==================== block 1
Figure 1. Cell sizes after repair (block 1).
The bar under the picture is 20 um long.
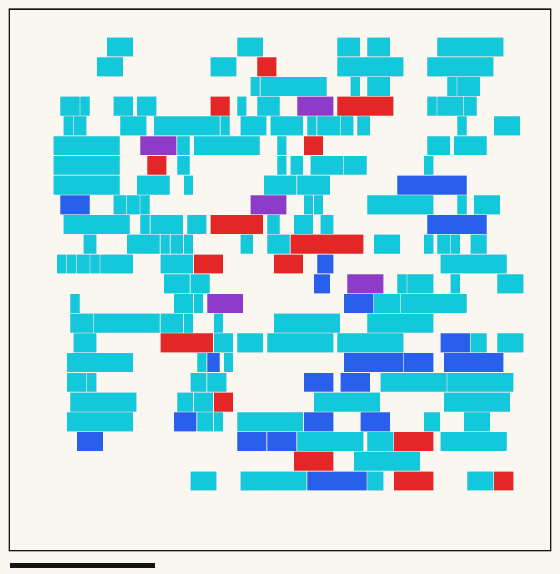

$ cat src/rtl/huffman_decoder.sv
// rtl/huffman_decoder.sv - serial Huffman decoder with small output FIFO
// Purpose: takes one code bit per accepted strobe (MSB first), walks the fixed
//   prefix-code table and pushes each decoded 4-bit symbol into an output FIFO.
// Optional feature macro: HUFFMAN_DEC_STATS_EN (adds Sym_cnt / Err_cnt).
// Ports:
//   Clk_in    in   clock, rising edge
//   n_Rst     in   asynchronous active-low reset
//   Start     in   pulse: clear accumulator/FIFO/Err/counters, enter DECODE
//   Bit_in    in   serial code bit
//   Bit_vld   in   Bit_in valid
//   Bit_rdy   out  bit can be accepted (DECODE and FIFO not full)
//   Rd_en     in   pop FIFO head (ignored when Empty)
//   Data_out  out  FIFO head symbol (0 when Empty)
//   Empty     out  FIFO empty
//   Full      out  FIFO full
//   Err       out  sticky invalid-prefix flag
//   Sym_cnt   out  symbols decoded since Start (stats build only)
//   Err_cnt   out  invalid prefixes since Start (stats build only)
module huffman_decoder #(
  parameter int FIFO_AW = 2,
  parameter int CNT_W   = 16
) (
  input  logic             Clk_in,
  input  logic             n_Rst,
  input  logic             Start,
  input  logic             Bit_in,
  input  logic             Bit_vld,
  output logic             Bit_rdy,
  input  logic             Rd_en,
  output logic [3:0]       Data_out,
  output logic             Empty,
  output logic             Full,
  output logic             Err
`ifdef HUFFMAN_DEC_STATS_EN
  ,
  output logic [CNT_W-1:0] Sym_cnt,
  output logic [CNT_W-1:0] Err_cnt
`endif
);

  localparam int DEPTH = 1 << FIFO_AW;

  localparam logic [1:0] ST_IDLE   = 2'd0;
  localparam logic [1:0] ST_DECODE = 2'd1;
  localparam logic [1:0] ST_ERROR  = 2'd2;

  logic [1:0]       state_q, state_d;
  logic [3:0]       acc_q, acc_d;
  logic [2:0]       len_q, len_d;
  logic             err_q, err_d;
  logic [FIFO_AW:0] wr_ptr_q, wr_ptr_d;
  logic [FIFO_AW:0] rd_ptr_q, rd_ptr_d;
  logic [3:0]       mem_q [DEPTH];
  logic [3:0]       mem_d [DEPTH];

  logic       empty;
  logic       full;
  logic       bit_acc;
  logic       rd_do;
  logic [4:0] code;
  logic [2:0] new_len;
  logic       hit;
  logic       bad;
  logic [3:0] sym;

  assign empty = (wr_ptr_q == rd_ptr_q);
  assign full  = (wr_ptr_q[FIFO_AW] != rd_ptr_q[FIFO_AW]) &&
                 (wr_ptr_q[FIFO_AW-1:0] == rd_ptr_q[FIFO_AW-1:0]);

  assign Bit_rdy  = (state_q == ST_DECODE) && !full;
  assign Empty    = empty;
  assign Full     = full;
  assign Err      = err_q;
  assign Data_out = empty ? 4'd0 : mem_q[rd_ptr_q[FIFO_AW-1:0]];

  // Start takes priority over both the serial bit and the FIFO pop.
  assign bit_acc = Bit_vld && Bit_rdy && !Start;
  assign rd_do   = Rd_en && !empty && !Start;

  // Candidate codeword: stored partial bits plus the incoming bit, right-aligned.
  assign code    = {acc_q, Bit_in};
  assign new_len = len_q + 3'd1;

  always_comb begin
    hit = 1'b0;
    bad = 1'b0;
    sym = 4'd0;
    case (new_len)
      3'd2: if (code[1:0] == 2'b00) begin hit = 1'b1; sym = 4'd0; end
      3'd3: begin
        case (code[2:0])
          3'b010:  begin hit = 1'b1; sym = 4'd1; end
          3'b011:  begin hit = 1'b1; sym = 4'd4; end
          3'b100:  begin hit = 1'b1; sym = 4'd9; end
          default: ;
        endcase
      end
      3'd4: begin
        case (code[3:0])
          4'b1010: begin hit = 1'b1; sym = 4'd2; end
          4'b1011: begin hit = 1'b1; sym = 4'd5; end
          4'b1100: begin hit = 1'b1; sym = 4'd3; end
          4'b1101: begin hit = 1'b1; sym = 4'd7; end
          default: ;
        endcase
      end
      3'd5: begin
        // Only 1110x/1111x can reach five bits; anything else here is invalid.
        case (code)
          5'b11100: begin hit = 1'b1; sym = 4'd6; end
          5'b11101: begin hit = 1'b1; sym = 4'd8; end
          default:  bad = 1'b1;
        endcase
      end
      default: ;
    endcase
  end

  always_comb begin
    state_d  = state_q;
    acc_d    = acc_q;
    len_d    = len_q;
    err_d    = err_q;
    wr_ptr_d = wr_ptr_q;
    rd_ptr_d = rd_ptr_q;
    mem_d    = mem_q;
    if (Start) begin
      state_d  = ST_DECODE;
      acc_d    = 4'd0;
      len_d    = 3'd0;
      err_d    = 1'b0;
      wr_ptr_d = '0;
      rd_ptr_d = '0;
    end else begin
      if (rd_do) rd_ptr_d = rd_ptr_q + 1'b1;
      if (bit_acc) begin
        if (hit) begin
          mem_d[wr_ptr_q[FIFO_AW-1:0]] = sym;
          wr_ptr_d = wr_ptr_q + 1'b1;
          acc_d    = 4'd0;
          len_d    = 3'd0;
        end else if (bad) begin
          err_d   = 1'b1;
          state_d = ST_ERROR;
          acc_d   = 4'd0;
          len_d   = 3'd0;
        end else begin
          acc_d = code[3:0];
          len_d = new_len;
        end
      end
    end
  end

  always_ff @(posedge Clk_in or negedge n_Rst) begin
    if (!n_Rst) begin
      state_q  <= ST_IDLE;
      acc_q    <= 4'd0;
      len_q    <= 3'd0;
      err_q    <= 1'b0;
      wr_ptr_q <= '0;
      rd_ptr_q <= '0;
      for (int i = 0; i < DEPTH; i++) mem_q[i] <= 4'd0;
    end else begin
      state_q  <= state_d;
      acc_q    <= acc_d;
      len_q    <= len_d;
      err_q    <= err_d;
      wr_ptr_q <= wr_ptr_d;
      rd_ptr_q <= rd_ptr_d;
      mem_q    <= mem_d;
    end
  end

`ifdef HUFFMAN_DEC_STATS_EN
  logic [CNT_W-1:0] sym_cnt_q, sym_cnt_d;
  logic [CNT_W-1:0] err_cnt_q, err_cnt_d;

  always_comb begin
    sym_cnt_d = sym_cnt_q;
    err_cnt_d = err_cnt_q;
    if (Start) begin
      sym_cnt_d = '0;
      err_cnt_d = '0;
    end else if (bit_acc) begin
      if (hit && (sym_cnt_q != '1)) sym_cnt_d = sym_cnt_q + 1'b1;
      if (bad && (err_cnt_q != '1)) err_cnt_d = err_cnt_q + 1'b1;
    end
  end

  always_ff @(posedge Clk_in or negedge n_Rst) begin
    if (!n_Rst) begin
      sym_cnt_q <= '0;
      err_cnt_q <= '0;
    end else begin
      sym_cnt_q <= sym_cnt_d;
      err_cnt_q <= err_cnt_d;
    end
  end

  assign Sym_cnt = sym_cnt_q;
  assign Err_cnt = err_cnt_q;
`endif

endmodule
$ cat config.mk
export PLATFORM = sky130hd
export DESIGN_NAME = huffman_decoder
export DESIGN_NICKNAME = d
export VERILOG_FILES = /design/src/rtl/huffman_decoder.sv
export SDC_FILE = /design/constraint.sdc
export NUM_CORES = 1
export LEC_CHECK = 0
export CAP_MARGIN = 15
export CELL_PAD_IN_SITES_DETAIL_PLACEMENT = 0
export CELL_PAD_IN_SITES_GLOBAL_PLACEMENT = 2
export CORE_MARGIN = 3
export CORE_UTILIZATION = 39
export DETAILED_ROUTE_END_ITERATION = 8
export PLACE_DENSITY_LB_ADDON = 0.1
export SETUP_SLACK_MARGIN = 0.1
export SKIP_LAST_GASP = 1
export SLEW_MARGIN = 40
export SYNTH_ARGS = -nofsm -noshare
export SYNTH_HDL_FRONTEND = slang
export SYNTH_SLANG_ARGS = --single-unit
$ cat constraint.sdc
create_clock -name Clk_in -period 2.9 [get_ports Clk_in]
set_clock_uncertainty 0.05 [all_clocks]
set_input_delay 0.29 -clock Clk_in [delete_from_list [all_inputs] [get_ports Clk_in]]
set_output_delay 0.29 -clock Clk_in [all_outputs]
set_load 0.02 [all_outputs]
==================== block 2
[config.mk]
export PLATFORM = sky130hd
export DESIGN_NAME = seg7_reader
export DESIGN_NICKNAME = d
export VERILOG_FILES = /design/src/rtl/seg7_pkg.sv /design/src/rtl/seg7_digit_decode.sv /design/src/rtl/seg7_reader.sv
export SDC_FILE = /design/constraint.sdc
export NUM_CORES = 1
export LEC_CHECK = 0
export ABC_AREA = 0
export CORE_ASPECT_RATIO = 0.6
export CORE_MARGIN = 10
export CORE_UTILIZATION = 60
export DETAILED_ROUTE_END_ITERATION = 7
export GPL_TIMING_DRIVEN = 0
export HOLD_SLACK_MARGIN = 0.06
export PLACE_DENSITY = 0.83
export SLEW_MARGIN = 10
export SYNTH_ARGS = -nofsm -noshare
export SYNTH_HDL_FRONTEND = slang
export SYNTH_SLANG_ARGS = --single-unit
[constraint.sdc]
create_clock -name clk -period 7.2 [get_ports clk]
set_clock_uncertainty 0.05 [all_clocks]
set_input_delay 1.44 -clock clk [delete_from_list [all_inputs] [get_ports clk]]
set_output_delay 1.44 -clock clk [all_outputs]
set_load 0.02 [all_outputs]
[src/rtl/seg7_pkg.sv]
// rtl/seg7_pkg.sv - segment codes, FSM states and decode result type for seg7_reader
package seg7_pkg;

  localparam logic [6:0] SEG_0     = 7'h01;
  localparam logic [6:0] SEG_1     = 7'h4F;
  localparam logic [6:0] SEG_2     = 7'h12;
  localparam logic [6:0] SEG_3     = 7'h06;
  localparam logic [6:0] SEG_4     = 7'h4C;
  localparam logic [6:0] SEG_5     = 7'h24;
  localparam logic [6:0] SEG_6     = 7'h60;
  localparam logic [6:0] SEG_7     = 7'h0F;
  localparam logic [6:0] SEG_8     = 7'h00;
  localparam logic [6:0] SEG_9     = 7'h0C;
  localparam logic [6:0] SEG_BLANK = 7'h7F;

  typedef enum logic [1:0] {WAIT, EMIT, DONE} state_e;

  // valid covers both a digit and a blank; digit is 0 for a blank
  typedef struct packed {
    logic       valid;
    logic       blank;
    logic [3:0] digit;
  } digit_res_t;

  function automatic logic [6:0] bcd_value(input logic [3:0] tens, input logic [3:0] ones);
    return 7'(tens) * 7'd10 + 7'(ones);
  endfunction

endpackage

[src/rtl/seg7_digit_decode.sv]
// rtl/seg7_digit_decode.sv - active-low 7-segment code to digit/blank/invalid
import seg7_pkg::*;

module seg7_digit_decode (
  input  logic [6:0] code_i,
  output digit_res_t res_o
);

  always_comb begin
    res_o = '{valid: 1'b1, blank: 1'b0, digit: 4'd0};
    case (code_i)
      SEG_0:     res_o.digit = 4'd0;
      SEG_1:     res_o.digit = 4'd1;
      SEG_2:     res_o.digit = 4'd2;
      SEG_3:     res_o.digit = 4'd3;
      SEG_4:     res_o.digit = 4'd4;
      SEG_5:     res_o.digit = 4'd5;
      SEG_6:     res_o.digit = 4'd6;
      SEG_7:     res_o.digit = 4'd7;
      SEG_8:     res_o.digit = 4'd8;
      SEG_9:     res_o.digit = 4'd9;
      SEG_BLANK: res_o.blank = 1'b1;
      default:   res_o.valid = 1'b0;
    endcase
  end

endmodule

[src/rtl/seg7_reader.sv]
// rtl/seg7_reader.sv - debounced two-digit 7-segment reader with valid/ready output and error count
import seg7_pkg::*;

module seg7_reader #(
  parameter int unsigned STABLE_CYCLES = 4
) (
  input  logic       clk,
  input  logic       rst_n,
  input  logic [6:0] seg_hi,
  input  logic [6:0] seg_lo,
  output logic       out_valid,
  input  logic       out_ready,
  output logic [3:0] out_tens,
  output logic [3:0] out_ones,
  output logic [6:0] out_value,
  output logic       out_blank,
  output logic       err_pulse,
  output logic [7:0] err_count
);

  localparam logic [7:0] STABLE_MAX = 8'(STABLE_CYCLES);

  logic [13:0] sample_q, sample_d, frame_q;
  logic [7:0]  cnt_q, cnt_d;
  state_e      state_q;
  digit_res_t  hi_res, lo_res;
  logic        sample_changed, frame_ok;

  logic       out_valid_q, out_blank_q, err_pulse_q;
  logic [3:0] out_tens_q, out_ones_q;
  logic [6:0] out_value_q;
  logic [7:0] err_count_q;

  seg7_digit_decode u_dec_hi (.code_i(sample_q[13:7]), .res_o(hi_res));
  seg7_digit_decode u_dec_lo (.code_i(sample_q[6:0]),  .res_o(lo_res));

  assign sample_d       = {seg_hi, seg_lo};
  assign sample_changed = (sample_d != sample_q);
  assign frame_ok       = hi_res.valid && lo_res.valid && (hi_res.blank == lo_res.blank);

  always_comb begin
    cnt_d = cnt_q;
    if (sample_changed)
      cnt_d = 8'd1;
    else if (cnt_q >= STABLE_MAX)
      cnt_d = STABLE_MAX;
    else
      cnt_d = cnt_q + 8'd1;
  end

  // Acting on cnt_d lets the frame be taken on the edge that completes the stable run.
  always_ff @(posedge clk or negedge rst_n) begin
    if (!rst_n) begin
      sample_q    <= {SEG_BLANK, SEG_BLANK};
      frame_q     <= {SEG_BLANK, SEG_BLANK};
      cnt_q       <= 8'd0;
      state_q     <= WAIT;
      out_valid_q <= 1'b0;
      out_tens_q  <= 4'd0;
      out_ones_q  <= 4'd0;
      out_value_q <= 7'd0;
      out_blank_q <= 1'b0;
      err_pulse_q <= 1'b0;
      err_count_q <= 8'd0;
    end else begin
      sample_q    <= sample_d;
      cnt_q       <= cnt_d;
      err_pulse_q <= 1'b0;
      case (state_q)
        WAIT: begin
          if (cnt_d == STABLE_MAX) begin
            if (frame_ok) begin
              out_valid_q <= 1'b1;
              out_tens_q  <= hi_res.digit;
              out_ones_q  <= lo_res.digit;
              out_value_q <= bcd_value(hi_res.digit, lo_res.digit);
              out_blank_q <= hi_res.blank;
              frame_q     <= sample_q;
              state_q     <= EMIT;
            end else begin
              err_pulse_q <= 1'b1;
              if (err_count_q != 8'hFF)
                err_count_q <= err_count_q + 8'd1;
              state_q <= DONE;
            end
          end
        end
        EMIT: begin
          if (out_ready) begin
            out_valid_q <= 1'b0;
            if (sample_d == frame_q) begin
              state_q <= DONE;
            end else begin
              state_q <= WAIT;
              cnt_q   <= 8'd1;
            end
          end
        end
        DONE: begin
          if (sample_changed)
            state_q <= WAIT;
        end
        default: state_q <= WAIT;
      endcase
    end
  end

  assign out_valid = out_valid_q;
  assign out_tens  = out_tens_q;
  assign out_ones  = out_ones_q;
  assign out_value = out_value_q;
  assign out_blank = out_blank_q;
  assign err_pulse = err_pulse_q;
  assign err_count = err_count_q;

endmodule
==================== block 3
File: src/rtl/pipe_pkg.sv
// Purpose: constants and types shared by the MIPS pipeline-register slice.
// Provides: reset/exception PCs, exception-code width and the "no exception" code.
// Also provides: the stage identifiers for naming register instances (F/D, D/E, E/M, M/W).
package pipe_pkg;

  localparam logic [31:0] RESET_PC = 32'h0000_3000;
  localparam logic [31:0] EXC_PC   = 32'h0000_4180;
  localparam int          EC_W     = 5;
  localparam logic [EC_W-1:0] EXC_NONE = '0;

  // Pipeline stages; a register instance sits between two consecutive stages.
  typedef enum logic [2:0] {
    STG_F = 3'd0,
    STG_D = 3'd1,
    STG_E = 3'd2,
    STG_M = 3'd3,
    STG_W = 3'd4
  } pipe_stage_e;

endpackage

File: src/rtl/sat_counter.sv
// Purpose: up-counter that sticks at all-ones instead of wrapping.
// Latency: count reflects an inc one cycle after it is presented.
// Ports: clk, reset (sync, active-high, clears to 0), inc (count enable), count (current value).
module sat_counter #(
  parameter int CNT_W = 16
) (
  input  logic             clk,
  input  logic             reset,
  input  logic             inc,
  output logic [CNT_W-1:0] count
);

  logic [CNT_W-1:0] count_q;
  logic [CNT_W-1:0] count_d;

  always_comb begin
    count_d = count_q;
    if (inc && (count_q != '1)) begin
      count_d = count_q + CNT_W'(1);
    end
  end

  always_ff @(posedge clk) begin
    if (reset) begin
      count_q <= '0;
    end else begin
      count_q <= count_d;
    end
  end

  assign count = count_q;

endmodule

File: src/rtl/pipe_stage_reg.sv
// Purpose: inter-stage pipeline register with CP0 redirect, flush and stall handling.
// Latency: 1 cycle, every output straight from a flop; stall holds or injects a bubble per BUBBLE_ON_STALL.
// Ports: clk/reset (sync, active-high); int_req/eret/epc/flush/stall control; in_* payload in,
//        out_* registered payload; stall_cnt/bubble_cnt saturating event counters.
module pipe_stage_reg
  import pipe_pkg::*;
#(
  parameter int                 DATA_W          = 32,
  parameter int                 NUM_FIELDS      = 5,
  parameter int                 EC_W            = pipe_pkg::EC_W,
  parameter int                 CNT_W           = 16,
  parameter bit                 BUBBLE_ON_STALL = 1'b0,
  parameter logic [DATA_W-1:0]  RESET_PC        = pipe_pkg::RESET_PC,
  parameter logic [DATA_W-1:0]  EXC_PC          = pipe_pkg::EXC_PC
) (
  input  logic                         clk,
  input  logic                         reset,
  input  logic                         int_req,
  input  logic                         eret,
  input  logic [DATA_W-1:0]            epc,
  input  logic                         flush,
  input  logic                         stall,
  input  logic                         in_valid,
  input  logic [DATA_W-1:0]            in_instr,
  input  logic [DATA_W-1:0]            in_pc,
  input  logic [NUM_FIELDS*DATA_W-1:0] in_data,
  input  logic [EC_W-1:0]              in_exc,
  input  logic                         in_bd,
  output logic                         out_valid,
  output logic [DATA_W-1:0]            out_instr,
  output logic [DATA_W-1:0]            out_pc,
  output logic [NUM_FIELDS*DATA_W-1:0] out_data,
  output logic [EC_W-1:0]              out_exc,
  output logic                         out_bd,
  output logic [CNT_W-1:0]             stall_cnt,
  output logic [CNT_W-1:0]             bubble_cnt
);

  // One-hot event select, index order is priority order (reset handled in the flop block).
  localparam int SEL_INT   = 0;
  localparam int SEL_ERET  = 1;
  localparam int SEL_FLUSH = 2;
  localparam int SEL_STALL = 3;
  localparam int SEL_LOAD  = 4;

  logic [4:0] sel;

  logic                         valid_q, valid_d;
  logic [DATA_W-1:0]            instr_q, instr_d;
  logic [DATA_W-1:0]            pc_q,    pc_d;
  logic [NUM_FIELDS*DATA_W-1:0] data_q,  data_d;
  logic [EC_W-1:0]              exc_q,   exc_d;
  logic                         bd_q,    bd_d;

  logic stall_inc;
  logic bubble_inc;

  always_comb begin
    sel = '0;
    if (int_req) begin
      sel[SEL_INT] = 1'b1;
    end else if (eret) begin
      sel[SEL_ERET] = 1'b1;
    end else if (flush) begin
      sel[SEL_FLUSH] = 1'b1;
    end else if (stall) begin
      sel[SEL_STALL] = 1'b1;
    end else begin
      sel[SEL_LOAD] = 1'b1;
    end
  end

  always_comb begin
    // Default is hold, which is exactly the non-bubbling stall response.
    valid_d = valid_q;
    instr_d = instr_q;
    pc_d    = pc_q;
    data_d  = data_q;
    exc_d   = exc_q;
    bd_d    = bd_q;

    if (sel[SEL_LOAD]) begin
      // An empty slot still carries PC/BD so CP0 can report a sane EPC.
      valid_d = in_valid;
      pc_d    = in_pc;
      bd_d    = in_bd;
      instr_d = in_valid ? in_instr : '0;
      data_d  = in_valid ? in_data  : '0;
      exc_d   = in_valid ? in_exc   : EC_W'(EXC_NONE);
    end else if (!sel[SEL_STALL] || BUBBLE_ON_STALL) begin
      valid_d = 1'b0;
      instr_d = '0;
      data_d  = '0;
      exc_d   = EC_W'(EXC_NONE);
      bd_d    = 1'b0;
      if (sel[SEL_INT]) begin
        pc_d = EXC_PC;
      end else if (sel[SEL_ERET]) begin
        pc_d = epc;
      end else if (sel[SEL_FLUSH]) begin
        pc_d = in_pc;
      end else begin
        // Stall bubble keeps the incoming PC and delay-slot flag for EPC.
        pc_d = in_pc;
        bd_d = in_bd;
      end
    end
  end

  always_ff @(posedge clk) begin
    if (reset) begin
      valid_q <= 1'b0;
      instr_q <= '0;
      pc_q    <= RESET_PC;
      data_q  <= '0;
      exc_q   <= EC_W'(EXC_NONE);
      bd_q    <= 1'b0;
    end else begin
      valid_q <= valid_d;
      instr_q <= instr_d;
      pc_q    <= pc_d;
      data_q  <= data_d;
      exc_q   <= exc_d;
      bd_q    <= bd_d;
    end
  end

  assign stall_inc  = sel[SEL_STALL];
  assign bubble_inc = sel[SEL_INT] | sel[SEL_ERET] | sel[SEL_FLUSH] |
                      (sel[SEL_STALL] & BUBBLE_ON_STALL);

  sat_counter #(.CNT_W(CNT_W)) u_stall_cnt (
    .clk   (clk),
    .reset (reset),
    .inc   (stall_inc),
    .count (stall_cnt)
  );

  sat_counter #(.CNT_W(CNT_W)) u_bubble_cnt (
    .clk   (clk),
    .reset (reset),
    .inc   (bubble_inc),
    .count (bubble_cnt)
  );

  assign out_valid = valid_q;
  assign out_instr = instr_q;
  assign out_pc    = pc_q;
  assign out_data  = data_q;
  assign out_exc   = exc_q;
  assign out_bd    = bd_q;

endmodule

File: config.mk
export PLATFORM = sky130hd
export DESIGN_NAME = pipe_stage_reg
export DESIGN_NICKNAME = d
export VERILOG_FILES = /design/src/rtl/pipe_pkg.sv /design/src/rtl/sat_counter.sv /design/src/rtl/pipe_stage_reg.sv
export SDC_FILE = /design/constraint.sdc
export NUM_CORES = 1
export LEC_CHECK = 0
export CAP_MARGIN = 10
export CORE_AREA = 2 2 209 211
export DETAILED_ROUTE_END_ITERATION = 10
export DIE_AREA = 0 0 211 213
export PLACE_DENSITY_LB_ADDON = 0.05
export SLEW_MARGIN = 20
export SYNTH_ARGS = -nofsm -noshare
export SYNTH_HDL_FRONTEND = slang
export SYNTH_SLANG_ARGS = --single-unit
File: constraint.sdc
create_clock -name clk -period 2.5 [get_ports clk]
set_input_delay 0.375 -clock clk [delete_from_list [all_inputs] [get_ports clk]]
set_output_delay 0.375 -clock clk [all_outputs]
set_load 0.03 [all_outputs]
Figure 2. Wire density map (block 3).
The bar under the picture is 50 um long. The die is cut into 21 by 21 equal tiles; dark purple is low, yellow is high, scaled to the fullest tile. Values are wire area over tile area, all layers added.
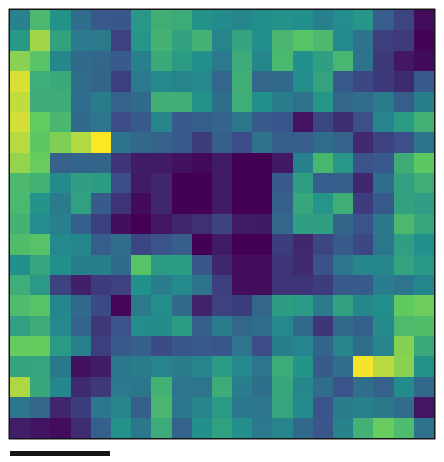
mean over tiles = 0.15
emptiest ninth of the die = center
fullest tile = 0.38
tiles over half the peak = 29%
nearly empty tiles = 3.6%
densest ninth of the die = upper left
total global routing track utilization: 17.2%
total number of vias: 9768
average wire per standard cell: 19.1 um
final WL: 40.5 mm

==> results.txt, block 3 <==
Synthesis and PnR results.

- The flow ran to the end, and the final reports show no timing, DRC or antenna violations.
- The first global-routing pass estimated 59.7 mm of wire.
- The synthesized design contains 0 enable-type register cells.
- The non-clock inverter total of the final layout is 7.
- The reg-to-reg endpoint is u_bubble_cnt.count[14].
- The placed standard-cell area reads 15800 um2.
- The worst setup path is launched from a flip-flop.
- The worst clock skew on the final layout reads 0.00551 ns.
- The leakage power is 5.89 nW.
- The met1 layer wirelength in the final routing is 16.8 mm.
- The arrival time at the worst endpoint reads 1.75 ns.
- The average instance in the mapped netlist occupies 9.32 um2.
- The power in sequential cells reads 4.27 mW.
- The critical path depth reads 1.
- The cell with the most instances after synthesis reads dfxtp_1.
- The final report gives the standard cell area, fillers excluded, as 16800 um2.
- The power report shows net switching accounting for 23.5% of the total.
- The die is 211 um wide.
- The switching power reads 2.32 mW.
- The site row count reads 76.
- The sum of met2 wire segment lengths after detailed routing reads 19.0 mm.
- The dominant register cell is dfxtp_1.
- The fraction of cell area in sequential cells is reported as 31.4%.
- Of all nets on the critical path, the largest fanout is 4.
- The power drawn by the combinational cells reads 1.00 mW.
- The worst path needs 2.12 ns of the cycle, external delays included.
- The post-synthesis async set-or-reset flop share is 0%.
- The number of buffers and inverters on the critical path is 1.
- The maximum clock path buffer count is 3.
Figure 3. Wire density map (block 1).
The bar under the picture is 20 um long. The die is cut into 15 by 15 equal tiles; dark purple is low, yellow is high, scaled to the fullest tile. Values are wire area over tile area, all layers added.
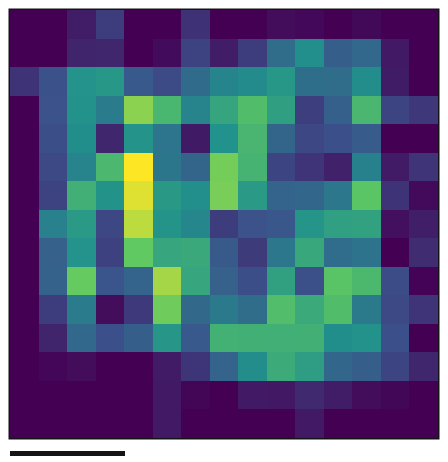
nearly empty tiles = 24%
tiles over half the peak = 24%
densest ninth of the die = center
mean over tiles = 0.10
average wire per standard cell: 15.8 um
total number of vias: 1242

Notes on Figure 1 above:
purple -> _6 and larger  # cells 5, share 2.7%
red -> _3 and _4 cells  # cells 15, share 8.2%
blue -> _2 cells  # cells 20, share 11%
cyan -> _0 and _1 cells  # cells 142, share 78%
Area growth syn-to-layout: 16.2%
number of ordinary and repair buffers in the finished layout: 17

==> results.txt, block 1 <==
Synthesis and PnR results.

- Post-CTS repair ended up resizing 0 cells.
- Detailed placement finished with a half-perimeter wire length of 2.87 mm.
- For reference, the post-synthesis area per instance comes to 11.4 um2.
- Counting every instance in the synthesized netlist gives 160.
- The standard cell with the maximum stage delay on the critical path is clkdlybuf4s50_1.
- The run finished with clean final reports.
- The proportion of power drawn by flip-flops and latches reads 50.2%.
- The mux contribution to synthesized area is 16.8%.
- The placement summary gives the final routability congestion estimate as 0.749.
- The worst vdd rail ir drop reads 0.239 mV.
- The power in sequential cells is 0.463 mW.
- The number of inserted filler cells in the final layout reads 432.
- OpenROAD emitted warnings numbering 32.
- The die width reads 74.5 um.
- The highest clock frequency the design can meet reads 383 MHz.
- In the synthesis report, Yosys lists the chip area as 1830 um2.
Figure 4. Clock network drawn from the DEF (block 2).
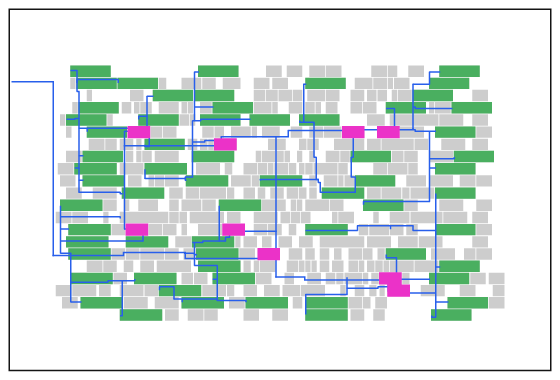
blue -> clock wires  # length 830 um
green -> flip-flops  # count 63
magenta -> clock drivers  # count 9
flops lie = all over the die
routed clock nets = 10

==> results.txt, block 2 <==
Synthesis and PnR results.

- The arrival time at the worst endpoint is 4.01 ns.
- The ratio of total power to cell area reads 181 nW/um2.
- Power attributed to combinational cells is 0.0733 mW.
- The combinational gate area is 1890 um2.
- The global routing usage on met3 is 6.70%.
- The count of nets left with antenna violations once routing finished came out at 0.
- Of the total synthesized cell area, the portion taken by AND, OR, NAND and NOR gates is 15.2%.
- The initial antenna violation count is 0.
- The detailed-placement wirelength estimate is 5.68 mm.
- The clock root buffer reads clkbuf_8.
- By area the synthesized netlist is led by dfrtp_1 24%, dfstp_2 20%, mux2_4 12%.
- Per the synthesis report, the adder-cell share of the synthesized area is 4.20%.
- In the setup report, the worst path falls into the class input pin to flip-flop.
- The global-route layer with the greatest usage reads met2.
- The flow ran to the end, and the final reports show no timing, DRC or antenna violations.
- The cell class with the largest area share is multi-input combinational cells.
- The design draws 0.794 mW.
- The DRC violations left reads 0.
- Entering global routing, the biggest net connects 64 pins.
- The dominant register cell reads dfrtp_1.
- Per STA, the worst path is made up of clkdlybuf4s50_1, xor2_1, nor4_2, nand4_2, nor3_4, nor3b_4, buf_6, mux2_4.
- The count of library flops with an enable pin is 0.
- The site row count is 21.
- Counting flops with an async set or reset pin after synthesis yields a share of 100%.
- Across the whole layout, multi-input logic makes up 43.0% of the cell area.
- The standard cell with the maximum stage delay on the critical path is clkdlybuf4s50_1.
- The post-route cell area is 4400 um2.
- The number of inserted filler cells in the final layout reads 400.
- In the detailed route, the total length drawn on met2 is 3.50 mm.
- The type of destination of the critical path is a flip-flop.

## Gallery

Cell placement.
picture 1
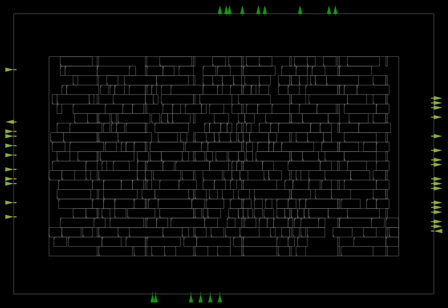
picture 2
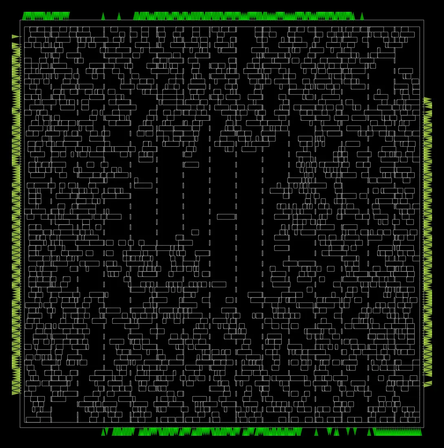
picture 3
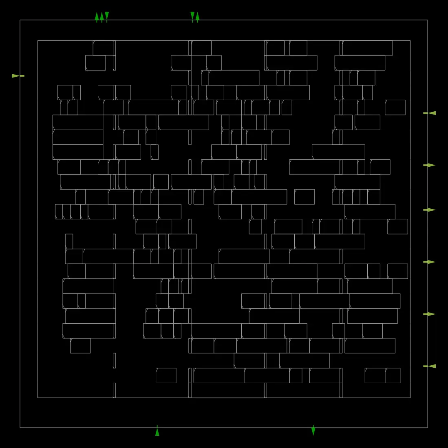
Picture 1 is block 2.
Picture 3 is block 1.
Picture 2 is block 3.


==================== block 4
Figure 5. Wire density map (block 4).
The bar under the picture is 10 um long. The die is cut into 8 by 9 equal tiles; dark purple is low, yellow is high, scaled to the fullest tile. Values are wire area over tile area, all layers added.
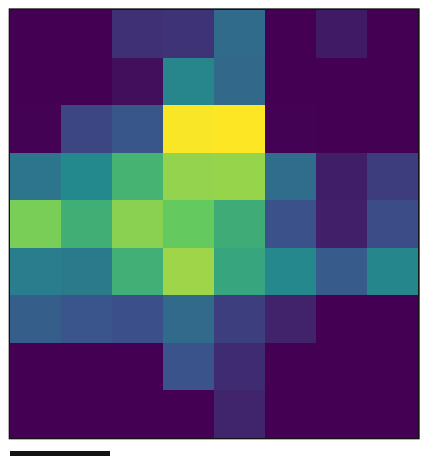

`src/rtl/mux_scan_n.sv`:
```
`default_nettype none
// ============================================================================
// Module   : mux_scan_n
// Purpose  : Registered CH:1 channel selector with a loadable, range-checked
//            selection register and an auto-scan mode that steps through the
//            channels, dwelling DWELL cycles on each. The output word is
//            tagged with the index of the channel it was taken from.
// Ports    : clk        - rising-edge clock
//            rst_n      - asynchronous active-low reset
//            in         - CH packed channels, channel k = in[k*W +: W]
//            sel        - channel index to load
//            sel_load   - capture sel into the selection register
//            mode       - 0 = manual hold, 1 = auto-scan
//            hold       - freeze all state and outputs
//            out        - registered data of the selected channel
//            cur_sel    - index of the channel that produced out
//            out_valid  - out/cur_sel are meaningful
//            sel_err    - one-cycle pulse after a rejected out-of-range load
// Revision : 1.0 - initial release
// ============================================================================
module mux_scan_n #(
  parameter int CH    = 4,
  parameter int W     = 1,
  parameter int SELW  = 2,
  parameter int DWELL = 1
) (
  input  logic            clk,
  input  logic            rst_n,
  input  logic [CH*W-1:0] in,
  input  logic [SELW-1:0] sel,
  input  logic            sel_load,
  input  logic            mode,
  input  logic            hold,
  output logic [W-1:0]    out,
  output logic [SELW-1:0] cur_sel,
  output logic            out_valid,
  output logic            sel_err
);

  // Dwell counter needs at least one bit even when DWELL == 1.
  localparam int                CW           = (DWELL > 1) ? $clog2(DWELL) : 1;
  localparam logic [CW-1:0]     c_dwell_last = CW'(DWELL - 1);
  localparam logic [SELW:0]     c_ch_count   = (SELW + 1)'(CH);
  localparam logic [SELW-1:0]   c_last_ch    = SELW'(CH - 1);

  logic [SELW-1:0] r_sel;
  logic [CW-1:0]   r_dwell;
  logic [W-1:0]    r_out;
  logic [SELW-1:0] r_cur;
  logic            r_valid;
  logic            r_err;

  logic [SELW-1:0] w_sel_nxt;
  logic [CW-1:0]   w_dwell_nxt;
  logic            w_err_nxt;
  logic            w_sel_ok;
  logic [W-1:0]    w_ch [CH];

  // Unpack the channels so the output mux indexes whole words: unselected
  // channels (including any X/Z on them) never feed the selected result.
  for (genvar k = 0; k < CH; k++) begin : g_unpack
    assign w_ch[k] = in[k*W +: W];
  end

  assign w_sel_ok = ({1'b0, sel} < c_ch_count);

  // Selection / dwell next state. A valid load beats a scan step. A rejected
  // load freezes the selection and counter for that cycle; in manual mode the
  // counter is still forced to zero so it is always 0 outside scan mode.
  always_comb begin
    w_sel_nxt   = r_sel;
    w_dwell_nxt = r_dwell;
    w_err_nxt   = 1'b0;
    if (sel_load && w_sel_ok) begin
      w_sel_nxt   = sel;
      w_dwell_nxt = '0;
    end else if (sel_load) begin
      w_err_nxt = 1'b1;
      if (!mode) begin
        w_dwell_nxt = '0;
      end
    end else if (!mode) begin
      w_dwell_nxt = '0;
    end else if (r_dwell == c_dwell_last) begin
      w_sel_nxt   = (r_sel == c_last_ch) ? '0 : r_sel + 1'b1;
      w_dwell_nxt = '0;
    end else begin
      w_dwell_nxt = r_dwell + 1'b1;
    end
  end

  always_ff @(posedge clk or negedge rst_n) begin
    if (!rst_n) begin
      r_sel   <= '0;
      r_dwell <= '0;
      r_out   <= '0;
      r_cur   <= '0;
      r_valid <= 1'b0;
      r_err   <= 1'b0;
    end else if (hold) begin
      // Everything frozen; only the error pulse is allowed to retire.
      r_err <= 1'b0;
    end else begin
      r_sel   <= w_sel_nxt;
      r_dwell <= w_dwell_nxt;
      r_out   <= w_ch[r_sel];
      r_cur   <= r_sel;
      r_valid <= 1'b1;
      r_err   <= w_err_nxt;
    end
  end

  assign out       = r_out;
  assign cur_sel   = r_cur;
  assign out_valid = r_valid;
  assign sel_err   = r_err;

endmodule
`default_nettype wire

```
`config.mk`:
```
export PLATFORM = sky130hd
export DESIGN_NAME = mux_scan_n
export DESIGN_NICKNAME = d
export VERILOG_FILES = /design/src/rtl/mux_scan_n.sv
export SDC_FILE = /design/constraint.sdc
export NUM_CORES = 1
export LEC_CHECK = 0
export ABC_AREA = 1
export CAP_MARGIN = 20
export CORE_AREA = 2 2 39 41
export CTS_BUF_LIST = sky130_fd_sc_hd__clkbuf_4 sky130_fd_sc_hd__clkbuf_8
export DETAILED_ROUTE_END_ITERATION = 8
export DIE_AREA = 0 0 41 43
export SKIP_LAST_GASP = 1
export SLEW_MARGIN = 25
export SYNTH_ARGS = -nofsm -noshare
export SYNTH_HDL_FRONTEND = slang
export SYNTH_SLANG_ARGS = --single-unit
```
`constraint.sdc`:
```
create_clock -name clk -period 1.15 [get_ports clk]
set_input_delay 0.345 -clock clk [delete_from_list [all_inputs] [get_ports clk]]
set_output_delay 0.345 -clock clk [all_outputs]
set_load 0.1 [all_outputs]
```
==================== block 5
## src/rtl/noise_injector_if.sv

```systemverilog
// Sample stream in, BRAM write port out, bundled for the noise_injector.
// The slave modport is the injector's view; master is the upstream/BRAM side.
interface noise_injector_if #(
   parameter int DATA_W = 8,
   parameter int ADDR_W = 10
);
   logic              in_valid;
   logic [DATA_W-1:0] in_data;
   logic              in_ready;
   logic              bram_we;
   logic [ADDR_W-1:0] bram_addr;
   logic [DATA_W-1:0] bram_din;

   modport master (
      output in_valid, in_data,
      input  in_ready, bram_we, bram_addr, bram_din
   );

   modport slave (
      input  in_valid, in_data,
      output in_ready, bram_we, bram_addr, bram_din
   );
endinterface

```

## src/rtl/noise_injector.sv

```systemverilog
// Adds switch-scaled LFSR noise to a frame of samples and writes them to BRAM.
// Define NOISE_SATURATE_EN to clamp the sum to 0..max instead of wrapping modulo 2^DATA_W.
module noise_injector #(
   parameter int          DATA_W    = 8,
   parameter int          ADDR_W    = 10,
   parameter int          DEPTH     = 1024,
   parameter logic [15:0] LFSR_SEED = 16'hACE1
) (
   input  logic             clk,
   input  logic             rst,
   input  logic             start,
   input  logic [3:0]       switches,
   noise_injector_if.slave  bus,
   output logic             busy,
   output logic             frame_done
);

   typedef enum logic [1:0] {IDLE, RUN, DONE} state_t;

   localparam logic [ADDR_W-1:0] LAST_IDX = ADDR_W'(DEPTH - 1);

   state_t            state;
   logic [3:0]        sw_q;
   logic [ADDR_W-1:0] idx;
   logic [15:0]       lfsr;
   logic [15:0]       lfsr_next;
   logic [2:0]        shamt;
   logic signed [7:0] noise;
   logic [DATA_W-1:0] out_val;
   logic              accept;
`ifdef NOISE_SATURATE_EN
   logic [DATA_W+1:0] sum;
`endif

   assign accept    = bus.in_valid && bus.in_ready;
   assign lfsr_next = lfsr[0] ? ((lfsr >> 1) ^ 16'hB400) : (lfsr >> 1);
   assign shamt     = 3'd7 - sw_q[2:0];

   // Kept as if/else: a ternary against an unsigned zero would turn >>> into a logical shift.
   always_comb begin
      noise = '0;
      if (sw_q[3]) begin
         noise = $signed(lfsr[7:0]) >>> shamt;
      end
   end

`ifdef NOISE_SATURATE_EN
   always_comb begin
      sum     = {2'b00, bus.in_data} + (DATA_W+2)'(noise);
      out_val = sum[DATA_W-1:0];
      if (sum[DATA_W+1]) begin
         out_val = '0;
      end else if (sum[DATA_W]) begin
         out_val = '1;
      end
   end
`else
   assign out_val = bus.in_data + DATA_W'(noise);
`endif

   always_ff @(posedge clk) begin
      if (rst) begin
         state         <= IDLE;
         sw_q          <= '0;
         idx           <= '0;
         lfsr          <= LFSR_SEED;
         bus.in_ready  <= 1'b0;
         bus.bram_we   <= 1'b0;
         bus.bram_addr <= '0;
         bus.bram_din  <= '0;
         busy          <= 1'b0;
         frame_done    <= 1'b0;
      end else begin
         bus.bram_we <= 1'b0;
         frame_done  <= 1'b0;
         case (state)
            IDLE: begin
               if (start) begin
                  sw_q         <= switches;
                  idx          <= '0;
                  bus.in_ready <= 1'b1;
                  busy         <= 1'b1;
                  state        <= RUN;
               end
            end
            RUN: begin
               if (accept) begin
                  bus.bram_we   <= 1'b1;
                  bus.bram_addr <= idx;
                  bus.bram_din  <= out_val;
                  lfsr          <= lfsr_next;
                  idx           <= idx + 1'b1;
                  if (idx == LAST_IDX) begin
                     bus.in_ready <= 1'b0;
                     state        <= DONE;
                  end
               end
            end
            DONE: begin
               busy       <= 1'b0;
               frame_done <= 1'b1;
               state      <= IDLE;
            end
            default: state <= IDLE;
         endcase
      end
   end

endmodule
```

## src/flat_wrapper.sv

```systemverilog
// flat-port wrapper written by rule: the top's interface ports become plain ports
module noise_injector_flat 
#(
   parameter int          DATA_W    = 8,
   parameter int          ADDR_W    = 10,
   parameter int          DEPTH     = 1024,
   parameter logic [15:0] LFSR_SEED = 16'hACE1
)
  (clk, rst, start, switches, busy, frame_done, bus_in_valid, bus_in_data, bus_in_ready, bus_bram_we, bus_bram_addr, bus_bram_din);
  noise_injector_if #(.DATA_W(DATA_W), .ADDR_W(ADDR_W)) bus_i ();
  input  logic clk;
  input  logic rst;
  input  logic start;
  input  logic [3:0] switches;
  output logic busy;
  output logic frame_done;
  input wire logic [$bits(bus_i.in_valid)-1:0] bus_in_valid;
  input wire logic [$bits(bus_i.in_data)-1:0] bus_in_data;
  output wire logic [$bits(bus_i.in_ready)-1:0] bus_in_ready;
  output wire logic [$bits(bus_i.bram_we)-1:0] bus_bram_we;
  output wire logic [$bits(bus_i.bram_addr)-1:0] bus_bram_addr;
  output wire logic [$bits(bus_i.bram_din)-1:0] bus_bram_din;
  assign bus_i.in_valid = bus_in_valid;
  assign bus_i.in_data = bus_in_data;
  assign bus_in_ready = bus_i.in_ready;
  assign bus_bram_we = bus_i.bram_we;
  assign bus_bram_addr = bus_i.bram_addr;
  assign bus_bram_din = bus_i.bram_din;
  noise_injector #(.DATA_W(DATA_W), .ADDR_W(ADDR_W), .DEPTH(DEPTH), .LFSR_SEED(LFSR_SEED)) u_core (.clk(clk), .rst(rst), .start(start), .switches(switches), .bus(bus_i), .busy(busy), .frame_done(frame_done));
endmodule
```

## config.mk

```make
export PLATFORM = sky130hd
export DESIGN_NAME = noise_injector_flat
export DESIGN_NICKNAME = d
export VERILOG_FILES = /design/src/rtl/noise_injector_if.sv /design/src/rtl/noise_injector.sv /design/src/flat_wrapper.sv
export SDC_FILE = /design/constraint.sdc
export NUM_CORES = 1
export LEC_CHECK = 0
export CAP_MARGIN = 20
export CORE_ASPECT_RATIO = 0.5
export CORE_MARGIN = 2
export CORE_UTILIZATION = 45
export CTS_CLUSTER_DIAMETER = 80
export DETAILED_ROUTE_END_ITERATION = 6
export PLACE_DENSITY = 0.68
export SYNTH_ARGS = -nofsm -noshare
export SYNTH_HDL_FRONTEND = slang
export SYNTH_SLANG_ARGS = --single-unit
```

## constraint.sdc

```tcl
create_clock -name clk -period 3.3 [get_ports clk]
set_input_delay 0.66 -clock clk [delete_from_list [all_inputs] [get_ports clk]]
set_output_delay 0.66 -clock clk [all_outputs]
set_load 0.02 [all_outputs]
```

==================== block 6
### config.mk
export PLATFORM = sky130hd
export DESIGN_NAME = stage_responder_flat
export DESIGN_NICKNAME = d
export VERILOG_FILES = /design/src/rtl/stage_responder_if.sv /design/src/rtl/stage_responder.sv /design/src/flat_wrapper.sv
export SDC_FILE = /design/constraint.sdc
export NUM_CORES = 1
export LEC_CHECK = 0
export ABC_AREA = 1
export CAP_MARGIN = 10
export CORE_MARGIN = 1.5
export CORE_UTILIZATION = 50
export CTS_BUF_LIST = sky130_fd_sc_hd__clkbuf_4
export DETAILED_ROUTE_END_ITERATION = 10
export PLACE_DENSITY = 0.87
export RECOVER_POWER = 100
export SYNTH_ARGS = -nofsm -noshare
export SYNTH_HDL_FRONTEND = slang
export SYNTH_SLANG_ARGS = --single-unit
### constraint.sdc
create_clock -name clk -period 1.9 [get_ports clk]
set_input_delay 0.38 -clock clk [delete_from_list [all_inputs] [get_ports clk]]
set_output_delay 0.38 -clock clk [all_outputs]
set_load 0.005 [all_outputs]
### src/rtl/stage_responder_if.sv
// Purpose: handshake and coordinate bus between a stage responder and the
//          pipeline control unit / stage datapath.
// Signals:
//   enable    - stage enable level from the control unit
//   done      - stage-complete level back to the control unit
//   busy      - stage is scanning or draining
//   pix_valid - coordinate presented to the datapath
//   pix_ready - datapath accepts the current coordinate
//   pix_x/y   - current column / row
//   pix_sof   - first coordinate of the frame
//   pix_eol   - last column of a line
//   pix_eof   - last coordinate of the frame
// Modports: master = stage responder, slave = control unit / datapath side.
interface stage_responder_if;
    logic       enable;
    logic       done;
    logic       busy;
    logic       pix_valid;
    logic       pix_ready;
    logic [9:0] pix_x;
    logic [9:0] pix_y;
    logic       pix_sof;
    logic       pix_eol;
    logic       pix_eof;

    modport master (
        input  enable, pix_ready,
        output done, busy, pix_valid, pix_x, pix_y, pix_sof, pix_eol, pix_eof
    );

    modport slave (
        output enable, pix_ready,
        input  done, busy, pix_valid, pix_x, pix_y, pix_sof, pix_eol, pix_eof
    );
endinterface

### src/rtl/stage_responder.sv
// Purpose: walks one frame of pixel coordinates in raster order under a
//          4-phase enable/done handshake, then flushes the datapath pipeline
//          for DRAIN_CYCLES cycles before reporting completion.
// Ports:
//   clk   - rising-edge clock
//   reset - synchronous active-high reset
//   bus   - stage_responder_if.master (enable/done/busy + pixel coordinate bus)
module stage_responder #(
    parameter int unsigned IMG_WIDTH    = 640,
    parameter int unsigned IMG_HEIGHT   = 480,
    parameter int unsigned DRAIN_CYCLES = 4
) (
    input  logic                  clk,
    input  logic                  reset,
    stage_responder_if.master     bus
);
    localparam int unsigned CW = 10;
    localparam int unsigned DW = 4;

    typedef enum logic [1:0] {
        IDLE  = 2'd0,
        RUN   = 2'd1,
        DRAIN = 2'd2,
        DONE  = 2'd3
    } state_e;

    state_e          state_q, state_d;
    logic [CW-1:0]   x_q, x_d;
    logic [CW-1:0]   y_q, y_d;
    logic [DW-1:0]   cnt_q, cnt_d;
    logic            valid_q, busy_q, done_q;
    logic            sof_q, eol_q, eof_q;
    logic            last_x_c, last_y_c;

    assign last_x_c = (x_q == CW'(IMG_WIDTH - 1));
    assign last_y_c = (y_q == CW'(IMG_HEIGHT - 1));

    // Next-state and counter update; enable low in RUN/DRAIN aborts first.
    always_comb begin
        state_d = state_q;
        x_d     = x_q;
        y_d     = y_q;
        cnt_d   = cnt_q;
        case (state_q)
            IDLE: begin
                if (bus.enable) begin
                    state_d = RUN;
                    x_d     = '0;
                    y_d     = '0;
                end
            end
            RUN: begin
                if (!bus.enable) begin
                    state_d = IDLE;
                end else if (bus.pix_ready) begin
                    if (last_x_c && last_y_c) begin
                        // Coordinates stay on the final pixel until the next frame.
                        state_d = DRAIN;
                        cnt_d   = DW'(DRAIN_CYCLES);
                    end else if (last_x_c) begin
                        x_d = '0;
                        y_d = y_q + CW'(1);
                    end else begin
                        x_d = x_q + CW'(1);
                    end
                end
            end
            DRAIN: begin
                if (!bus.enable) begin
                    state_d = IDLE;
                end else begin
                    cnt_d = cnt_q - DW'(1);
                    if (cnt_q == DW'(1)) begin
                        state_d = DONE;
                    end
                end
            end
            DONE: begin
                if (!bus.enable) begin
                    state_d = IDLE;
                end
            end
            default: state_d = IDLE;
        endcase
    end

    // State, counters and registered outputs; flags are derived from next state
    // so they line up with the coordinates they qualify.
    always_ff @(posedge clk) begin
        if (reset) begin
            state_q <= IDLE;
            x_q     <= '0;
            y_q     <= '0;
            cnt_q   <= '0;
            valid_q <= 1'b0;
            busy_q  <= 1'b0;
            done_q  <= 1'b0;
            sof_q   <= 1'b0;
            eol_q   <= 1'b0;
            eof_q   <= 1'b0;
        end else begin
            state_q <= state_d;
            x_q     <= x_d;
            y_q     <= y_d;
            cnt_q   <= cnt_d;
            valid_q <= (state_d == RUN);
            busy_q  <= (state_d == RUN) || (state_d == DRAIN);
            // done trails DONE entry/exit by one cycle.
            done_q  <= (state_q == DONE);
            sof_q   <= (state_d == RUN) && (x_d == '0) && (y_d == '0);
            eol_q   <= (state_d == RUN) && (x_d == CW'(IMG_WIDTH - 1));
            eof_q   <= (state_d == RUN) && (x_d == CW'(IMG_WIDTH - 1))
                       && (y_d == CW'(IMG_HEIGHT - 1));
        end
    end

    assign bus.pix_valid = valid_q;
    assign bus.busy      = busy_q;
    assign bus.done      = done_q;
    assign bus.pix_x     = x_q;
    assign bus.pix_y     = y_q;
    assign bus.pix_sof   = sof_q;
    assign bus.pix_eol   = eol_q;
    assign bus.pix_eof   = eof_q;
endmodule
### src/flat_wrapper.sv
// flat-port wrapper written by rule: the top's interface ports become plain ports
module stage_responder_flat 
#(
    parameter int unsigned IMG_WIDTH    = 640,
    parameter int unsigned IMG_HEIGHT   = 480,
    parameter int unsigned DRAIN_CYCLES = 4
)
  (clk, reset, bus_enable, bus_pix_ready, bus_done, bus_busy, bus_pix_valid, bus_pix_x, bus_pix_y, bus_pix_sof, bus_pix_eol, bus_pix_eof);
  stage_responder_if bus_i ();
  input  logic clk;
  input  logic reset;
  input wire logic [$bits(bus_i.enable)-1:0] bus_enable;
  input wire logic [$bits(bus_i.pix_ready)-1:0] bus_pix_ready;
  output wire logic [$bits(bus_i.done)-1:0] bus_done;
  output wire logic [$bits(bus_i.busy)-1:0] bus_busy;
  output wire logic [$bits(bus_i.pix_valid)-1:0] bus_pix_valid;
  output wire logic [$bits(bus_i.pix_x)-1:0] bus_pix_x;
  output wire logic [$bits(bus_i.pix_y)-1:0] bus_pix_y;
  output wire logic [$bits(bus_i.pix_sof)-1:0] bus_pix_sof;
  output wire logic [$bits(bus_i.pix_eol)-1:0] bus_pix_eol;
  output wire logic [$bits(bus_i.pix_eof)-1:0] bus_pix_eof;
  assign bus_i.enable = bus_enable;
  assign bus_i.pix_ready = bus_pix_ready;
  assign bus_done = bus_i.done;
  assign bus_busy = bus_i.busy;
  assign bus_pix_valid = bus_i.pix_valid;
  assign bus_pix_x = bus_i.pix_x;
  assign bus_pix_y = bus_i.pix_y;
  assign bus_pix_sof = bus_i.pix_sof;
  assign bus_pix_eol = bus_i.pix_eol;
  assign bus_pix_eof = bus_i.pix_eof;
  stage_responder #(.IMG_WIDTH(IMG_WIDTH), .IMG_HEIGHT(IMG_HEIGHT), .DRAIN_CYCLES(DRAIN_CYCLES)) u_core (.clk(clk), .reset(reset), .bus(bus_i));
endmodule
==================== block 7
===== src/rtl/mem_port_arbiter.sv =====
// Arbiter that shares one single-port memory between the fetch and data stages.
// Data requests win by default; a waiting fetch is served after STARVE_LIMIT data grants.
module mem_port_arbiter #(
    parameter int STARVE_LIMIT   = 3,
    parameter int TIMEOUT_CYCLES = 15
) (
    input  logic        clk,
    input  logic        reset,
    input  logic        if_req,
    input  logic [31:0] if_addr,
    input  logic        dm_req,
    input  logic        dm_we,
    input  logic [31:0] dm_addr,
    input  logic [7:0]  dm_wdata,
    input  logic [31:0] mem_rdata,
    input  logic        mem_ready,
    output logic        mem_en,
    output logic        mem_we,
    output logic [31:0] mem_addr,
    output logic [7:0]  mem_wdata,
    output logic        if_valid,
    output logic        dm_valid,
    output logic [31:0] if_rdata,
    output logic [7:0]  dm_rdata,
    output logic        if_stall,
    output logic        dm_stall,
    output logic        bus_err,
    output logic        err_src
);

    localparam logic [1:0] S_IDLE   = 2'd0;
    localparam logic [1:0] S_IF_ACC = 2'd1;
    localparam logic [1:0] S_DM_ACC = 2'd2;

    localparam logic [2:0] STARVE_MAX = 3'(STARVE_LIMIT);
    localparam logic [3:0] TMO_LAST   = 4'(TIMEOUT_CYCLES - 1);

    logic [1:0]  state_q, state_d;
    logic [2:0]  starve_q, starve_d;
    logic [3:0]  tmo_q, tmo_d;
    logic [31:0] addr_q, addr_d;
    logic        we_q, we_d;
    logic [7:0]  wdata_q, wdata_d;

    logic in_acc;
    logic abort;
    logic finish;
    logic grant_dm;
    logic grant_if;

    always_comb begin
        in_acc   = (state_q == S_IF_ACC) || (state_q == S_DM_ACC);
        abort    = in_acc && !mem_ready && (tmo_q == TMO_LAST);
        finish   = in_acc && (mem_ready || abort);
        grant_dm = (state_q == S_IDLE) && dm_req && !(if_req && (starve_q == STARVE_MAX));
        grant_if = (state_q == S_IDLE) && if_req && !grant_dm;
    end

    always_comb begin
        state_d  = state_q;
        starve_d = starve_q;
        tmo_d    = tmo_q;
        addr_d   = addr_q;
        we_d     = we_q;
        wdata_d  = wdata_q;
        if (grant_dm) begin
            state_d = S_DM_ACC;
            addr_d  = dm_addr;
            we_d    = dm_we;
            wdata_d = dm_wdata;
            tmo_d   = 4'd0;
            // Only count data grants that actually made a fetch wait.
            if (if_req && (starve_q != STARVE_MAX)) begin
                starve_d = starve_q + 3'd1;
            end
        end else if (grant_if) begin
            state_d  = S_IF_ACC;
            addr_d   = if_addr;
            we_d     = 1'b0;
            wdata_d  = 8'd0;
            tmo_d    = 4'd0;
            starve_d = 3'd0;
        end else if (in_acc) begin
            if (finish) begin
                state_d = S_IDLE;
            end
            if (!mem_ready) begin
                tmo_d = tmo_q + 4'd1;
            end
        end
    end

    always_ff @(posedge clk) begin
        if (!reset) begin
            state_q  <= S_IDLE;
            starve_q <= 3'd0;
            tmo_q    <= 4'd0;
            addr_q   <= 32'd0;
            we_q     <= 1'b0;
            wdata_q  <= 8'd0;
        end else begin
            state_q  <= state_d;
            starve_q <= starve_d;
            tmo_q    <= tmo_d;
            addr_q   <= addr_d;
            we_q     <= we_d;
            wdata_q  <= wdata_d;
        end
    end

    // Outputs are gated by reset so nothing leaks out before the first reset edge.
    always_comb begin
        mem_en    = reset && in_acc;
        mem_we    = reset && we_q;
        mem_addr  = reset ? addr_q : 32'd0;
        mem_wdata = reset ? wdata_q : 8'd0;
        if_valid  = reset && (state_q == S_IF_ACC) && finish;
        dm_valid  = reset && (state_q == S_DM_ACC) && finish;
        bus_err   = reset && abort;
        err_src   = bus_err && (state_q == S_DM_ACC);
        if_rdata  = (if_valid && !bus_err) ? mem_rdata : 32'd0;
        dm_rdata  = (dm_valid && !bus_err) ? mem_rdata[7:0] : 8'd0;
        if_stall  = if_req && !if_valid;
        dm_stall  = dm_req && !dm_valid;
    end

endmodule

===== config.mk =====
export PLATFORM = sky130hd
export DESIGN_NAME = mem_port_arbiter
export DESIGN_NICKNAME = d
export VERILOG_FILES = /design/src/rtl/mem_port_arbiter.sv
export SDC_FILE = /design/constraint.sdc
export NUM_CORES = 1
export LEC_CHECK = 0
export ABC_AREA = 1
export CORE_MARGIN = 2
export CORE_UTILIZATION = 37
export CTS_CLUSTER_SIZE = 12
export DETAILED_ROUTE_END_ITERATION = 10
export PLACE_DENSITY = 0.82
export SLEW_MARGIN = 40
export SYNTH_ARGS = -nofsm -noshare
export SYNTH_HDL_FRONTEND = slang
export SYNTH_SLANG_ARGS = --single-unit

===== constraint.sdc =====
create_clock -name clk -period 2.1 [get_ports clk]
set_clock_uncertainty 0.05 [all_clocks]
set_input_delay 0.42 -clock clk [delete_from_list [all_inputs] [get_ports clk]]
set_output_delay 0.42 -clock clk [all_outputs]
set_load 0.01 [all_outputs]

==================== block 8
## src/rtl/instr_encoder.sv

```systemverilog
// RV32I instruction encoder: turns a decoded request into a 32-bit word and
// streams it, with an auto-incrementing word address, to instruction memory.
module instr_encoder #(
  parameter int ADDR_W    = 10,
  parameter int BASE_ADDR = 0
) (
  input  logic              clk,
  input  logic              rst,
  input  logic              in_valid,
  output logic              in_ready,
  input  logic [3:0]        in_cls,
  input  logic [4:0]        in_rd,
  input  logic [4:0]        in_rs1,
  input  logic [4:0]        in_rs2,
  input  logic [2:0]        in_funct3,
  input  logic              in_f7b5,
  input  logic [31:0]       in_imm,
  output logic              out_valid,
  input  logic              out_ready,
  output logic [31:0]       out_instr,
  output logic [ADDR_W-1:0] out_addr,
  output logic              err,
  input  logic              err_clr
);

  localparam logic [ADDR_W-1:0] BASE = ADDR_W'(BASE_ADDR);

  localparam logic [6:0] OP_R      = 7'b0110011;
  localparam logic [6:0] OP_IALU   = 7'b0010011;
  localparam logic [6:0] OP_LOAD   = 7'b0000011;
  localparam logic [6:0] OP_STORE  = 7'b0100011;
  localparam logic [6:0] OP_BRANCH = 7'b1100011;
  localparam logic [6:0] OP_JAL    = 7'b1101111;
  localparam logic [6:0] OP_JALR   = 7'b1100111;
  localparam logic [6:0] OP_LUI    = 7'b0110111;
  localparam logic [6:0] OP_AUIPC  = 7'b0010111;

  logic              out_valid_q;
  logic [31:0]       out_instr_q;
  logic [ADDR_W-1:0] out_addr_q;
  logic [ADDR_W-1:0] cnt_q;
  logic              err_q;

  logic [31:0]       instr_d;
  logic              legal;
  logic              accept;

  assign in_ready  = !out_valid_q || out_ready;
  assign accept    = in_valid && in_ready;
  assign legal     = (in_cls <= 4'd8);

  assign out_valid = out_valid_q;
  assign out_instr = out_instr_q;
  assign out_addr  = out_addr_q;
  assign err       = err_q;

  always_comb begin
    instr_d = '0;
    case (in_cls)
      4'd0: instr_d = {1'b0, in_f7b5, 5'b0, in_rs2, in_rs1, in_funct3, in_rd, OP_R};
      4'd1: begin
        // Shift-immediates carry SRAI/SRLI selection in the upper funct7 bits
        if (in_funct3 == 3'b001 || in_funct3 == 3'b101)
          instr_d = {1'b0, in_f7b5, 5'b0, in_imm[4:0], in_rs1, in_funct3, in_rd, OP_IALU};
        else
          instr_d = {in_imm[11:0], in_rs1, in_funct3, in_rd, OP_IALU};
      end
      4'd2: instr_d = {in_imm[11:0], in_rs1, in_funct3, in_rd, OP_LOAD};
      4'd3: instr_d = {in_imm[11:5], in_rs2, in_rs1, in_funct3, in_imm[4:0], OP_STORE};
      4'd4: instr_d = {in_imm[12], in_imm[10:5], in_rs2, in_rs1, in_funct3,
                       in_imm[4:1], in_imm[11], OP_BRANCH};
      4'd5: instr_d = {in_imm[20], in_imm[10:1], in_imm[11], in_imm[19:12], in_rd, OP_JAL};
      4'd6: instr_d = {in_imm[11:0], in_rs1, 3'b000, in_rd, OP_JALR};
      4'd7: instr_d = {in_imm[31:12], in_rd, OP_LUI};
      4'd8: instr_d = {in_imm[31:12], in_rd, OP_AUIPC};
      default: instr_d = '0;
    endcase
  end

  always_ff @(posedge clk or posedge rst) begin
    if (rst) begin
      out_valid_q <= 1'b0;
      out_instr_q <= '0;
      out_addr_q  <= BASE;
      cnt_q       <= BASE;
      err_q       <= 1'b0;
    end else begin
      if (accept && legal) begin
        out_valid_q <= 1'b1;
        out_instr_q <= instr_d;
        out_addr_q  <= cnt_q;
        cnt_q       <= cnt_q + ADDR_W'(1);
      end else if (out_valid_q && out_ready) begin
        out_valid_q <= 1'b0;
      end
      // An illegal acceptance wins over a same-cycle clear
      if (accept && !legal)
        err_q <= 1'b1;
      else if (err_clr)
        err_q <= 1'b0;
    end
  end

endmodule
```

## config.mk

```make
export PLATFORM = sky130hd
export DESIGN_NAME = instr_encoder
export DESIGN_NICKNAME = d
export VERILOG_FILES = /design/src/rtl/instr_encoder.sv
export SDC_FILE = /design/constraint.sdc
export NUM_CORES = 1
export LEC_CHECK = 0
export CAP_MARGIN = 20
export CELL_PAD_IN_SITES_DETAIL_PLACEMENT = 1
export CELL_PAD_IN_SITES_GLOBAL_PLACEMENT = 2
export CORE_MARGIN = 2
export CORE_UTILIZATION = 26
export CTS_CLUSTER_SIZE = 14
export DETAILED_ROUTE_END_ITERATION = 8
export HOLD_SLACK_MARGIN = 0.08
export PLACE_DENSITY = 0.85
export SLEW_MARGIN = 15
export SYNTH_ARGS = -nofsm -noshare
export SYNTH_HDL_FRONTEND = slang
export SYNTH_SLANG_ARGS = --single-unit
```

## constraint.sdc

```tcl
create_clock -name clk -period 2.1 [get_ports clk]
set_clock_uncertainty 0.1 [all_clocks]
set_input_delay 0.21 -clock clk [delete_from_list [all_inputs] [get_ports clk]]
set_output_delay 0.21 -clock clk [all_outputs]
set_load 0.05 [all_outputs]
```


==> screenshots <==
Sequential cells colored by netlist name.
Other sequential cells in the stronger gray, the rest of the logic in the fainter gray.
image #1
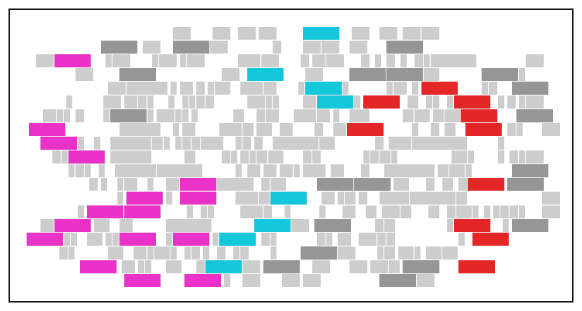
image #2
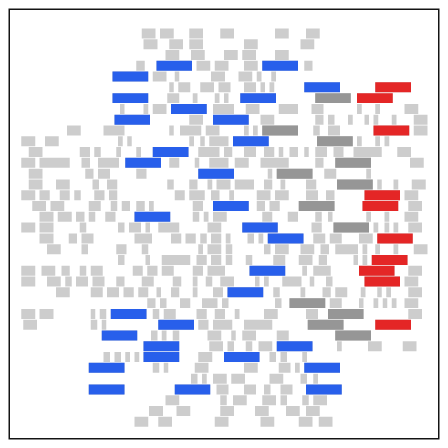
image #3
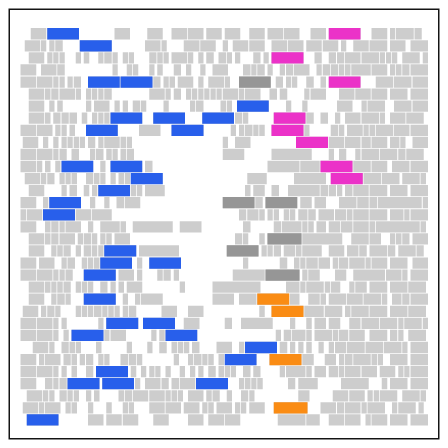
image #4
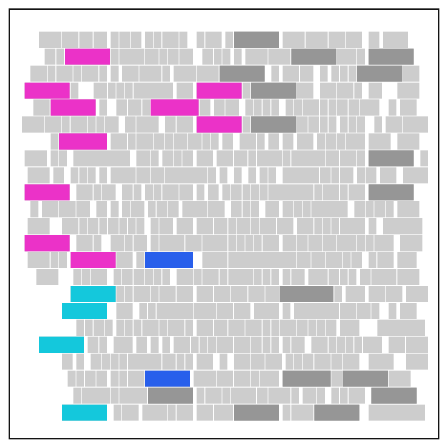
block 6 -> image #4
block 8 -> image #2
block 7 -> image #3
block 5 -> image #1
Of these, fewest cells: image #1
Of these, fewest sequential cells: image #4

Figure 6. Clock network drawn from the DEF (block 7).
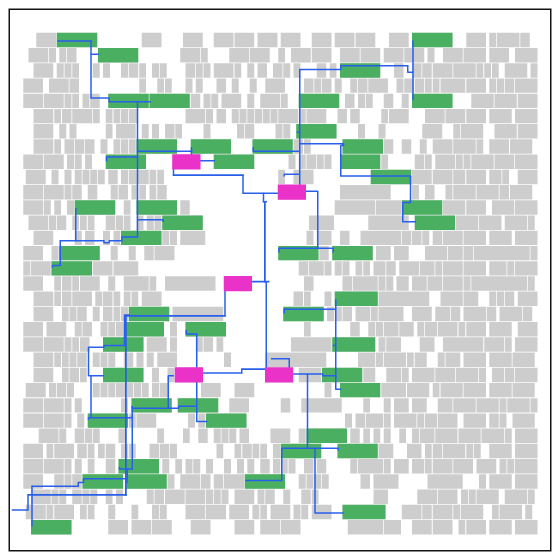
blue -> clock wires  # length 605 um
green -> flip-flops  # count 50
magenta -> clock drivers  # count 5
routed clock nets = 6
power dissipated in the clock network: 0.661 mW
part of the total power dissipated in the clock network: 24.1%
clock latency reported for the late side of the worst-skew pair: 0.29 ns

==> results.txt, block 7 <==
Synthesis and PnR results.

- The global routing usage on met3 is 6.83%.
- The critical-path maximum fanout reads 7.
- The sum of met2 wire segment lengths after detailed routing reads 5.81 mm.
- The minimum setup slack after placement is -0.488 ns.
- The final timing report lists a hold violation count of 0.
- Summing over every cut layer, the via total after detailed routing is 3983.
- The aoi/oai-family share of the synthesized area reads 8.46%.
- The setup-violating endpoint count in the final report reads 41.
- The switching fraction of total power is 30.0%.
- After layout, the design draws a total of 2.74 mW.
- The register with the most flip-flops in the final layout is addr_q.
- The final reports fail on negative setup slack.
- The internal power component is 1.92 mW.
- The flip-flop and latch count after synthesis reads 50.
- The launch instance of the worst register-to-register path reads starve_q[0].
- The final worst setup slack reads -0.216 ns.
- The proportion of power drawn by flip-flops and latches is 39.8%.
- The flow ran to the end, but the final reports show violations.
- The combinational power share is 36.1%.
- The report lists the power per cell area as 459 nW/um2.
- The die area is 9310 um2.
Figure 7. Wire density map (block 6).
The bar under the picture is 20 um long. The die is cut into 14 by 14 equal tiles; dark purple is low, yellow is high, scaled to the fullest tile. Values are wire area over tile area, all layers added.
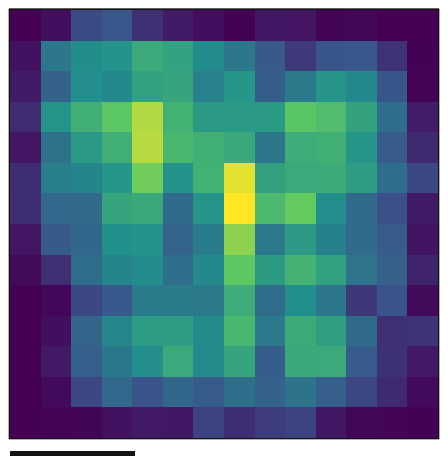
nearly empty tiles = 9.7%
densest ninth of the die = center
tiles over half the peak = 30%
fullest tile = 1.2
mean over tiles = 0.41
average wire per standard cell: 19.1 um
final WL: 10.4 mm
total global routing track utilization: 40.7%
total number of vias: 3412

Figure 8. Signal wires on met4 (block 6).
The bar under the picture is 20 um long. Supply wires on this layer in gray.
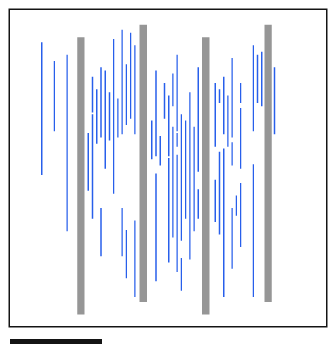
main direction = vertical
nets with wire on the layer = 56
longest straight run = 38.1 um
share of all routed wire = 8.8%

==> results.txt, block 6 <==
Synthesis and PnR results.

- Per the cell usage report, the commonest logic cells after layout are 93 x nand2_1, 83 x buf_4, 57 x nor2_1, 40 x inv_1, 29 x nand3_1.
- The standard cell with the maximum stage delay on the critical path reads dfxtp_1.
- The worst hold path was traced through 2 stages.
- Signal routing reaches up to met4.
- The post-synthesis instance total reads 371.
- The number of hold buffers added after cts is 0.
- The ratio of total power to cell area reads 419 nW/um2.
- The final worst setup slack is -0.265 ns.
- The post-route fraction of the period consumed by the critical path reads 114%.
- In the final layout, non-clock buffers account for 27.7% of the cell area.
- The worst relative slew slack is 56.7%.
- From left edge to right edge, the die measures 68.7 um.
- The power drawn by the combinational cells is 0.239 mW.
- The largest family of logic cells by area is simple AND/OR/NAND/NOR gates.
- Cell internal power was estimated by the tool at 1.06 mW.
- The final reports fail on negative setup slack.
- The flow ran to the end, but the final reports show violations.
- The number of warnings in the stage logs is 29.
- In this run, the clock network consumes 38.3% of the power.
- Summed over all instances, the cell type with the most area after synthesis is dfxtp_1.
- The floorplan has 23 rows.
- The setup-violating endpoint count in the final report reads 6.
- The initial cell density of the core reads 52.8%.
- The dominant logic cell type in the layout reads nand2_1.
- The multi-input combinational gate total is 285.
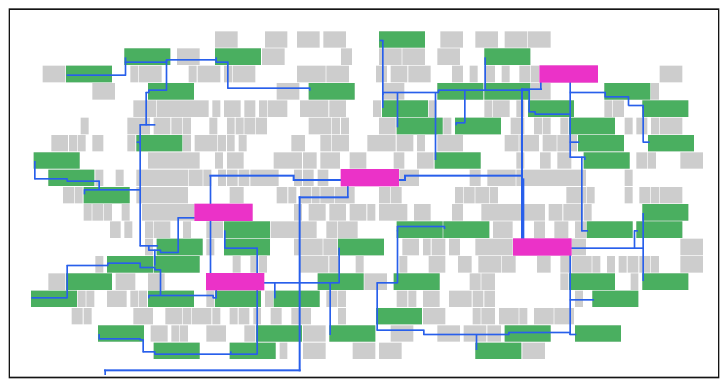
Figure 9: block 5, clock network drawn from the DEF.
magenta -> clock drivers  # count 5
green -> flip-flops  # count 54
blue -> clock wires  # length 679 um
routed clock nets = 6
flops lie = all over the die
power dissipated in the clock network: 0.595 mW
part of the total power dissipated in the clock network: 41.7%
clock latency reported for the late side of the worst-skew pair: 0.29 ns
Layout Skew: 0.00454 ns

==> results.txt, block 5 <==
Synthesis and PnR results.

- The flow ran to the end, and the final reports show no timing, DRC or antenna violations.
- The maximum cell stage delay along the critical path is 0.54 ns.
- The share of synthesized cell area in and, or, nand and nor gates reads 23.3%.
- The portion of synthesized cell area occupied by the leading cell type reads 41.7%.
- Per the CTS log, the buffer count on the longest clock path is 2.
- The routed design could run at a clock period as short as 2.77 ns.
- The dominant logic cell type in the layout reads nand2_1.
- The share of the core area taken by cells at floorplan is 47.0%.
- The number of inserted filler cells in the final layout reads 514.
- In the layout the commonest cells are 61 x nand2_1, 54 x dfxtp_1, 37 x clkdlybuf4s50_1, 33 x a21oi_1, 28 x nor2_1.
- The layout buffering overhead excluding clock cells is 12.9%.
- The worst hold path terminates at u_core.lfsr[14].
- Per report_power, the Combinational row totals 0.150 mW.
- The die width is 111 um.
- The library cell with the largest summed area after synthesis is dfxtp_1.
- The height of the die reads 57.7 um.
- The stat command in Yosys gives a chip area of 2590 um2.
- Non-clock inverters in the final layout number 7.
- Per the layout area report, the register area comes to 1080 um2.
- The source of the worst hold timing path is u_core.lfsr[15].
- The post-detailed-route count of antenna-violating nets is 0.
- The utilization after layout reads 57.5%.
- Of all the cell area in the finished design, the clock network holds 5.25%.
- By area, the class that comes first in the final layout consists of multi-input combinational cells.
Figure 10. Cell placement (block 8).
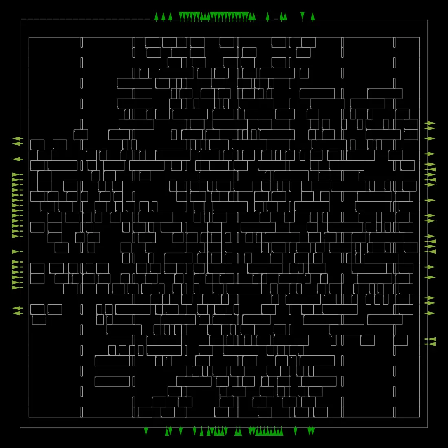
fill cell instance count of the final layout: 1224
Core Area: 10400 um2
final design utilization: 40.3%
# Taps: 136

==> results.txt, block 8 <==
Synthesis and PnR results.

- The number of flip-flops and latches is 53.
- The final-report hold violation count is 0.
- In this run the cell area of the synthesized design comes to 2810 um2.
- The mux contribution to synthesized area reads 1.47%.
- The die area is 11600 um2.
- The global routing usage summed across all routing layers reads 16.2%.
- The top cell types in the final layout, fill and taps aside, are 103 x clkdlybuf4s50_1, 53 x dfrtp_1, 52 x nand2_1, 30 x nor2_1, 21 x buf_4.
- The number of standard cells in the layout, taps in and fillers out is 546.
- The flow ran to the end, and the final reports show no timing, DRC or antenna violations.
- The power drawn by the combinational cells reads 1.45 mW.
- Looking at the clock tree report, the H-tree level count equals 2.
- The number of unique standard cell types used by synthesis reads 54.
- After detailed routing, the wire length on met1 is 3.92 mm.
- The share of cells above drive strength 1 reads 11.5%.
- The required time of the worst setup path reads 1.79 ns.
- The count of library flops with an enable pin reads 0.
- The type of destination of the critical path reads a primary output.
- The combinational gate area is 1330 um2.
- The aggregate global routing overflow reads 0.
- The worst vdd rail ir drop reads 0.448 mV.
- The final weighted congestion of routability-driven global placement reads 0.756.
- The power in sequential cells reads 1.37 mW.
- After layout, the design draws a total of 3.42 mW.
- The count of buffers added by post-CTS timing repair for setup is 0.
- The detailed-route wire length is 9.02 mm.
- The share of final layout cell area taken by clock buffers and inverters reads 2.14%.
- The maximum cell stage delay along the critical path is 0.83 ns.
- The number of hold buffers added after cts is 1.
- For this design the total switching power over the nets is 1.39 mW.
Figure 11. Cell placement (block 4).
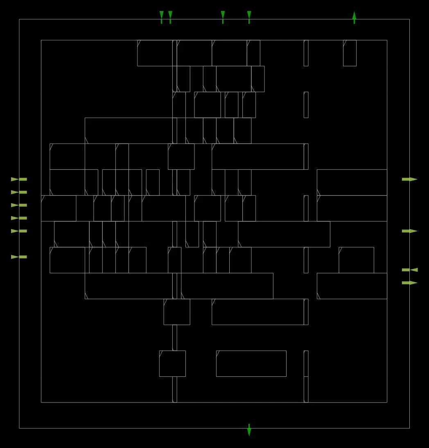
number of flip-flops and latches: 6
fraction of standard cell area that is sequential: 27.8%
fill cell instance count of the final layout: 151

Notes on Figure 5 above:
densest ninth of the die = center
tiles over half the peak = 18%
fullest tile = 0.24
mean over tiles = 0.060
nearly empty tiles = 39%

==> results.txt, block 4 <==
Synthesis and PnR results.

- The worst vdd rail ir drop is 0.424 mV.
- Grouping non-sequential cells by family puts the most area in simple AND/OR/NAND/NOR gates.
- In this run, the synthesized area fraction spent on adder and majority cells is recorded as 3.88%.
- The final-report hold violation count is 0.
- Per the OpenROAD floorplan log, the height of the die is 43 um.
- The final reports fail on negative setup slack.
- The maximum number of pins on one net before global-route repair reads 7.
- The via count of the first global-routing pass reads 281.
- The area of the placeable core reads 1380 um2.
- The aoi/oai-family share of the synthesized area reads 4.65%.
- Setup slack on the critical path of the routed design comes to -0.0328 ns.
- In this run the deepest clock path goes through 2 buffers.
- The average size of a mapped cell reads 7.02 um2.
- The layout buffering overhead excluding clock cells reads 35.0%.
- The share of final layout cell area taken by clock buffers and inverters reads 4.04%.
- The power in sequential cells is 0.283 mW.
- The setup-violating endpoint count in the final report reads 4.
- The standard cell with the maximum stage delay on the critical path is dfrtp_2.
- The number of cells traversed by the worst register-to-register path reads 5.
- The flow ran to the end, but the final reports show violations.
- Per the OpenROAD power report, switching power amounts to 0.366 mW.
- The synthesis-to-finish area growth reads 72.9%.
- The cell with the most instances after synthesis reads nand2_1.
- The global routing usage summed across all routing layers is 9.38%.
- The cell class with the largest area share reads buffers.
- The die area reads 1760 um2.
- The worst register-to-register path ends at r_sel[1].
- The number of standard cells in the layout, taps in and fillers out reads 80.
- Per the detailed-route log, wirelength across all metal layers totals 622 um.
- In the final layout, excluding clock inverters the inverter count is 8.

==================== block 9
Figure 12. Clock network drawn from the DEF (block 9).
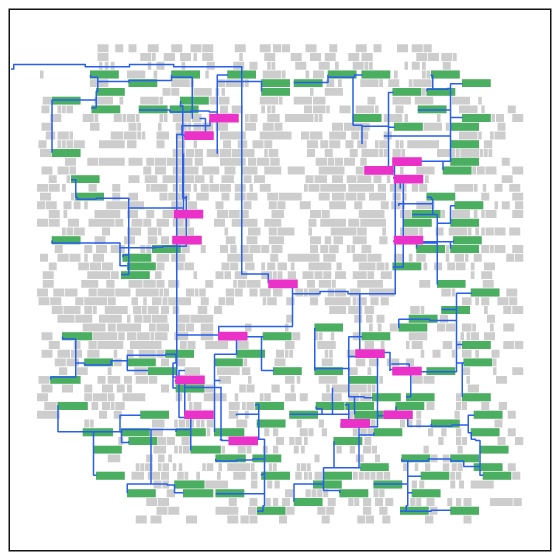

`src/rtl/ysyx_22050598_writeback_unit_if.sv`:
```
// Write-back unit bus: EXU handoff, LSU load return, RF write port and scoreboard.
// Optional bypass outputs are present when YSYX_22050598_WB_BYPASS_EN is defined.
interface ysyx_22050598_writeback_unit_if #(
  parameter int unsigned XLEN = 64,
  parameter int unsigned AW   = 5
);
  logic            ex_valid;
  logic            ex_ready;
  logic [AW-1:0]   ex_rd;
  logic            ex_wen;
  logic            ex_is_load;
  logic [XLEN-1:0] ex_result;
  logic [2:0]      ex_funct3;
  logic [2:0]      ex_addr_lo;
  logic            lsu_rvalid;
  logic [XLEN-1:0] lsu_rdata;
  logic            rf_wen;
  logic [AW-1:0]   rf_waddr;
  logic [XLEN-1:0] rf_wdata;
  logic [31:0]     pend_mask;
  logic            commit;
`ifdef YSYX_22050598_WB_BYPASS_EN
  logic            byp_valid;
  logic [AW-1:0]   byp_rd;
  logic [XLEN-1:0] byp_data;

  modport master (
    output ex_valid, ex_rd, ex_wen, ex_is_load, ex_result, ex_funct3, ex_addr_lo,
           lsu_rvalid, lsu_rdata,
    input  ex_ready, rf_wen, rf_waddr, rf_wdata, pend_mask, commit,
           byp_valid, byp_rd, byp_data
  );

  modport slave (
    input  ex_valid, ex_rd, ex_wen, ex_is_load, ex_result, ex_funct3, ex_addr_lo,
           lsu_rvalid, lsu_rdata,
    output ex_ready, rf_wen, rf_waddr, rf_wdata, pend_mask, commit,
           byp_valid, byp_rd, byp_data
  );
`else
  modport master (
    output ex_valid, ex_rd, ex_wen, ex_is_load, ex_result, ex_funct3, ex_addr_lo,
           lsu_rvalid, lsu_rdata,
    input  ex_ready, rf_wen, rf_waddr, rf_wdata, pend_mask, commit
  );

  modport slave (
    input  ex_valid, ex_rd, ex_wen, ex_is_load, ex_result, ex_funct3, ex_addr_lo,
           lsu_rvalid, lsu_rdata,
    output ex_ready, rf_wen, rf_waddr, rf_wdata, pend_mask, commit
  );
`endif
endinterface

```
`src/rtl/ysyx_22050598_writeback_unit.sv`:
```
// Write-back stage: sole writer of the 32x64 register file. Retires ALU results
// with latency 1, waits for LSU data on loads, extends it, and tracks pending
// destination registers for decode's RAW stall logic.
// Optional feature macro: YSYX_22050598_WB_BYPASS_EN (adds byp_* outputs and
// clears the pending bit in the same cycle the RF write is presented).
module ysyx_22050598_writeback_unit (
  input  logic                            clk,
  input  logic                            rst_n,
  ysyx_22050598_writeback_unit_if.slave   bus
);
  localparam int unsigned XLEN = 64;
  localparam int unsigned AW   = 5;
  localparam int unsigned NREG = 32;

  typedef enum logic [0:0] {
    IDLE      = 1'b0,
    WAIT_LOAD = 1'b1
  } state_t;

  state_t          state, state_nx;

  logic [AW-1:0]   ld_rd;
  logic            ld_wen;
  logic [2:0]      ld_funct3;
  logic [2:0]      ld_addr_lo;

  logic            rf_wen_q;
  logic [AW-1:0]   rf_waddr_q;
  logic [XLEN-1:0] rf_wdata_q;
  logic            commit_q;
  logic [NREG-1:0] pend_q;

  logic            accept_c;
  logic            retire_c;
  logic            wr_c;
  logic [AW-1:0]   wr_rd_c;
  logic [XLEN-1:0] wr_data_c;
  logic [XLEN-1:0] ld_shift_c;
  logic [XLEN-1:0] ld_ext_c;
  logic [NREG-1:0] set_c;
  logic [NREG-1:0] clr_c;

  assign bus.ex_ready  = (state == IDLE);
  assign bus.rf_wen    = rf_wen_q;
  assign bus.rf_waddr  = rf_waddr_q;
  assign bus.rf_wdata  = rf_wdata_q;
  assign bus.commit    = commit_q;
  assign bus.pend_mask = pend_q;
`ifdef YSYX_22050598_WB_BYPASS_EN
  assign bus.byp_valid = rf_wen_q;
  assign bus.byp_rd    = rf_waddr_q;
  assign bus.byp_data  = rf_wdata_q;
`endif

  // Select and sign/zero-extend the loaded field from the raw doubleword
  always_comb begin
    ld_shift_c = bus.lsu_rdata >> {ld_addr_lo, 3'b000};
    case (ld_funct3)
      3'b000:  ld_ext_c = {{(XLEN-8){ld_shift_c[7]}},   ld_shift_c[7:0]};
      3'b001:  ld_ext_c = {{(XLEN-16){ld_shift_c[15]}}, ld_shift_c[15:0]};
      3'b010:  ld_ext_c = {{(XLEN-32){ld_shift_c[31]}}, ld_shift_c[31:0]};
      3'b100:  ld_ext_c = {{(XLEN-8){1'b0}},            ld_shift_c[7:0]};
      3'b101:  ld_ext_c = {{(XLEN-16){1'b0}},           ld_shift_c[15:0]};
      3'b110:  ld_ext_c = {{(XLEN-32){1'b0}},           ld_shift_c[31:0]};
      default: ld_ext_c = ld_shift_c;
    endcase
  end

  // Next state, accept and retire decisions
  always_comb begin
    state_nx  = state;
    accept_c  = 1'b0;
    retire_c  = 1'b0;
    wr_c      = 1'b0;
    wr_rd_c   = bus.ex_rd;
    wr_data_c = bus.ex_result;
    case (state)
      IDLE: begin
        if (bus.ex_valid) begin
          accept_c = 1'b1;
          if (bus.ex_is_load) begin
            state_nx = WAIT_LOAD;
          end else begin
            retire_c = 1'b1;
            wr_c     = bus.ex_wen && (bus.ex_rd != '0);
          end
        end
      end
      WAIT_LOAD: begin
        if (bus.lsu_rvalid) begin
          retire_c  = 1'b1;
          wr_c      = ld_wen && (ld_rd != '0);
          wr_rd_c   = ld_rd;
          wr_data_c = ld_ext_c;
          state_nx  = IDLE;
        end
      end
      default: state_nx = IDLE;
    endcase
  end

  // Scoreboard set/clear vectors
  always_comb begin
    set_c = '0;
    clr_c = '0;
`ifdef YSYX_22050598_WB_BYPASS_EN
    // A non-load's result is forwarded on the same edge it would be marked, so only loads mark
    if (accept_c && bus.ex_wen && bus.ex_is_load && (bus.ex_rd != '0)) begin
      set_c = NREG'(1) << bus.ex_rd;
    end
    if (wr_c) begin
      clr_c = NREG'(1) << wr_rd_c;
    end
`else
    if (accept_c && bus.ex_wen && (bus.ex_rd != '0)) begin
      set_c = NREG'(1) << bus.ex_rd;
    end
    // Clear only once the RF read port sees the new value
    if (rf_wen_q) begin
      clr_c = NREG'(1) << rf_waddr_q;
    end
`endif
  end

  // State register
  always_ff @(posedge clk or negedge rst_n) begin
    if (!rst_n) begin
      state <= IDLE;
    end else begin
      state <= state_nx;
    end
  end

  // Latch load context at accept
  always_ff @(posedge clk or negedge rst_n) begin
    if (!rst_n) begin
      ld_rd      <= '0;
      ld_wen     <= 1'b0;
      ld_funct3  <= '0;
      ld_addr_lo <= '0;
    end else if (accept_c && bus.ex_is_load) begin
      ld_rd      <= bus.ex_rd;
      ld_wen     <= bus.ex_wen;
      ld_funct3  <= bus.ex_funct3;
      ld_addr_lo <= bus.ex_addr_lo;
    end
  end

  // Registered RF write port and commit pulse
  always_ff @(posedge clk or negedge rst_n) begin
    if (!rst_n) begin
      rf_wen_q   <= 1'b0;
      rf_waddr_q <= '0;
      rf_wdata_q <= '0;
      commit_q   <= 1'b0;
    end else begin
      rf_wen_q <= wr_c;
      commit_q <= retire_c;
      if (retire_c) begin
        rf_waddr_q <= wr_rd_c;
        rf_wdata_q <= wr_data_c;
      end
    end
  end

  // Pending-write mask; a new set beats a clear of the same bit, x0 never pending
  always_ff @(posedge clk or negedge rst_n) begin
    if (!rst_n) begin
      pend_q <= '0;
    end else begin
      pend_q <= ((pend_q & ~clr_c) | set_c) & ~NREG'(1);
    end
  end

endmodule

```
`src/flat_wrapper.sv`:
```
// flat-port wrapper written by rule: the top's interface ports become plain ports
module ysyx_22050598_writeback_unit_flat 
  (clk, rst_n, bus_ex_valid, bus_ex_rd, bus_ex_wen, bus_ex_is_load, bus_ex_result, bus_ex_funct3, bus_ex_addr_lo, bus_lsu_rvalid, bus_lsu_rdata, bus_ex_ready, bus_rf_wen, bus_rf_waddr, bus_rf_wdata, bus_pend_mask, bus_commit);
  ysyx_22050598_writeback_unit_if bus_i ();
  input  logic clk;
  input  logic rst_n;
  input wire logic [$bits(bus_i.ex_valid)-1:0] bus_ex_valid;
  input wire logic [$bits(bus_i.ex_rd)-1:0] bus_ex_rd;
  input wire logic [$bits(bus_i.ex_wen)-1:0] bus_ex_wen;
  input wire logic [$bits(bus_i.ex_is_load)-1:0] bus_ex_is_load;
  input wire logic [$bits(bus_i.ex_result)-1:0] bus_ex_result;
  input wire logic [$bits(bus_i.ex_funct3)-1:0] bus_ex_funct3;
  input wire logic [$bits(bus_i.ex_addr_lo)-1:0] bus_ex_addr_lo;
  input wire logic [$bits(bus_i.lsu_rvalid)-1:0] bus_lsu_rvalid;
  input wire logic [$bits(bus_i.lsu_rdata)-1:0] bus_lsu_rdata;
  output wire logic [$bits(bus_i.ex_ready)-1:0] bus_ex_ready;
  output wire logic [$bits(bus_i.rf_wen)-1:0] bus_rf_wen;
  output wire logic [$bits(bus_i.rf_waddr)-1:0] bus_rf_waddr;
  output wire logic [$bits(bus_i.rf_wdata)-1:0] bus_rf_wdata;
  output wire logic [$bits(bus_i.pend_mask)-1:0] bus_pend_mask;
  output wire logic [$bits(bus_i.commit)-1:0] bus_commit;
  assign bus_i.ex_valid = bus_ex_valid;
  assign bus_i.ex_rd = bus_ex_rd;
  assign bus_i.ex_wen = bus_ex_wen;
  assign bus_i.ex_is_load = bus_ex_is_load;
  assign bus_i.ex_result = bus_ex_result;
  assign bus_i.ex_funct3 = bus_ex_funct3;
  assign bus_i.ex_addr_lo = bus_ex_addr_lo;
  assign bus_i.lsu_rvalid = bus_lsu_rvalid;
  assign bus_i.lsu_rdata = bus_lsu_rdata;
  assign bus_ex_ready = bus_i.ex_ready;
  assign bus_rf_wen = bus_i.rf_wen;
  assign bus_rf_waddr = bus_i.rf_waddr;
  assign bus_rf_wdata = bus_i.rf_wdata;
  assign bus_pend_mask = bus_i.pend_mask;
  assign bus_commit = bus_i.commit;
  ysyx_22050598_writeback_unit u_core (.clk(clk), .rst_n(rst_n), .bus(bus_i));
endmodule
```
`config.mk`:
```
export PLATFORM = sky130hd
export DESIGN_NAME = ysyx_22050598_writeback_unit_flat
export DESIGN_NICKNAME = d
export VERILOG_FILES = /design/src/rtl/ysyx_22050598_writeback_unit_if.sv /design/src/rtl/ysyx_22050598_writeback_unit.sv /design/src/flat_wrapper.sv
export SDC_FILE = /design/constraint.sdc
export NUM_CORES = 1
export LEC_CHECK = 0
export ABC_AREA = 0
export CAP_MARGIN = 40
export CELL_PAD_IN_SITES_DETAIL_PLACEMENT = 0
export CELL_PAD_IN_SITES_GLOBAL_PLACEMENT = 1
export CORE_MARGIN = 8
export CORE_UTILIZATION = 31
export DETAILED_ROUTE_END_ITERATION = 7
export PLACE_DENSITY_LB_ADDON = 0.1
export SETUP_SLACK_MARGIN = 0.15
export SLEW_MARGIN = 20
export SYNTH_ARGS = -nofsm -noshare
export SYNTH_HDL_FRONTEND = slang
export SYNTH_SLANG_ARGS = --single-unit
```
`constraint.sdc`:
```
create_clock -name clk -period 1.8 [get_ports clk]
set_input_delay 0.45 -clock clk [delete_from_list [all_inputs] [get_ports clk]]
set_output_delay 0.45 -clock clk [all_outputs]
set_load 0.05 [all_outputs]
```
==================== block 10
--- config.mk ---
export PLATFORM = sky130hd
export DESIGN_NAME = lane_shift_right_seq
export DESIGN_NICKNAME = d
export VERILOG_FILES = /design/src/rtl/lane_shift_right_seq.sv
export SDC_FILE = /design/constraint.sdc
export NUM_CORES = 1
export LEC_CHECK = 0
export CAP_MARGIN = 20
export CORE_MARGIN = 2
export CORE_UTILIZATION = 25
export DETAILED_ROUTE_END_ITERATION = 10
export HOLD_SLACK_MARGIN = 0.15
export PLACE_DENSITY = 0.56
export SLEW_MARGIN = 20
export SYNTH_ARGS = -nofsm -noshare
export SYNTH_HDL_FRONTEND = slang
export SYNTH_SLANG_ARGS = --single-unit
--- constraint.sdc ---
create_clock -name clk -period 4.2 [get_ports clk]
set_input_delay 0.84 -clock clk [delete_from_list [all_inputs] [get_ports clk]]
set_output_delay 0.84 -clock clk [all_outputs]
set_load 0.005 [all_outputs]
--- src/rtl/lane_shift_right_seq.sv ---
// Sequential lane right shifter: moves a word down by one lane per clock.
// Vacated upper lanes take a captured fill value. Valid/ready handshakes on both sides.
module lane_shift_right_seq #(
    parameter int LANE_W    = 12,
    parameter int LANES     = 8,
    parameter int MAX_SHIFT = 5
) (
    input  logic                      clk,
    input  logic                      rst_n,
    input  logic                      in_valid,
    output logic                      in_ready,
    input  logic [LANE_W*LANES-1:0]   in_data,
    input  logic [2:0]                in_shift,
    input  logic [LANE_W-1:0]         in_fill,
    output logic                      out_valid,
    input  logic                      out_ready,
    output logic [LANE_W*LANES-1:0]   out_data,
    output logic                      out_err
);

    localparam int W = LANE_W * LANES;
    localparam logic [2:0] MAX_S = 3'(MAX_SHIFT);

    localparam logic [1:0] IDLE  = 2'd0;
    localparam logic [1:0] SHIFT = 2'd1;
    localparam logic [1:0] DONE  = 2'd2;

    logic [1:0]        state;
    logic [W-1:0]      data_q;
    logic [LANE_W-1:0] fill_q;
    logic [2:0]        count_q;
    logic              err_q;

    logic accept;
    logic shift_bad;

    // A finishing word can hand off to the next one in the same cycle, so DONE
    // only offers ready when downstream is taking the current result.
    assign in_ready  = (state == IDLE) | ((state == DONE) & out_ready);
    assign accept    = in_valid & in_ready;
    assign shift_bad = in_shift > MAX_S;

    assign out_valid = (state == DONE);
    assign out_data  = data_q;
    assign out_err   = err_q;

    // NOTE: sequential state uses non-blocking assignments so every register
    // samples the pre-edge values of the others, independent of statement order.
    always_ff @(posedge clk or negedge rst_n) begin
        if (!rst_n) begin
            state   <= IDLE;
            data_q  <= '0;
            fill_q  <= '0;
            count_q <= '0;
            err_q   <= 1'b0;
        end else if (accept) begin
            data_q  <= in_data;
            fill_q  <= in_fill;
            count_q <= in_shift;
            err_q   <= shift_bad;
            state   <= ((in_shift == 3'd0) || shift_bad) ? DONE : SHIFT;
        end else begin
            case (state)
                SHIFT: begin
                    data_q  <= {fill_q, data_q[W-1:LANE_W]};
                    count_q <= count_q - 3'd1;
                    if (count_q == 3'd1) begin
                        state <= DONE;
                    end
                end
                DONE: begin
                    if (out_ready) begin
                        state <= IDLE;
                    end
                end
                default: state <= IDLE;
            endcase
        end
    end

endmodule

Figure 13. Sequential cells colored by netlist name (block 9).
Other sequential cells in the stronger gray, the rest of the logic in the fainter gray.
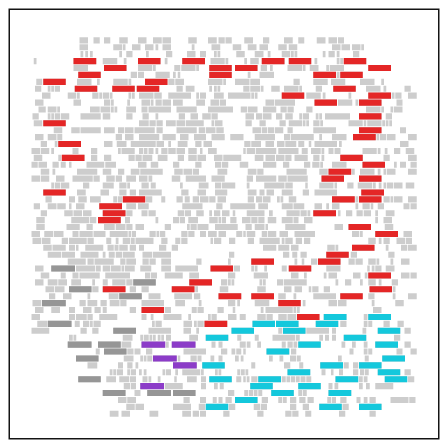
red -> `u_core.bus.rf_wdata`  # sequential cells 64
cyan -> `u_core.bus.pend_mask`  # sequential cells 31
purple -> `u_core.bus.rf_waddr`  # sequential cells 5
final design utilization: 53.3%
Power Sequential: 4.05 mW
fraction of standard cell area that is sequential: 23.9%
storage element area: 2890 um2

## Picture notes: Figure 12
magenta -> clock drivers  # count 17
blue -> clock wires  # length 1960 um
green -> flip-flops  # count 115
flops lie = all over the die

==> results.txt, block 9 <==
Synthesis and PnR results.

- The flow ran to the end, but the final reports show violations.
- The final reports fail on negative setup slack.
- The pin closest to its max-slew limit shows a slew of 0.518 ns.
- The area of the placeable core reads 22700 um2.
- The setup-violating endpoint count in the final report is 63.
- The area taken by multi-input combinational cells is reported as 4410 um2.
- The DRC violations left reads 0.
- The worst clock skew on the final layout is 0.0150 ns.
- The mux contribution to synthesized area is 16.9%.
- The number of flip-flops and latches reads 115.
- The share of final layout cell area taken by clock buffers and inverters is 4.90%.
- After layout, the worst setup slack is -0.273 ns.
- Of the total synthesized cell area, the portion taken by AND, OR, NAND and NOR gates is 17.3%.
- The number of warnings reported in the yosys synthesis log reads 0.
- The number of inserted filler cells in the final layout is 2113.
- Setup repair after global routing could not meet its margin everywhere.
- The power after layout is 16.7 mW.
- Tap insertion was completed with 285 tapcells.
- The flip-flop count of the largest register after layout is 64.
- The share of the final layout cell area in multi-input gates is 36.5%.
- The switching fraction of total power reads 45.4%.
- The startpoint-to-endpoint class of the critical path reads flip-flop to flip-flop.
- The clock root buffer is clkbuf_16.
- The die covers 28300 um2.
- The worst relative slew slack is 65.3%.
- The internal portion of the total power is 9.10 mW.
- Per the detail_route log, met3 wirelength is 1.67 mm.
- The initial DRC count is 467.
Figure 14. Clock network drawn from the DEF (block 10).
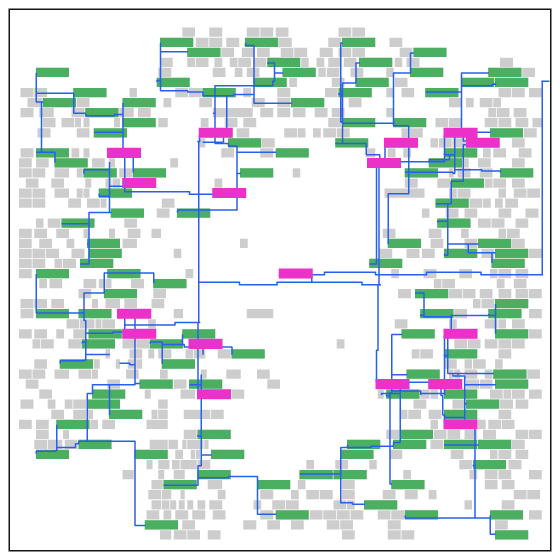
blue -> clock wires  # length 1810 um
magenta -> clock drivers  # count 17
green -> flip-flops  # count 114
routed clock nets = 18
clock latency reported for the late side of the worst-skew pair: 0.41 ns
Layout Skew: 0.0117 ns
power dissipated in the clock network: 1.38 mW

==> results.txt, block 10 <==
Synthesis and PnR results.

- The flip-flop and latch count after synthesis reads 114.
- The yosys cell count is 394.
- The share of synthesized cell area in and, or, nand and nor gates reads 13.4%.
- The critical path startpoint category is an input pin.
- The routed design has 16.6 mm of wire.
- The most common logic cell in the final layout is clkdlybuf4s50_1.
- The required time of the worst setup path reads 3.36 ns.
- After layout, the buffer instance count without clock buffers stands at 221.
- The layout buffering overhead excluding clock cells reads 28.0%.
- The met2 usage reads 23.3%.
- The type of destination of the critical path is a primary output.
- The flow ran to the end, and the final reports show no timing, DRC or antenna violations.
- The detailed-placement wirelength estimate is 11.7 mm.
- The final power report lists total power as 6.05 mW.
- The site row count is 51.
- The flip-flop and latch area reads 2850 um2.
- Of the total power, registers draw 34.8%.
- The number of well-tap cells placed reads 265.
- The length of routed met3 wiring reads 1.38 mm.

==> screenshots <==
Wire density map.
(a)
The bar under the picture is 50 um long. The die is cut into 29 by 29 equal tiles; dark purple is low, yellow is high, scaled to the fullest tile. Values are wire area over tile area, all layers added.
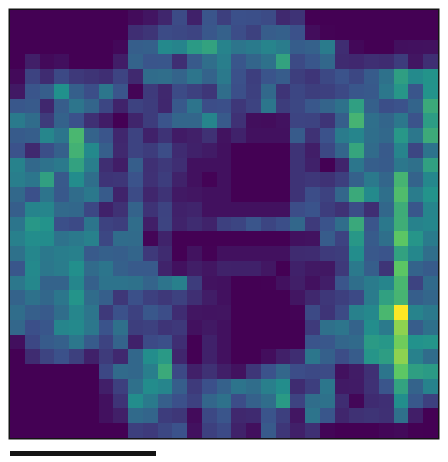
(b)
The bar under the picture is 50 um long. The die is cut into 34 by 34 equal tiles; dark purple is low, yellow is high, scaled to the fullest tile. Values are wire area over tile area, all layers added.
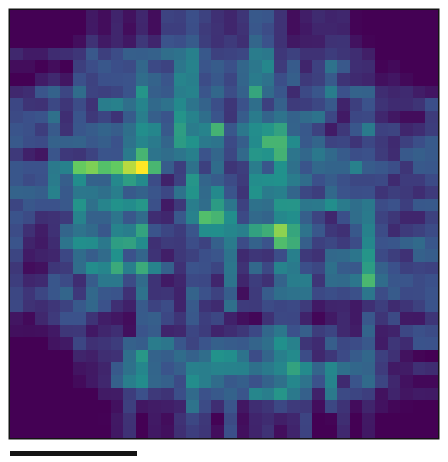
The one with the largest die is (b).
For block 9, see (b).
For block 10, see (a).

Key to (b):
fullest tile = 0.75
mean over tiles = 0.17
emptiest ninth of the die = lower left


==================== block 11
--- src/rtl/attn_seq_ctrl.sv ---
// attn_seq_ctrl: sequencer for the self-attention datapath.
// Launches each stage engine in order, once per head, and waits for that
// stage's completion. A per-stage watchdog, an abort input and sticky error
// reporting wrap the sequence. Every output is decoded from registered state,
// so all outputs return to zero as soon as rst is asserted.
module attn_seq_ctrl #(
    parameter int NUM_STAGES = 4,
    parameter int NUM_HEADS  = 4,
    parameter int TIMEOUT_W  = 16,
    localparam int SW = $clog2(NUM_STAGES) + 1,
    localparam int HW = $clog2(NUM_HEADS) + 1
) (
    input  logic                  clk,
    input  logic                  rst,
    input  logic                  start,
    input  logic                  abort,
    input  logic [TIMEOUT_W-1:0]  timeout_cycles,
    input  logic [NUM_STAGES-1:0] stage_done,
    output logic [NUM_STAGES-1:0] stage_start,
    output logic [HW-1:0]         head_idx,
    output logic [SW-1:0]         stage_idx,
    output logic                  busy,
    output logic                  done,
    output logic                  error,
    output logic [SW-1:0]         err_stage,
    output logic [HW-1:0]         err_head,
    output logic [2:0]            debug_state
);

    localparam logic [2:0] S_IDLE   = 3'd0;
    localparam logic [2:0] S_LAUNCH = 3'd1;
    localparam logic [2:0] S_WAIT   = 3'd2;
    localparam logic [2:0] S_DONE   = 3'd3;
    localparam logic [2:0] S_ERR    = 3'd4;

    localparam logic [SW-1:0] LAST_STAGE = SW'(NUM_STAGES - 1);
    localparam logic [HW-1:0] LAST_HEAD  = HW'(NUM_HEADS - 1);

    logic [2:0]           state;
    logic [SW-1:0]        stage;
    logic [HW-1:0]        head;
    logic [TIMEOUT_W-1:0] timer;
    logic [TIMEOUT_W-1:0] timeout_q;
    logic [SW-1:0]        err_stage_q;
    logic [HW-1:0]        err_head_q;
    logic                 active_done;
    logic                 expire;

    // Select the completion bit of the active stage and decode the launch pulse.
    always_comb begin
        active_done = 1'b0;
        stage_start = '0;
        for (int i = 0; i < NUM_STAGES; i++) begin
            if (stage == SW'(i)) begin
                active_done    = stage_done[i];
                stage_start[i] = (state == S_LAUNCH);
            end
        end
    end

    // The watchdog fires on the last allowed WAIT cycle; a zero limit disables it.
    assign expire = (timeout_q != '0) && (timer == timeout_q - TIMEOUT_W'(1));

    // Main sequencer: abort dominates, then stage completion, then the watchdog.
    always_ff @(posedge clk or posedge rst) begin
        if (rst) begin
            state       <= S_IDLE;
            stage       <= '0;
            head        <= '0;
            timer       <= '0;
            timeout_q   <= '0;
            err_stage_q <= '0;
            err_head_q  <= '0;
        end else if (abort && (state != S_IDLE)) begin
            state       <= S_IDLE;
            stage       <= '0;
            head        <= '0;
            timer       <= '0;
            err_stage_q <= '0;
            err_head_q  <= '0;
        end else begin
            case (state)
                S_IDLE: begin
                    if (start) begin
                        timeout_q <= timeout_cycles;
                        head      <= '0;
                        stage     <= '0;
                        state     <= S_LAUNCH;
                    end
                end
                S_LAUNCH: begin
                    timer <= '0;
                    state <= S_WAIT;
                end
                S_WAIT: begin
                    if (timer != '1) begin
                        timer <= timer + TIMEOUT_W'(1);
                    end
                    if (active_done) begin
                        if (stage != LAST_STAGE) begin
                            stage <= stage + SW'(1);
                            state <= S_LAUNCH;
                        end else if (head != LAST_HEAD) begin
                            head  <= head + HW'(1);
                            stage <= '0;
                            state <= S_LAUNCH;
                        end else begin
                            state <= S_DONE;
                        end
                    end else if (expire) begin
                        err_stage_q <= stage;
                        err_head_q  <= head;
                        state       <= S_ERR;
                    end
                end
                S_DONE: begin
                    stage <= '0;
                    head  <= '0;
                    state <= S_IDLE;
                end
                S_ERR: begin
                    state <= S_ERR;
                end
                default: begin
                    state <= S_IDLE;
                end
            endcase
        end
    end

    assign busy        = (state == S_LAUNCH) || (state == S_WAIT);
    assign done        = (state == S_DONE);
    assign error       = (state == S_ERR);
    assign head_idx    = head;
    assign stage_idx   = stage;
    assign err_stage   = err_stage_q;
    assign err_head    = err_head_q;
    assign debug_state = state;

endmodule

--- config.mk ---
export PLATFORM = sky130hd
export DESIGN_NAME = attn_seq_ctrl
export DESIGN_NICKNAME = d
export VERILOG_FILES = /design/src/rtl/attn_seq_ctrl.sv
export SDC_FILE = /design/constraint.sdc
export NUM_CORES = 1
export LEC_CHECK = 0
export ABC_AREA = 1
export CORE_MARGIN = 2
export CORE_UTILIZATION = 38
export CTS_BUF_LIST = sky130_fd_sc_hd__clkbuf_8
export DETAILED_ROUTE_END_ITERATION = 16
export PLACE_DENSITY = 0.61
export SYNTH_ARGS = -nofsm -noshare
export SYNTH_HDL_FRONTEND = slang
export SYNTH_SLANG_ARGS = --single-unit
--- constraint.sdc ---
create_clock -name clk -period 3.8 [get_ports clk]
set_clock_uncertainty 0.05 [all_clocks]
set_input_delay 0.95 -clock clk [delete_from_list [all_inputs] [get_ports clk]]
set_output_delay 0.95 -clock clk [all_outputs]
set_load 0.01 [all_outputs]
==================== block 12
==> config.mk <==
export PLATFORM = sky130hd
export DESIGN_NAME = run_sequencer_flat
export DESIGN_NICKNAME = d
export VERILOG_FILES = /design/src/rtl/run_sequencer_if.sv /design/src/rtl/run_sequencer.sv /design/src/flat_wrapper.sv
export SDC_FILE = /design/constraint.sdc
export NUM_CORES = 1
export LEC_CHECK = 0
export CAP_MARGIN = 20
export CELL_PAD_IN_SITES_DETAIL_PLACEMENT = 0
export CELL_PAD_IN_SITES_GLOBAL_PLACEMENT = 1
export CORE_UTILIZATION = 47
export CTS_CLUSTER_DIAMETER = 60
export CTS_CLUSTER_SIZE = 20
export DETAILED_ROUTE_END_ITERATION = 16
export GPL_ROUTABILITY_DRIVEN = 0
export PLACE_DENSITY = 0.88
export SYNTH_ARGS = -nofsm -noshare
export SYNTH_HDL_FRONTEND = slang
export SYNTH_SLANG_ARGS = --single-unit
==> constraint.sdc <==
create_clock -name Clk -period 3.2 [get_ports Clk]
set_clock_uncertainty 0.05 [all_clocks]
set_input_delay 0.64 -clock Clk [delete_from_list [all_inputs] [get_ports Clk]]
set_output_delay 0.64 -clock Clk [all_outputs]
set_load 0.02 [all_outputs]
==> src/rtl/run_sequencer_if.sv <==
// Host-facing bundle of the run sequencer: run request, core handshake,
// program select, status flags and the cycle-count read port.
interface run_sequencer_if #(
  parameter int NPROG = 3,
  parameter int CW    = 16
);
  logic             Go;
  logic             Ack;
  logic             Start;
  logic [2:0]       ProgSel;
  logic             Busy;
  logic             Done;
  logic [NPROG-1:0] TimeoutMask;
  logic [2:0]       RdSel;
  logic [CW-1:0]    RdCycles;

  modport slave (
    input  Go, Ack, RdSel,
    output Start, ProgSel, Busy, Done, TimeoutMask, RdCycles
  );

  modport master (
    output Go, Ack, RdSel,
    input  Start, ProgSel, Busy, Done, TimeoutMask, RdCycles
  );
endinterface

==> src/rtl/run_sequencer.sv <==
// Runs programs 0..NPROG-1 on the core per Go request, strobing Start and
// timing each run until Ack or timeout; results readable via RdSel/RdCycles.
module run_sequencer #(
  parameter int          NPROG     = 3,
  parameter int          CW        = 16,
  parameter int unsigned TIMEOUT   = 16'hFFFF,
  parameter int          START_CYC = 2
) (
  input  logic          Clk,
  input  logic          Reset,
  run_sequencer_if.slave bus
);

  typedef enum logic [2:0] {IDLE, START, RUN, GAP, DONE} state_e;

  localparam logic [CW-1:0] PH_INIT   = CW'(START_CYC - 1);
  localparam logic [CW-1:0] RUN_LAST  = CW'(TIMEOUT - 1);
  localparam logic [CW-1:0] TO_VAL    = CW'(TIMEOUT);
  localparam logic [2:0]    LAST_PROG = 3'(NPROG - 1);

  state_e           state_q, state_d;
  logic [2:0]       prog_q, prog_d;
  logic [CW-1:0]    phase_q, phase_d;
  logic [CW-1:0]    run_q, run_d;
  logic [CW-1:0]    slot_q [NPROG];
  logic [CW-1:0]    slot_d [NPROG];
  logic [NPROG-1:0] tmask_q, tmask_d;

  always_ff @(posedge Clk) begin
    if (!Reset) begin
      state_q <= IDLE;
      prog_q  <= '0;
      phase_q <= '0;
      run_q   <= '0;
      tmask_q <= '0;
      for (int i = 0; i < NPROG; i++) slot_q[i] <= '0;
    end else begin
      state_q <= state_d;
      prog_q  <= prog_d;
      phase_q <= phase_d;
      run_q   <= run_d;
      tmask_q <= tmask_d;
      slot_q  <= slot_d;
    end
  end

  always_comb begin
    state_d = state_q;
    prog_d  = prog_q;
    phase_d = phase_q;
    run_d   = run_q;
    tmask_d = tmask_q;
    slot_d  = slot_q;
    unique case (state_q)
      IDLE, DONE: begin
        if (bus.Go) begin
          for (int i = 0; i < NPROG; i++) slot_d[i] = '0;
          tmask_d = '0;
          prog_d  = '0;
          phase_d = PH_INIT;
          state_d = START;
        end
      end
      START: begin
        if (phase_q == '0) begin
          run_d   = '0;
          state_d = RUN;
        end else begin
          phase_d = phase_q - CW'(1);
        end
      end
      RUN: begin
        // Ack wins over the timeout when both land on the last allowed cycle.
        if (bus.Ack) begin
          for (int i = 0; i < NPROG; i++)
            if (prog_q == 3'(i)) slot_d[i] = run_q;
          state_d = GAP;
        end else if (run_q == RUN_LAST) begin
          for (int i = 0; i < NPROG; i++)
            if (prog_q == 3'(i)) begin
              slot_d[i]  = TO_VAL;
              tmask_d[i] = 1'b1;
            end
          state_d = GAP;
        end else begin
          run_d = run_q + CW'(1);
        end
      end
      GAP: begin
        if (prog_q == LAST_PROG) begin
          state_d = DONE;
        end else begin
          prog_d  = prog_q + 3'd1;
          phase_d = PH_INIT;
          state_d = START;
        end
      end
      default: state_d = IDLE;
    endcase
  end

  assign bus.Start       = (state_q == START);
  assign bus.Busy        = (state_q == START) || (state_q == RUN) || (state_q == GAP);
  assign bus.Done        = (state_q == DONE);
  assign bus.ProgSel     = prog_q;
  assign bus.TimeoutMask = tmask_q;

  always_comb begin
    bus.RdCycles = '0;
    for (int i = 0; i < NPROG; i++)
      if (bus.RdSel == 3'(i)) bus.RdCycles = slot_q[i];
  end

endmodule

==> src/flat_wrapper.sv <==
// flat-port wrapper written by rule: the top's interface ports become plain ports
module run_sequencer_flat 
#(
  parameter int          NPROG     = 3,
  parameter int          CW        = 16,
  parameter int unsigned TIMEOUT   = 16'hFFFF,
  parameter int          START_CYC = 2
)
  (Clk, Reset, bus_Go, bus_Ack, bus_RdSel, bus_Start, bus_ProgSel, bus_Busy, bus_Done, bus_TimeoutMask, bus_RdCycles);
  run_sequencer_if #(.NPROG(NPROG), .CW(CW)) bus_i ();
  input  logic Clk;
  input  logic Reset;
  input wire logic [$bits(bus_i.Go)-1:0] bus_Go;
  input wire logic [$bits(bus_i.Ack)-1:0] bus_Ack;
  input wire logic [$bits(bus_i.RdSel)-1:0] bus_RdSel;
  output wire logic [$bits(bus_i.Start)-1:0] bus_Start;
  output wire logic [$bits(bus_i.ProgSel)-1:0] bus_ProgSel;
  output wire logic [$bits(bus_i.Busy)-1:0] bus_Busy;
  output wire logic [$bits(bus_i.Done)-1:0] bus_Done;
  output wire logic [$bits(bus_i.TimeoutMask)-1:0] bus_TimeoutMask;
  output wire logic [$bits(bus_i.RdCycles)-1:0] bus_RdCycles;
  assign bus_i.Go = bus_Go;
  assign bus_i.Ack = bus_Ack;
  assign bus_i.RdSel = bus_RdSel;
  assign bus_Start = bus_i.Start;
  assign bus_ProgSel = bus_i.ProgSel;
  assign bus_Busy = bus_i.Busy;
  assign bus_Done = bus_i.Done;
  assign bus_TimeoutMask = bus_i.TimeoutMask;
  assign bus_RdCycles = bus_i.RdCycles;
  run_sequencer #(.NPROG(NPROG), .CW(CW), .TIMEOUT(TIMEOUT), .START_CYC(START_CYC)) u_core (.Clk(Clk), .Reset(Reset), .bus(bus_i));
endmodule
Figure 15. Wire density map (block 11).
The bar under the picture is 20 um long. The die is cut into 19 by 19 equal tiles; dark purple is low, yellow is high, scaled to the fullest tile. Values are wire area over tile area, all layers added.
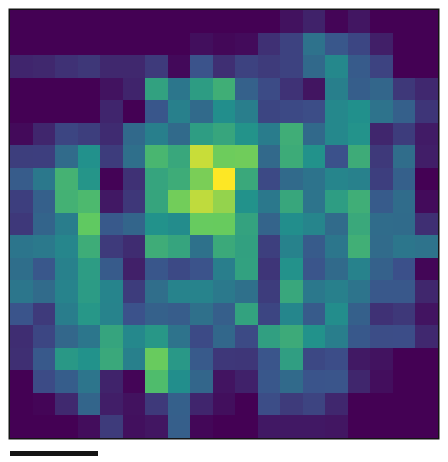
mean over tiles = 0.14
densest ninth of the die = center
tiles over half the peak = 18%
final WL: 8.24 mm
total global routing track utilization: 17.8%

==> results.txt, block 11 <==
Synthesis and PnR results.

- The run finished with clean final reports.
- The final worst setup slack is 0.828 ns.
- The site row count is 34.
- The power report attributes to the clock group a share of 15.0%.
- For this design the total switching power over the nets is 0.991 mW.
- The standard cell with the maximum stage delay on the critical path reads clkdlybuf4s50_1.
- The total inserted antenna cells reads 0.
- The number of sinks handled by clock tree synthesis is 47.
- The number of gates resized after CTS was 0.
- The timing report shows the most common cell along the critical path to be nand2_1.
- The type of destination of the critical path is a primary output.
- The share of cells above drive strength 1 is 11.9%.
- The number of buffers inserted by port buffering reads 45.
- The maximum cell stage delay along the critical path reads 0.55 ns.
- For this design, Yosys synthesis ends with a cell count of 474.
- The dominant power group reads combinational cells.
- The minimum setup slack after placement is 0.985 ns.
- The start point of the critical path reads debug_state[2].
- The die width reads 97.4 um.
- The number of detailed-routing iterations run before antenna repair is 4.
- The power after layout is 2.14 mW.
- The number of flip-flops and latches reads 47.
- Adding up every negative setup slack in the final design gives 0 ns.
Figure 16. Wire density map (block 12).
The bar under the picture is 20 um long. The die is cut into 19 by 19 equal tiles; dark purple is low, yellow is high, scaled to the fullest tile. Values are wire area over tile area, all layers added.
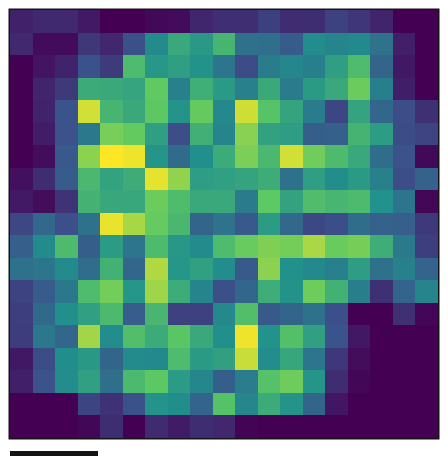
fullest tile = 0.38
tiles over half the peak = 37%
emptiest ninth of the die = lower right
nearly empty tiles = 13%
densest ninth of the die = center
mean over tiles = 0.15

Figure 17. Cell sizes after repair (block 12).
The bar under the picture is 20 um long.
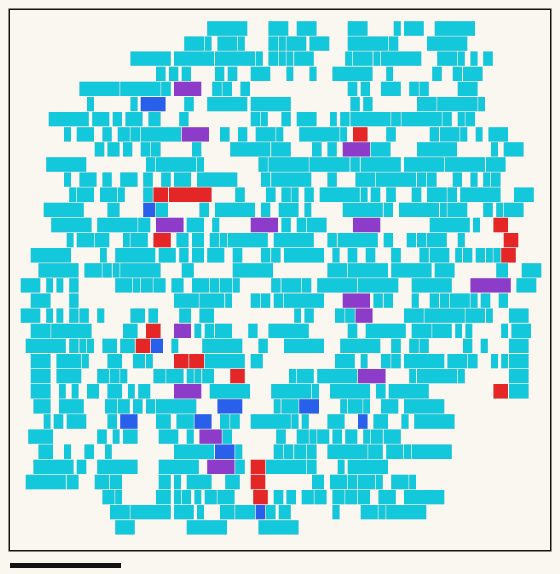
cyan -> _0 and _1 cells  # cells 503, share 93%
blue -> _2 cells  # cells 10, share 1.8%
red -> _3 and _4 cells  # cells 16, share 2.9%
purple -> _6 and larger  # cells 14, share 2.6%
smallest setup slack after layout: 0.153 ns
number of ordinary and repair buffers in the finished layout: 45
summed area of non-filler cells in the final layout: 4850 um2
Area growth syn-to-layout: 13.9%

==> results.txt, block 12 <==
Synthesis and PnR results.

- The ratio of total power to cell area is 682 nW/um2.
- Ranked by instance count, the synthesized netlist is headed by 89 x dfxtp_1, 70 x nor2_1, 60 x o21ai_0.
- In the final layout, the multi-input gates occupy 2280 um2.
- The clock insertion delay at the later pin of the skew report is 0.35 ns.
- The switching fraction of total power is 39.5%.
- Summed over all cells, the static leakage comes to 1.81 nW.
- Buffers added to address setup during post-CTS repair amount to 0.
- The layout buffering overhead excluding clock cells is 8.72%.
- The run finished with clean final reports.
- The register fraction of the total cell area is 36.7%.
- Across the whole layout, multi-input logic makes up 47.0% of the cell area.
- The maximum clock path buffer count reads 2.
- Per the GRT congestion report, total overflow comes to 0.
- The cell resize tally after clock tree synthesis is 0.
- The total inserted antenna cells reads 0.
- The met1 demand-to-capacity share in global routing is 29.7%.
- The count of placed standard cells including taps is 635.
- Sequential cells consume a total of 1.35 mW.
- The highest clock frequency the design can meet is 328 MHz.


==> screenshots <==
Signal wires on met4.
shot_01.png
The bar under the picture is 20 um long. Supply wires on this layer in gray.
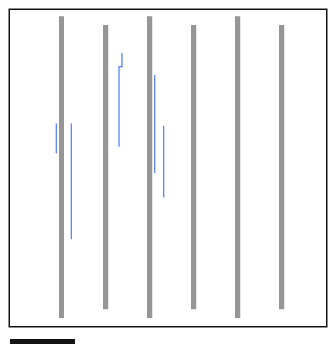
shot_02.png
The bar under the picture is 50 um long. Supply wires on this layer in gray.
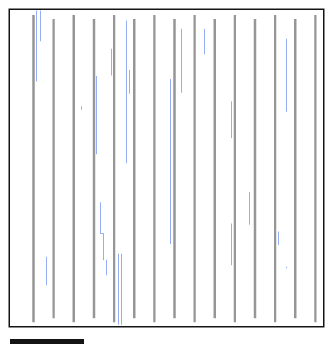
shot_03.png
The bar under the picture is 20 um long. Supply wires on this layer in gray.
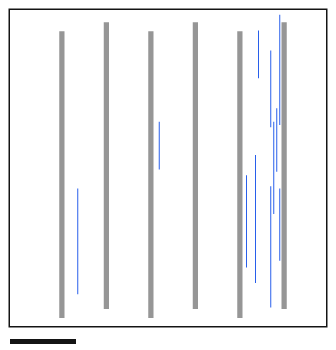
shot_04.png
The bar under the picture is 50 um long. Supply wires on this layer in gray.
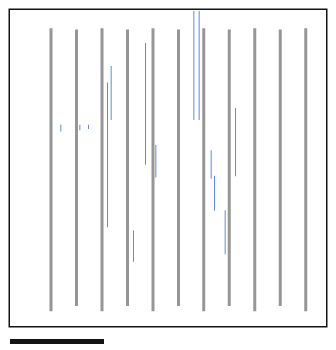
block 7 -> shot_03.png
block 11 -> shot_01.png
block 9 -> shot_04.png
block 3 -> shot_02.png


==> layout pictures side by side <==
Sequential cells colored by netlist name.
Other sequential cells in the stronger gray, the rest of the logic in the fainter gray.
Plate I
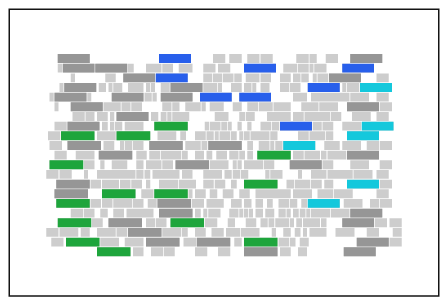
Plate II
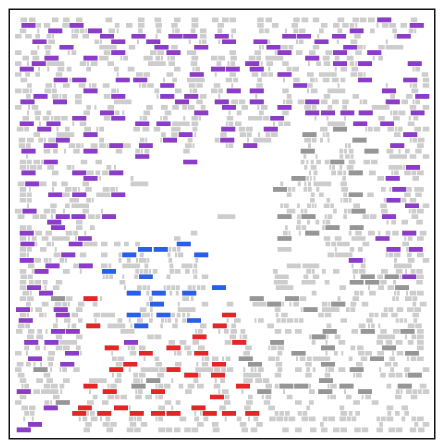
Plate III
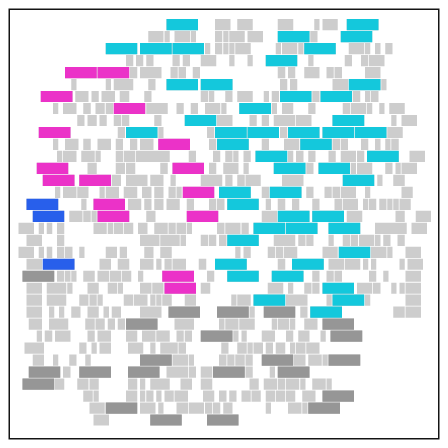
Plate IV
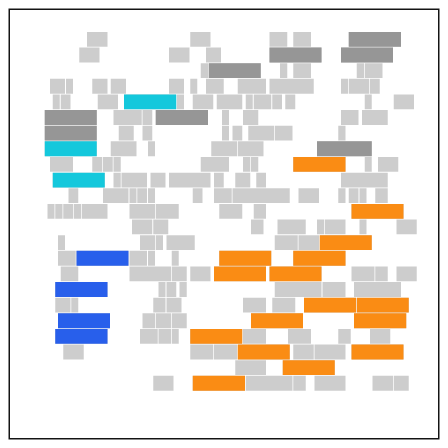
Plate V
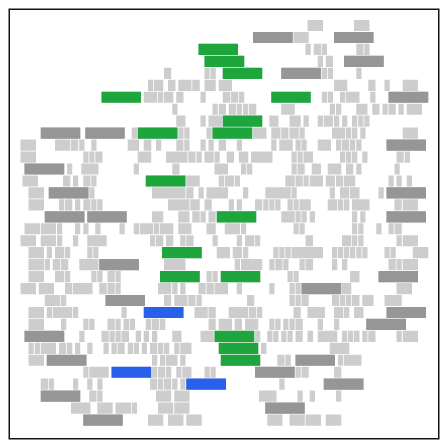
Plate VI
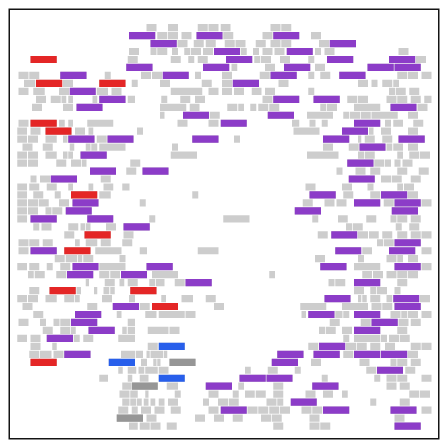
Of these, most sequential cells: Plate II
Of these, fewest sequential cells: Plate IV
Plate IV -> block 1
Plate I -> block 2
Plate VI -> block 10
Plate V -> block 11
Plate II -> block 3
Plate III -> block 12

Key to Plate V:
blue -> `debug_state`  # sequential cells 3
green -> `timer`  # sequential cells 16
not colored = 28

No activity file was given, so power comes from the tool's default toggle rates.
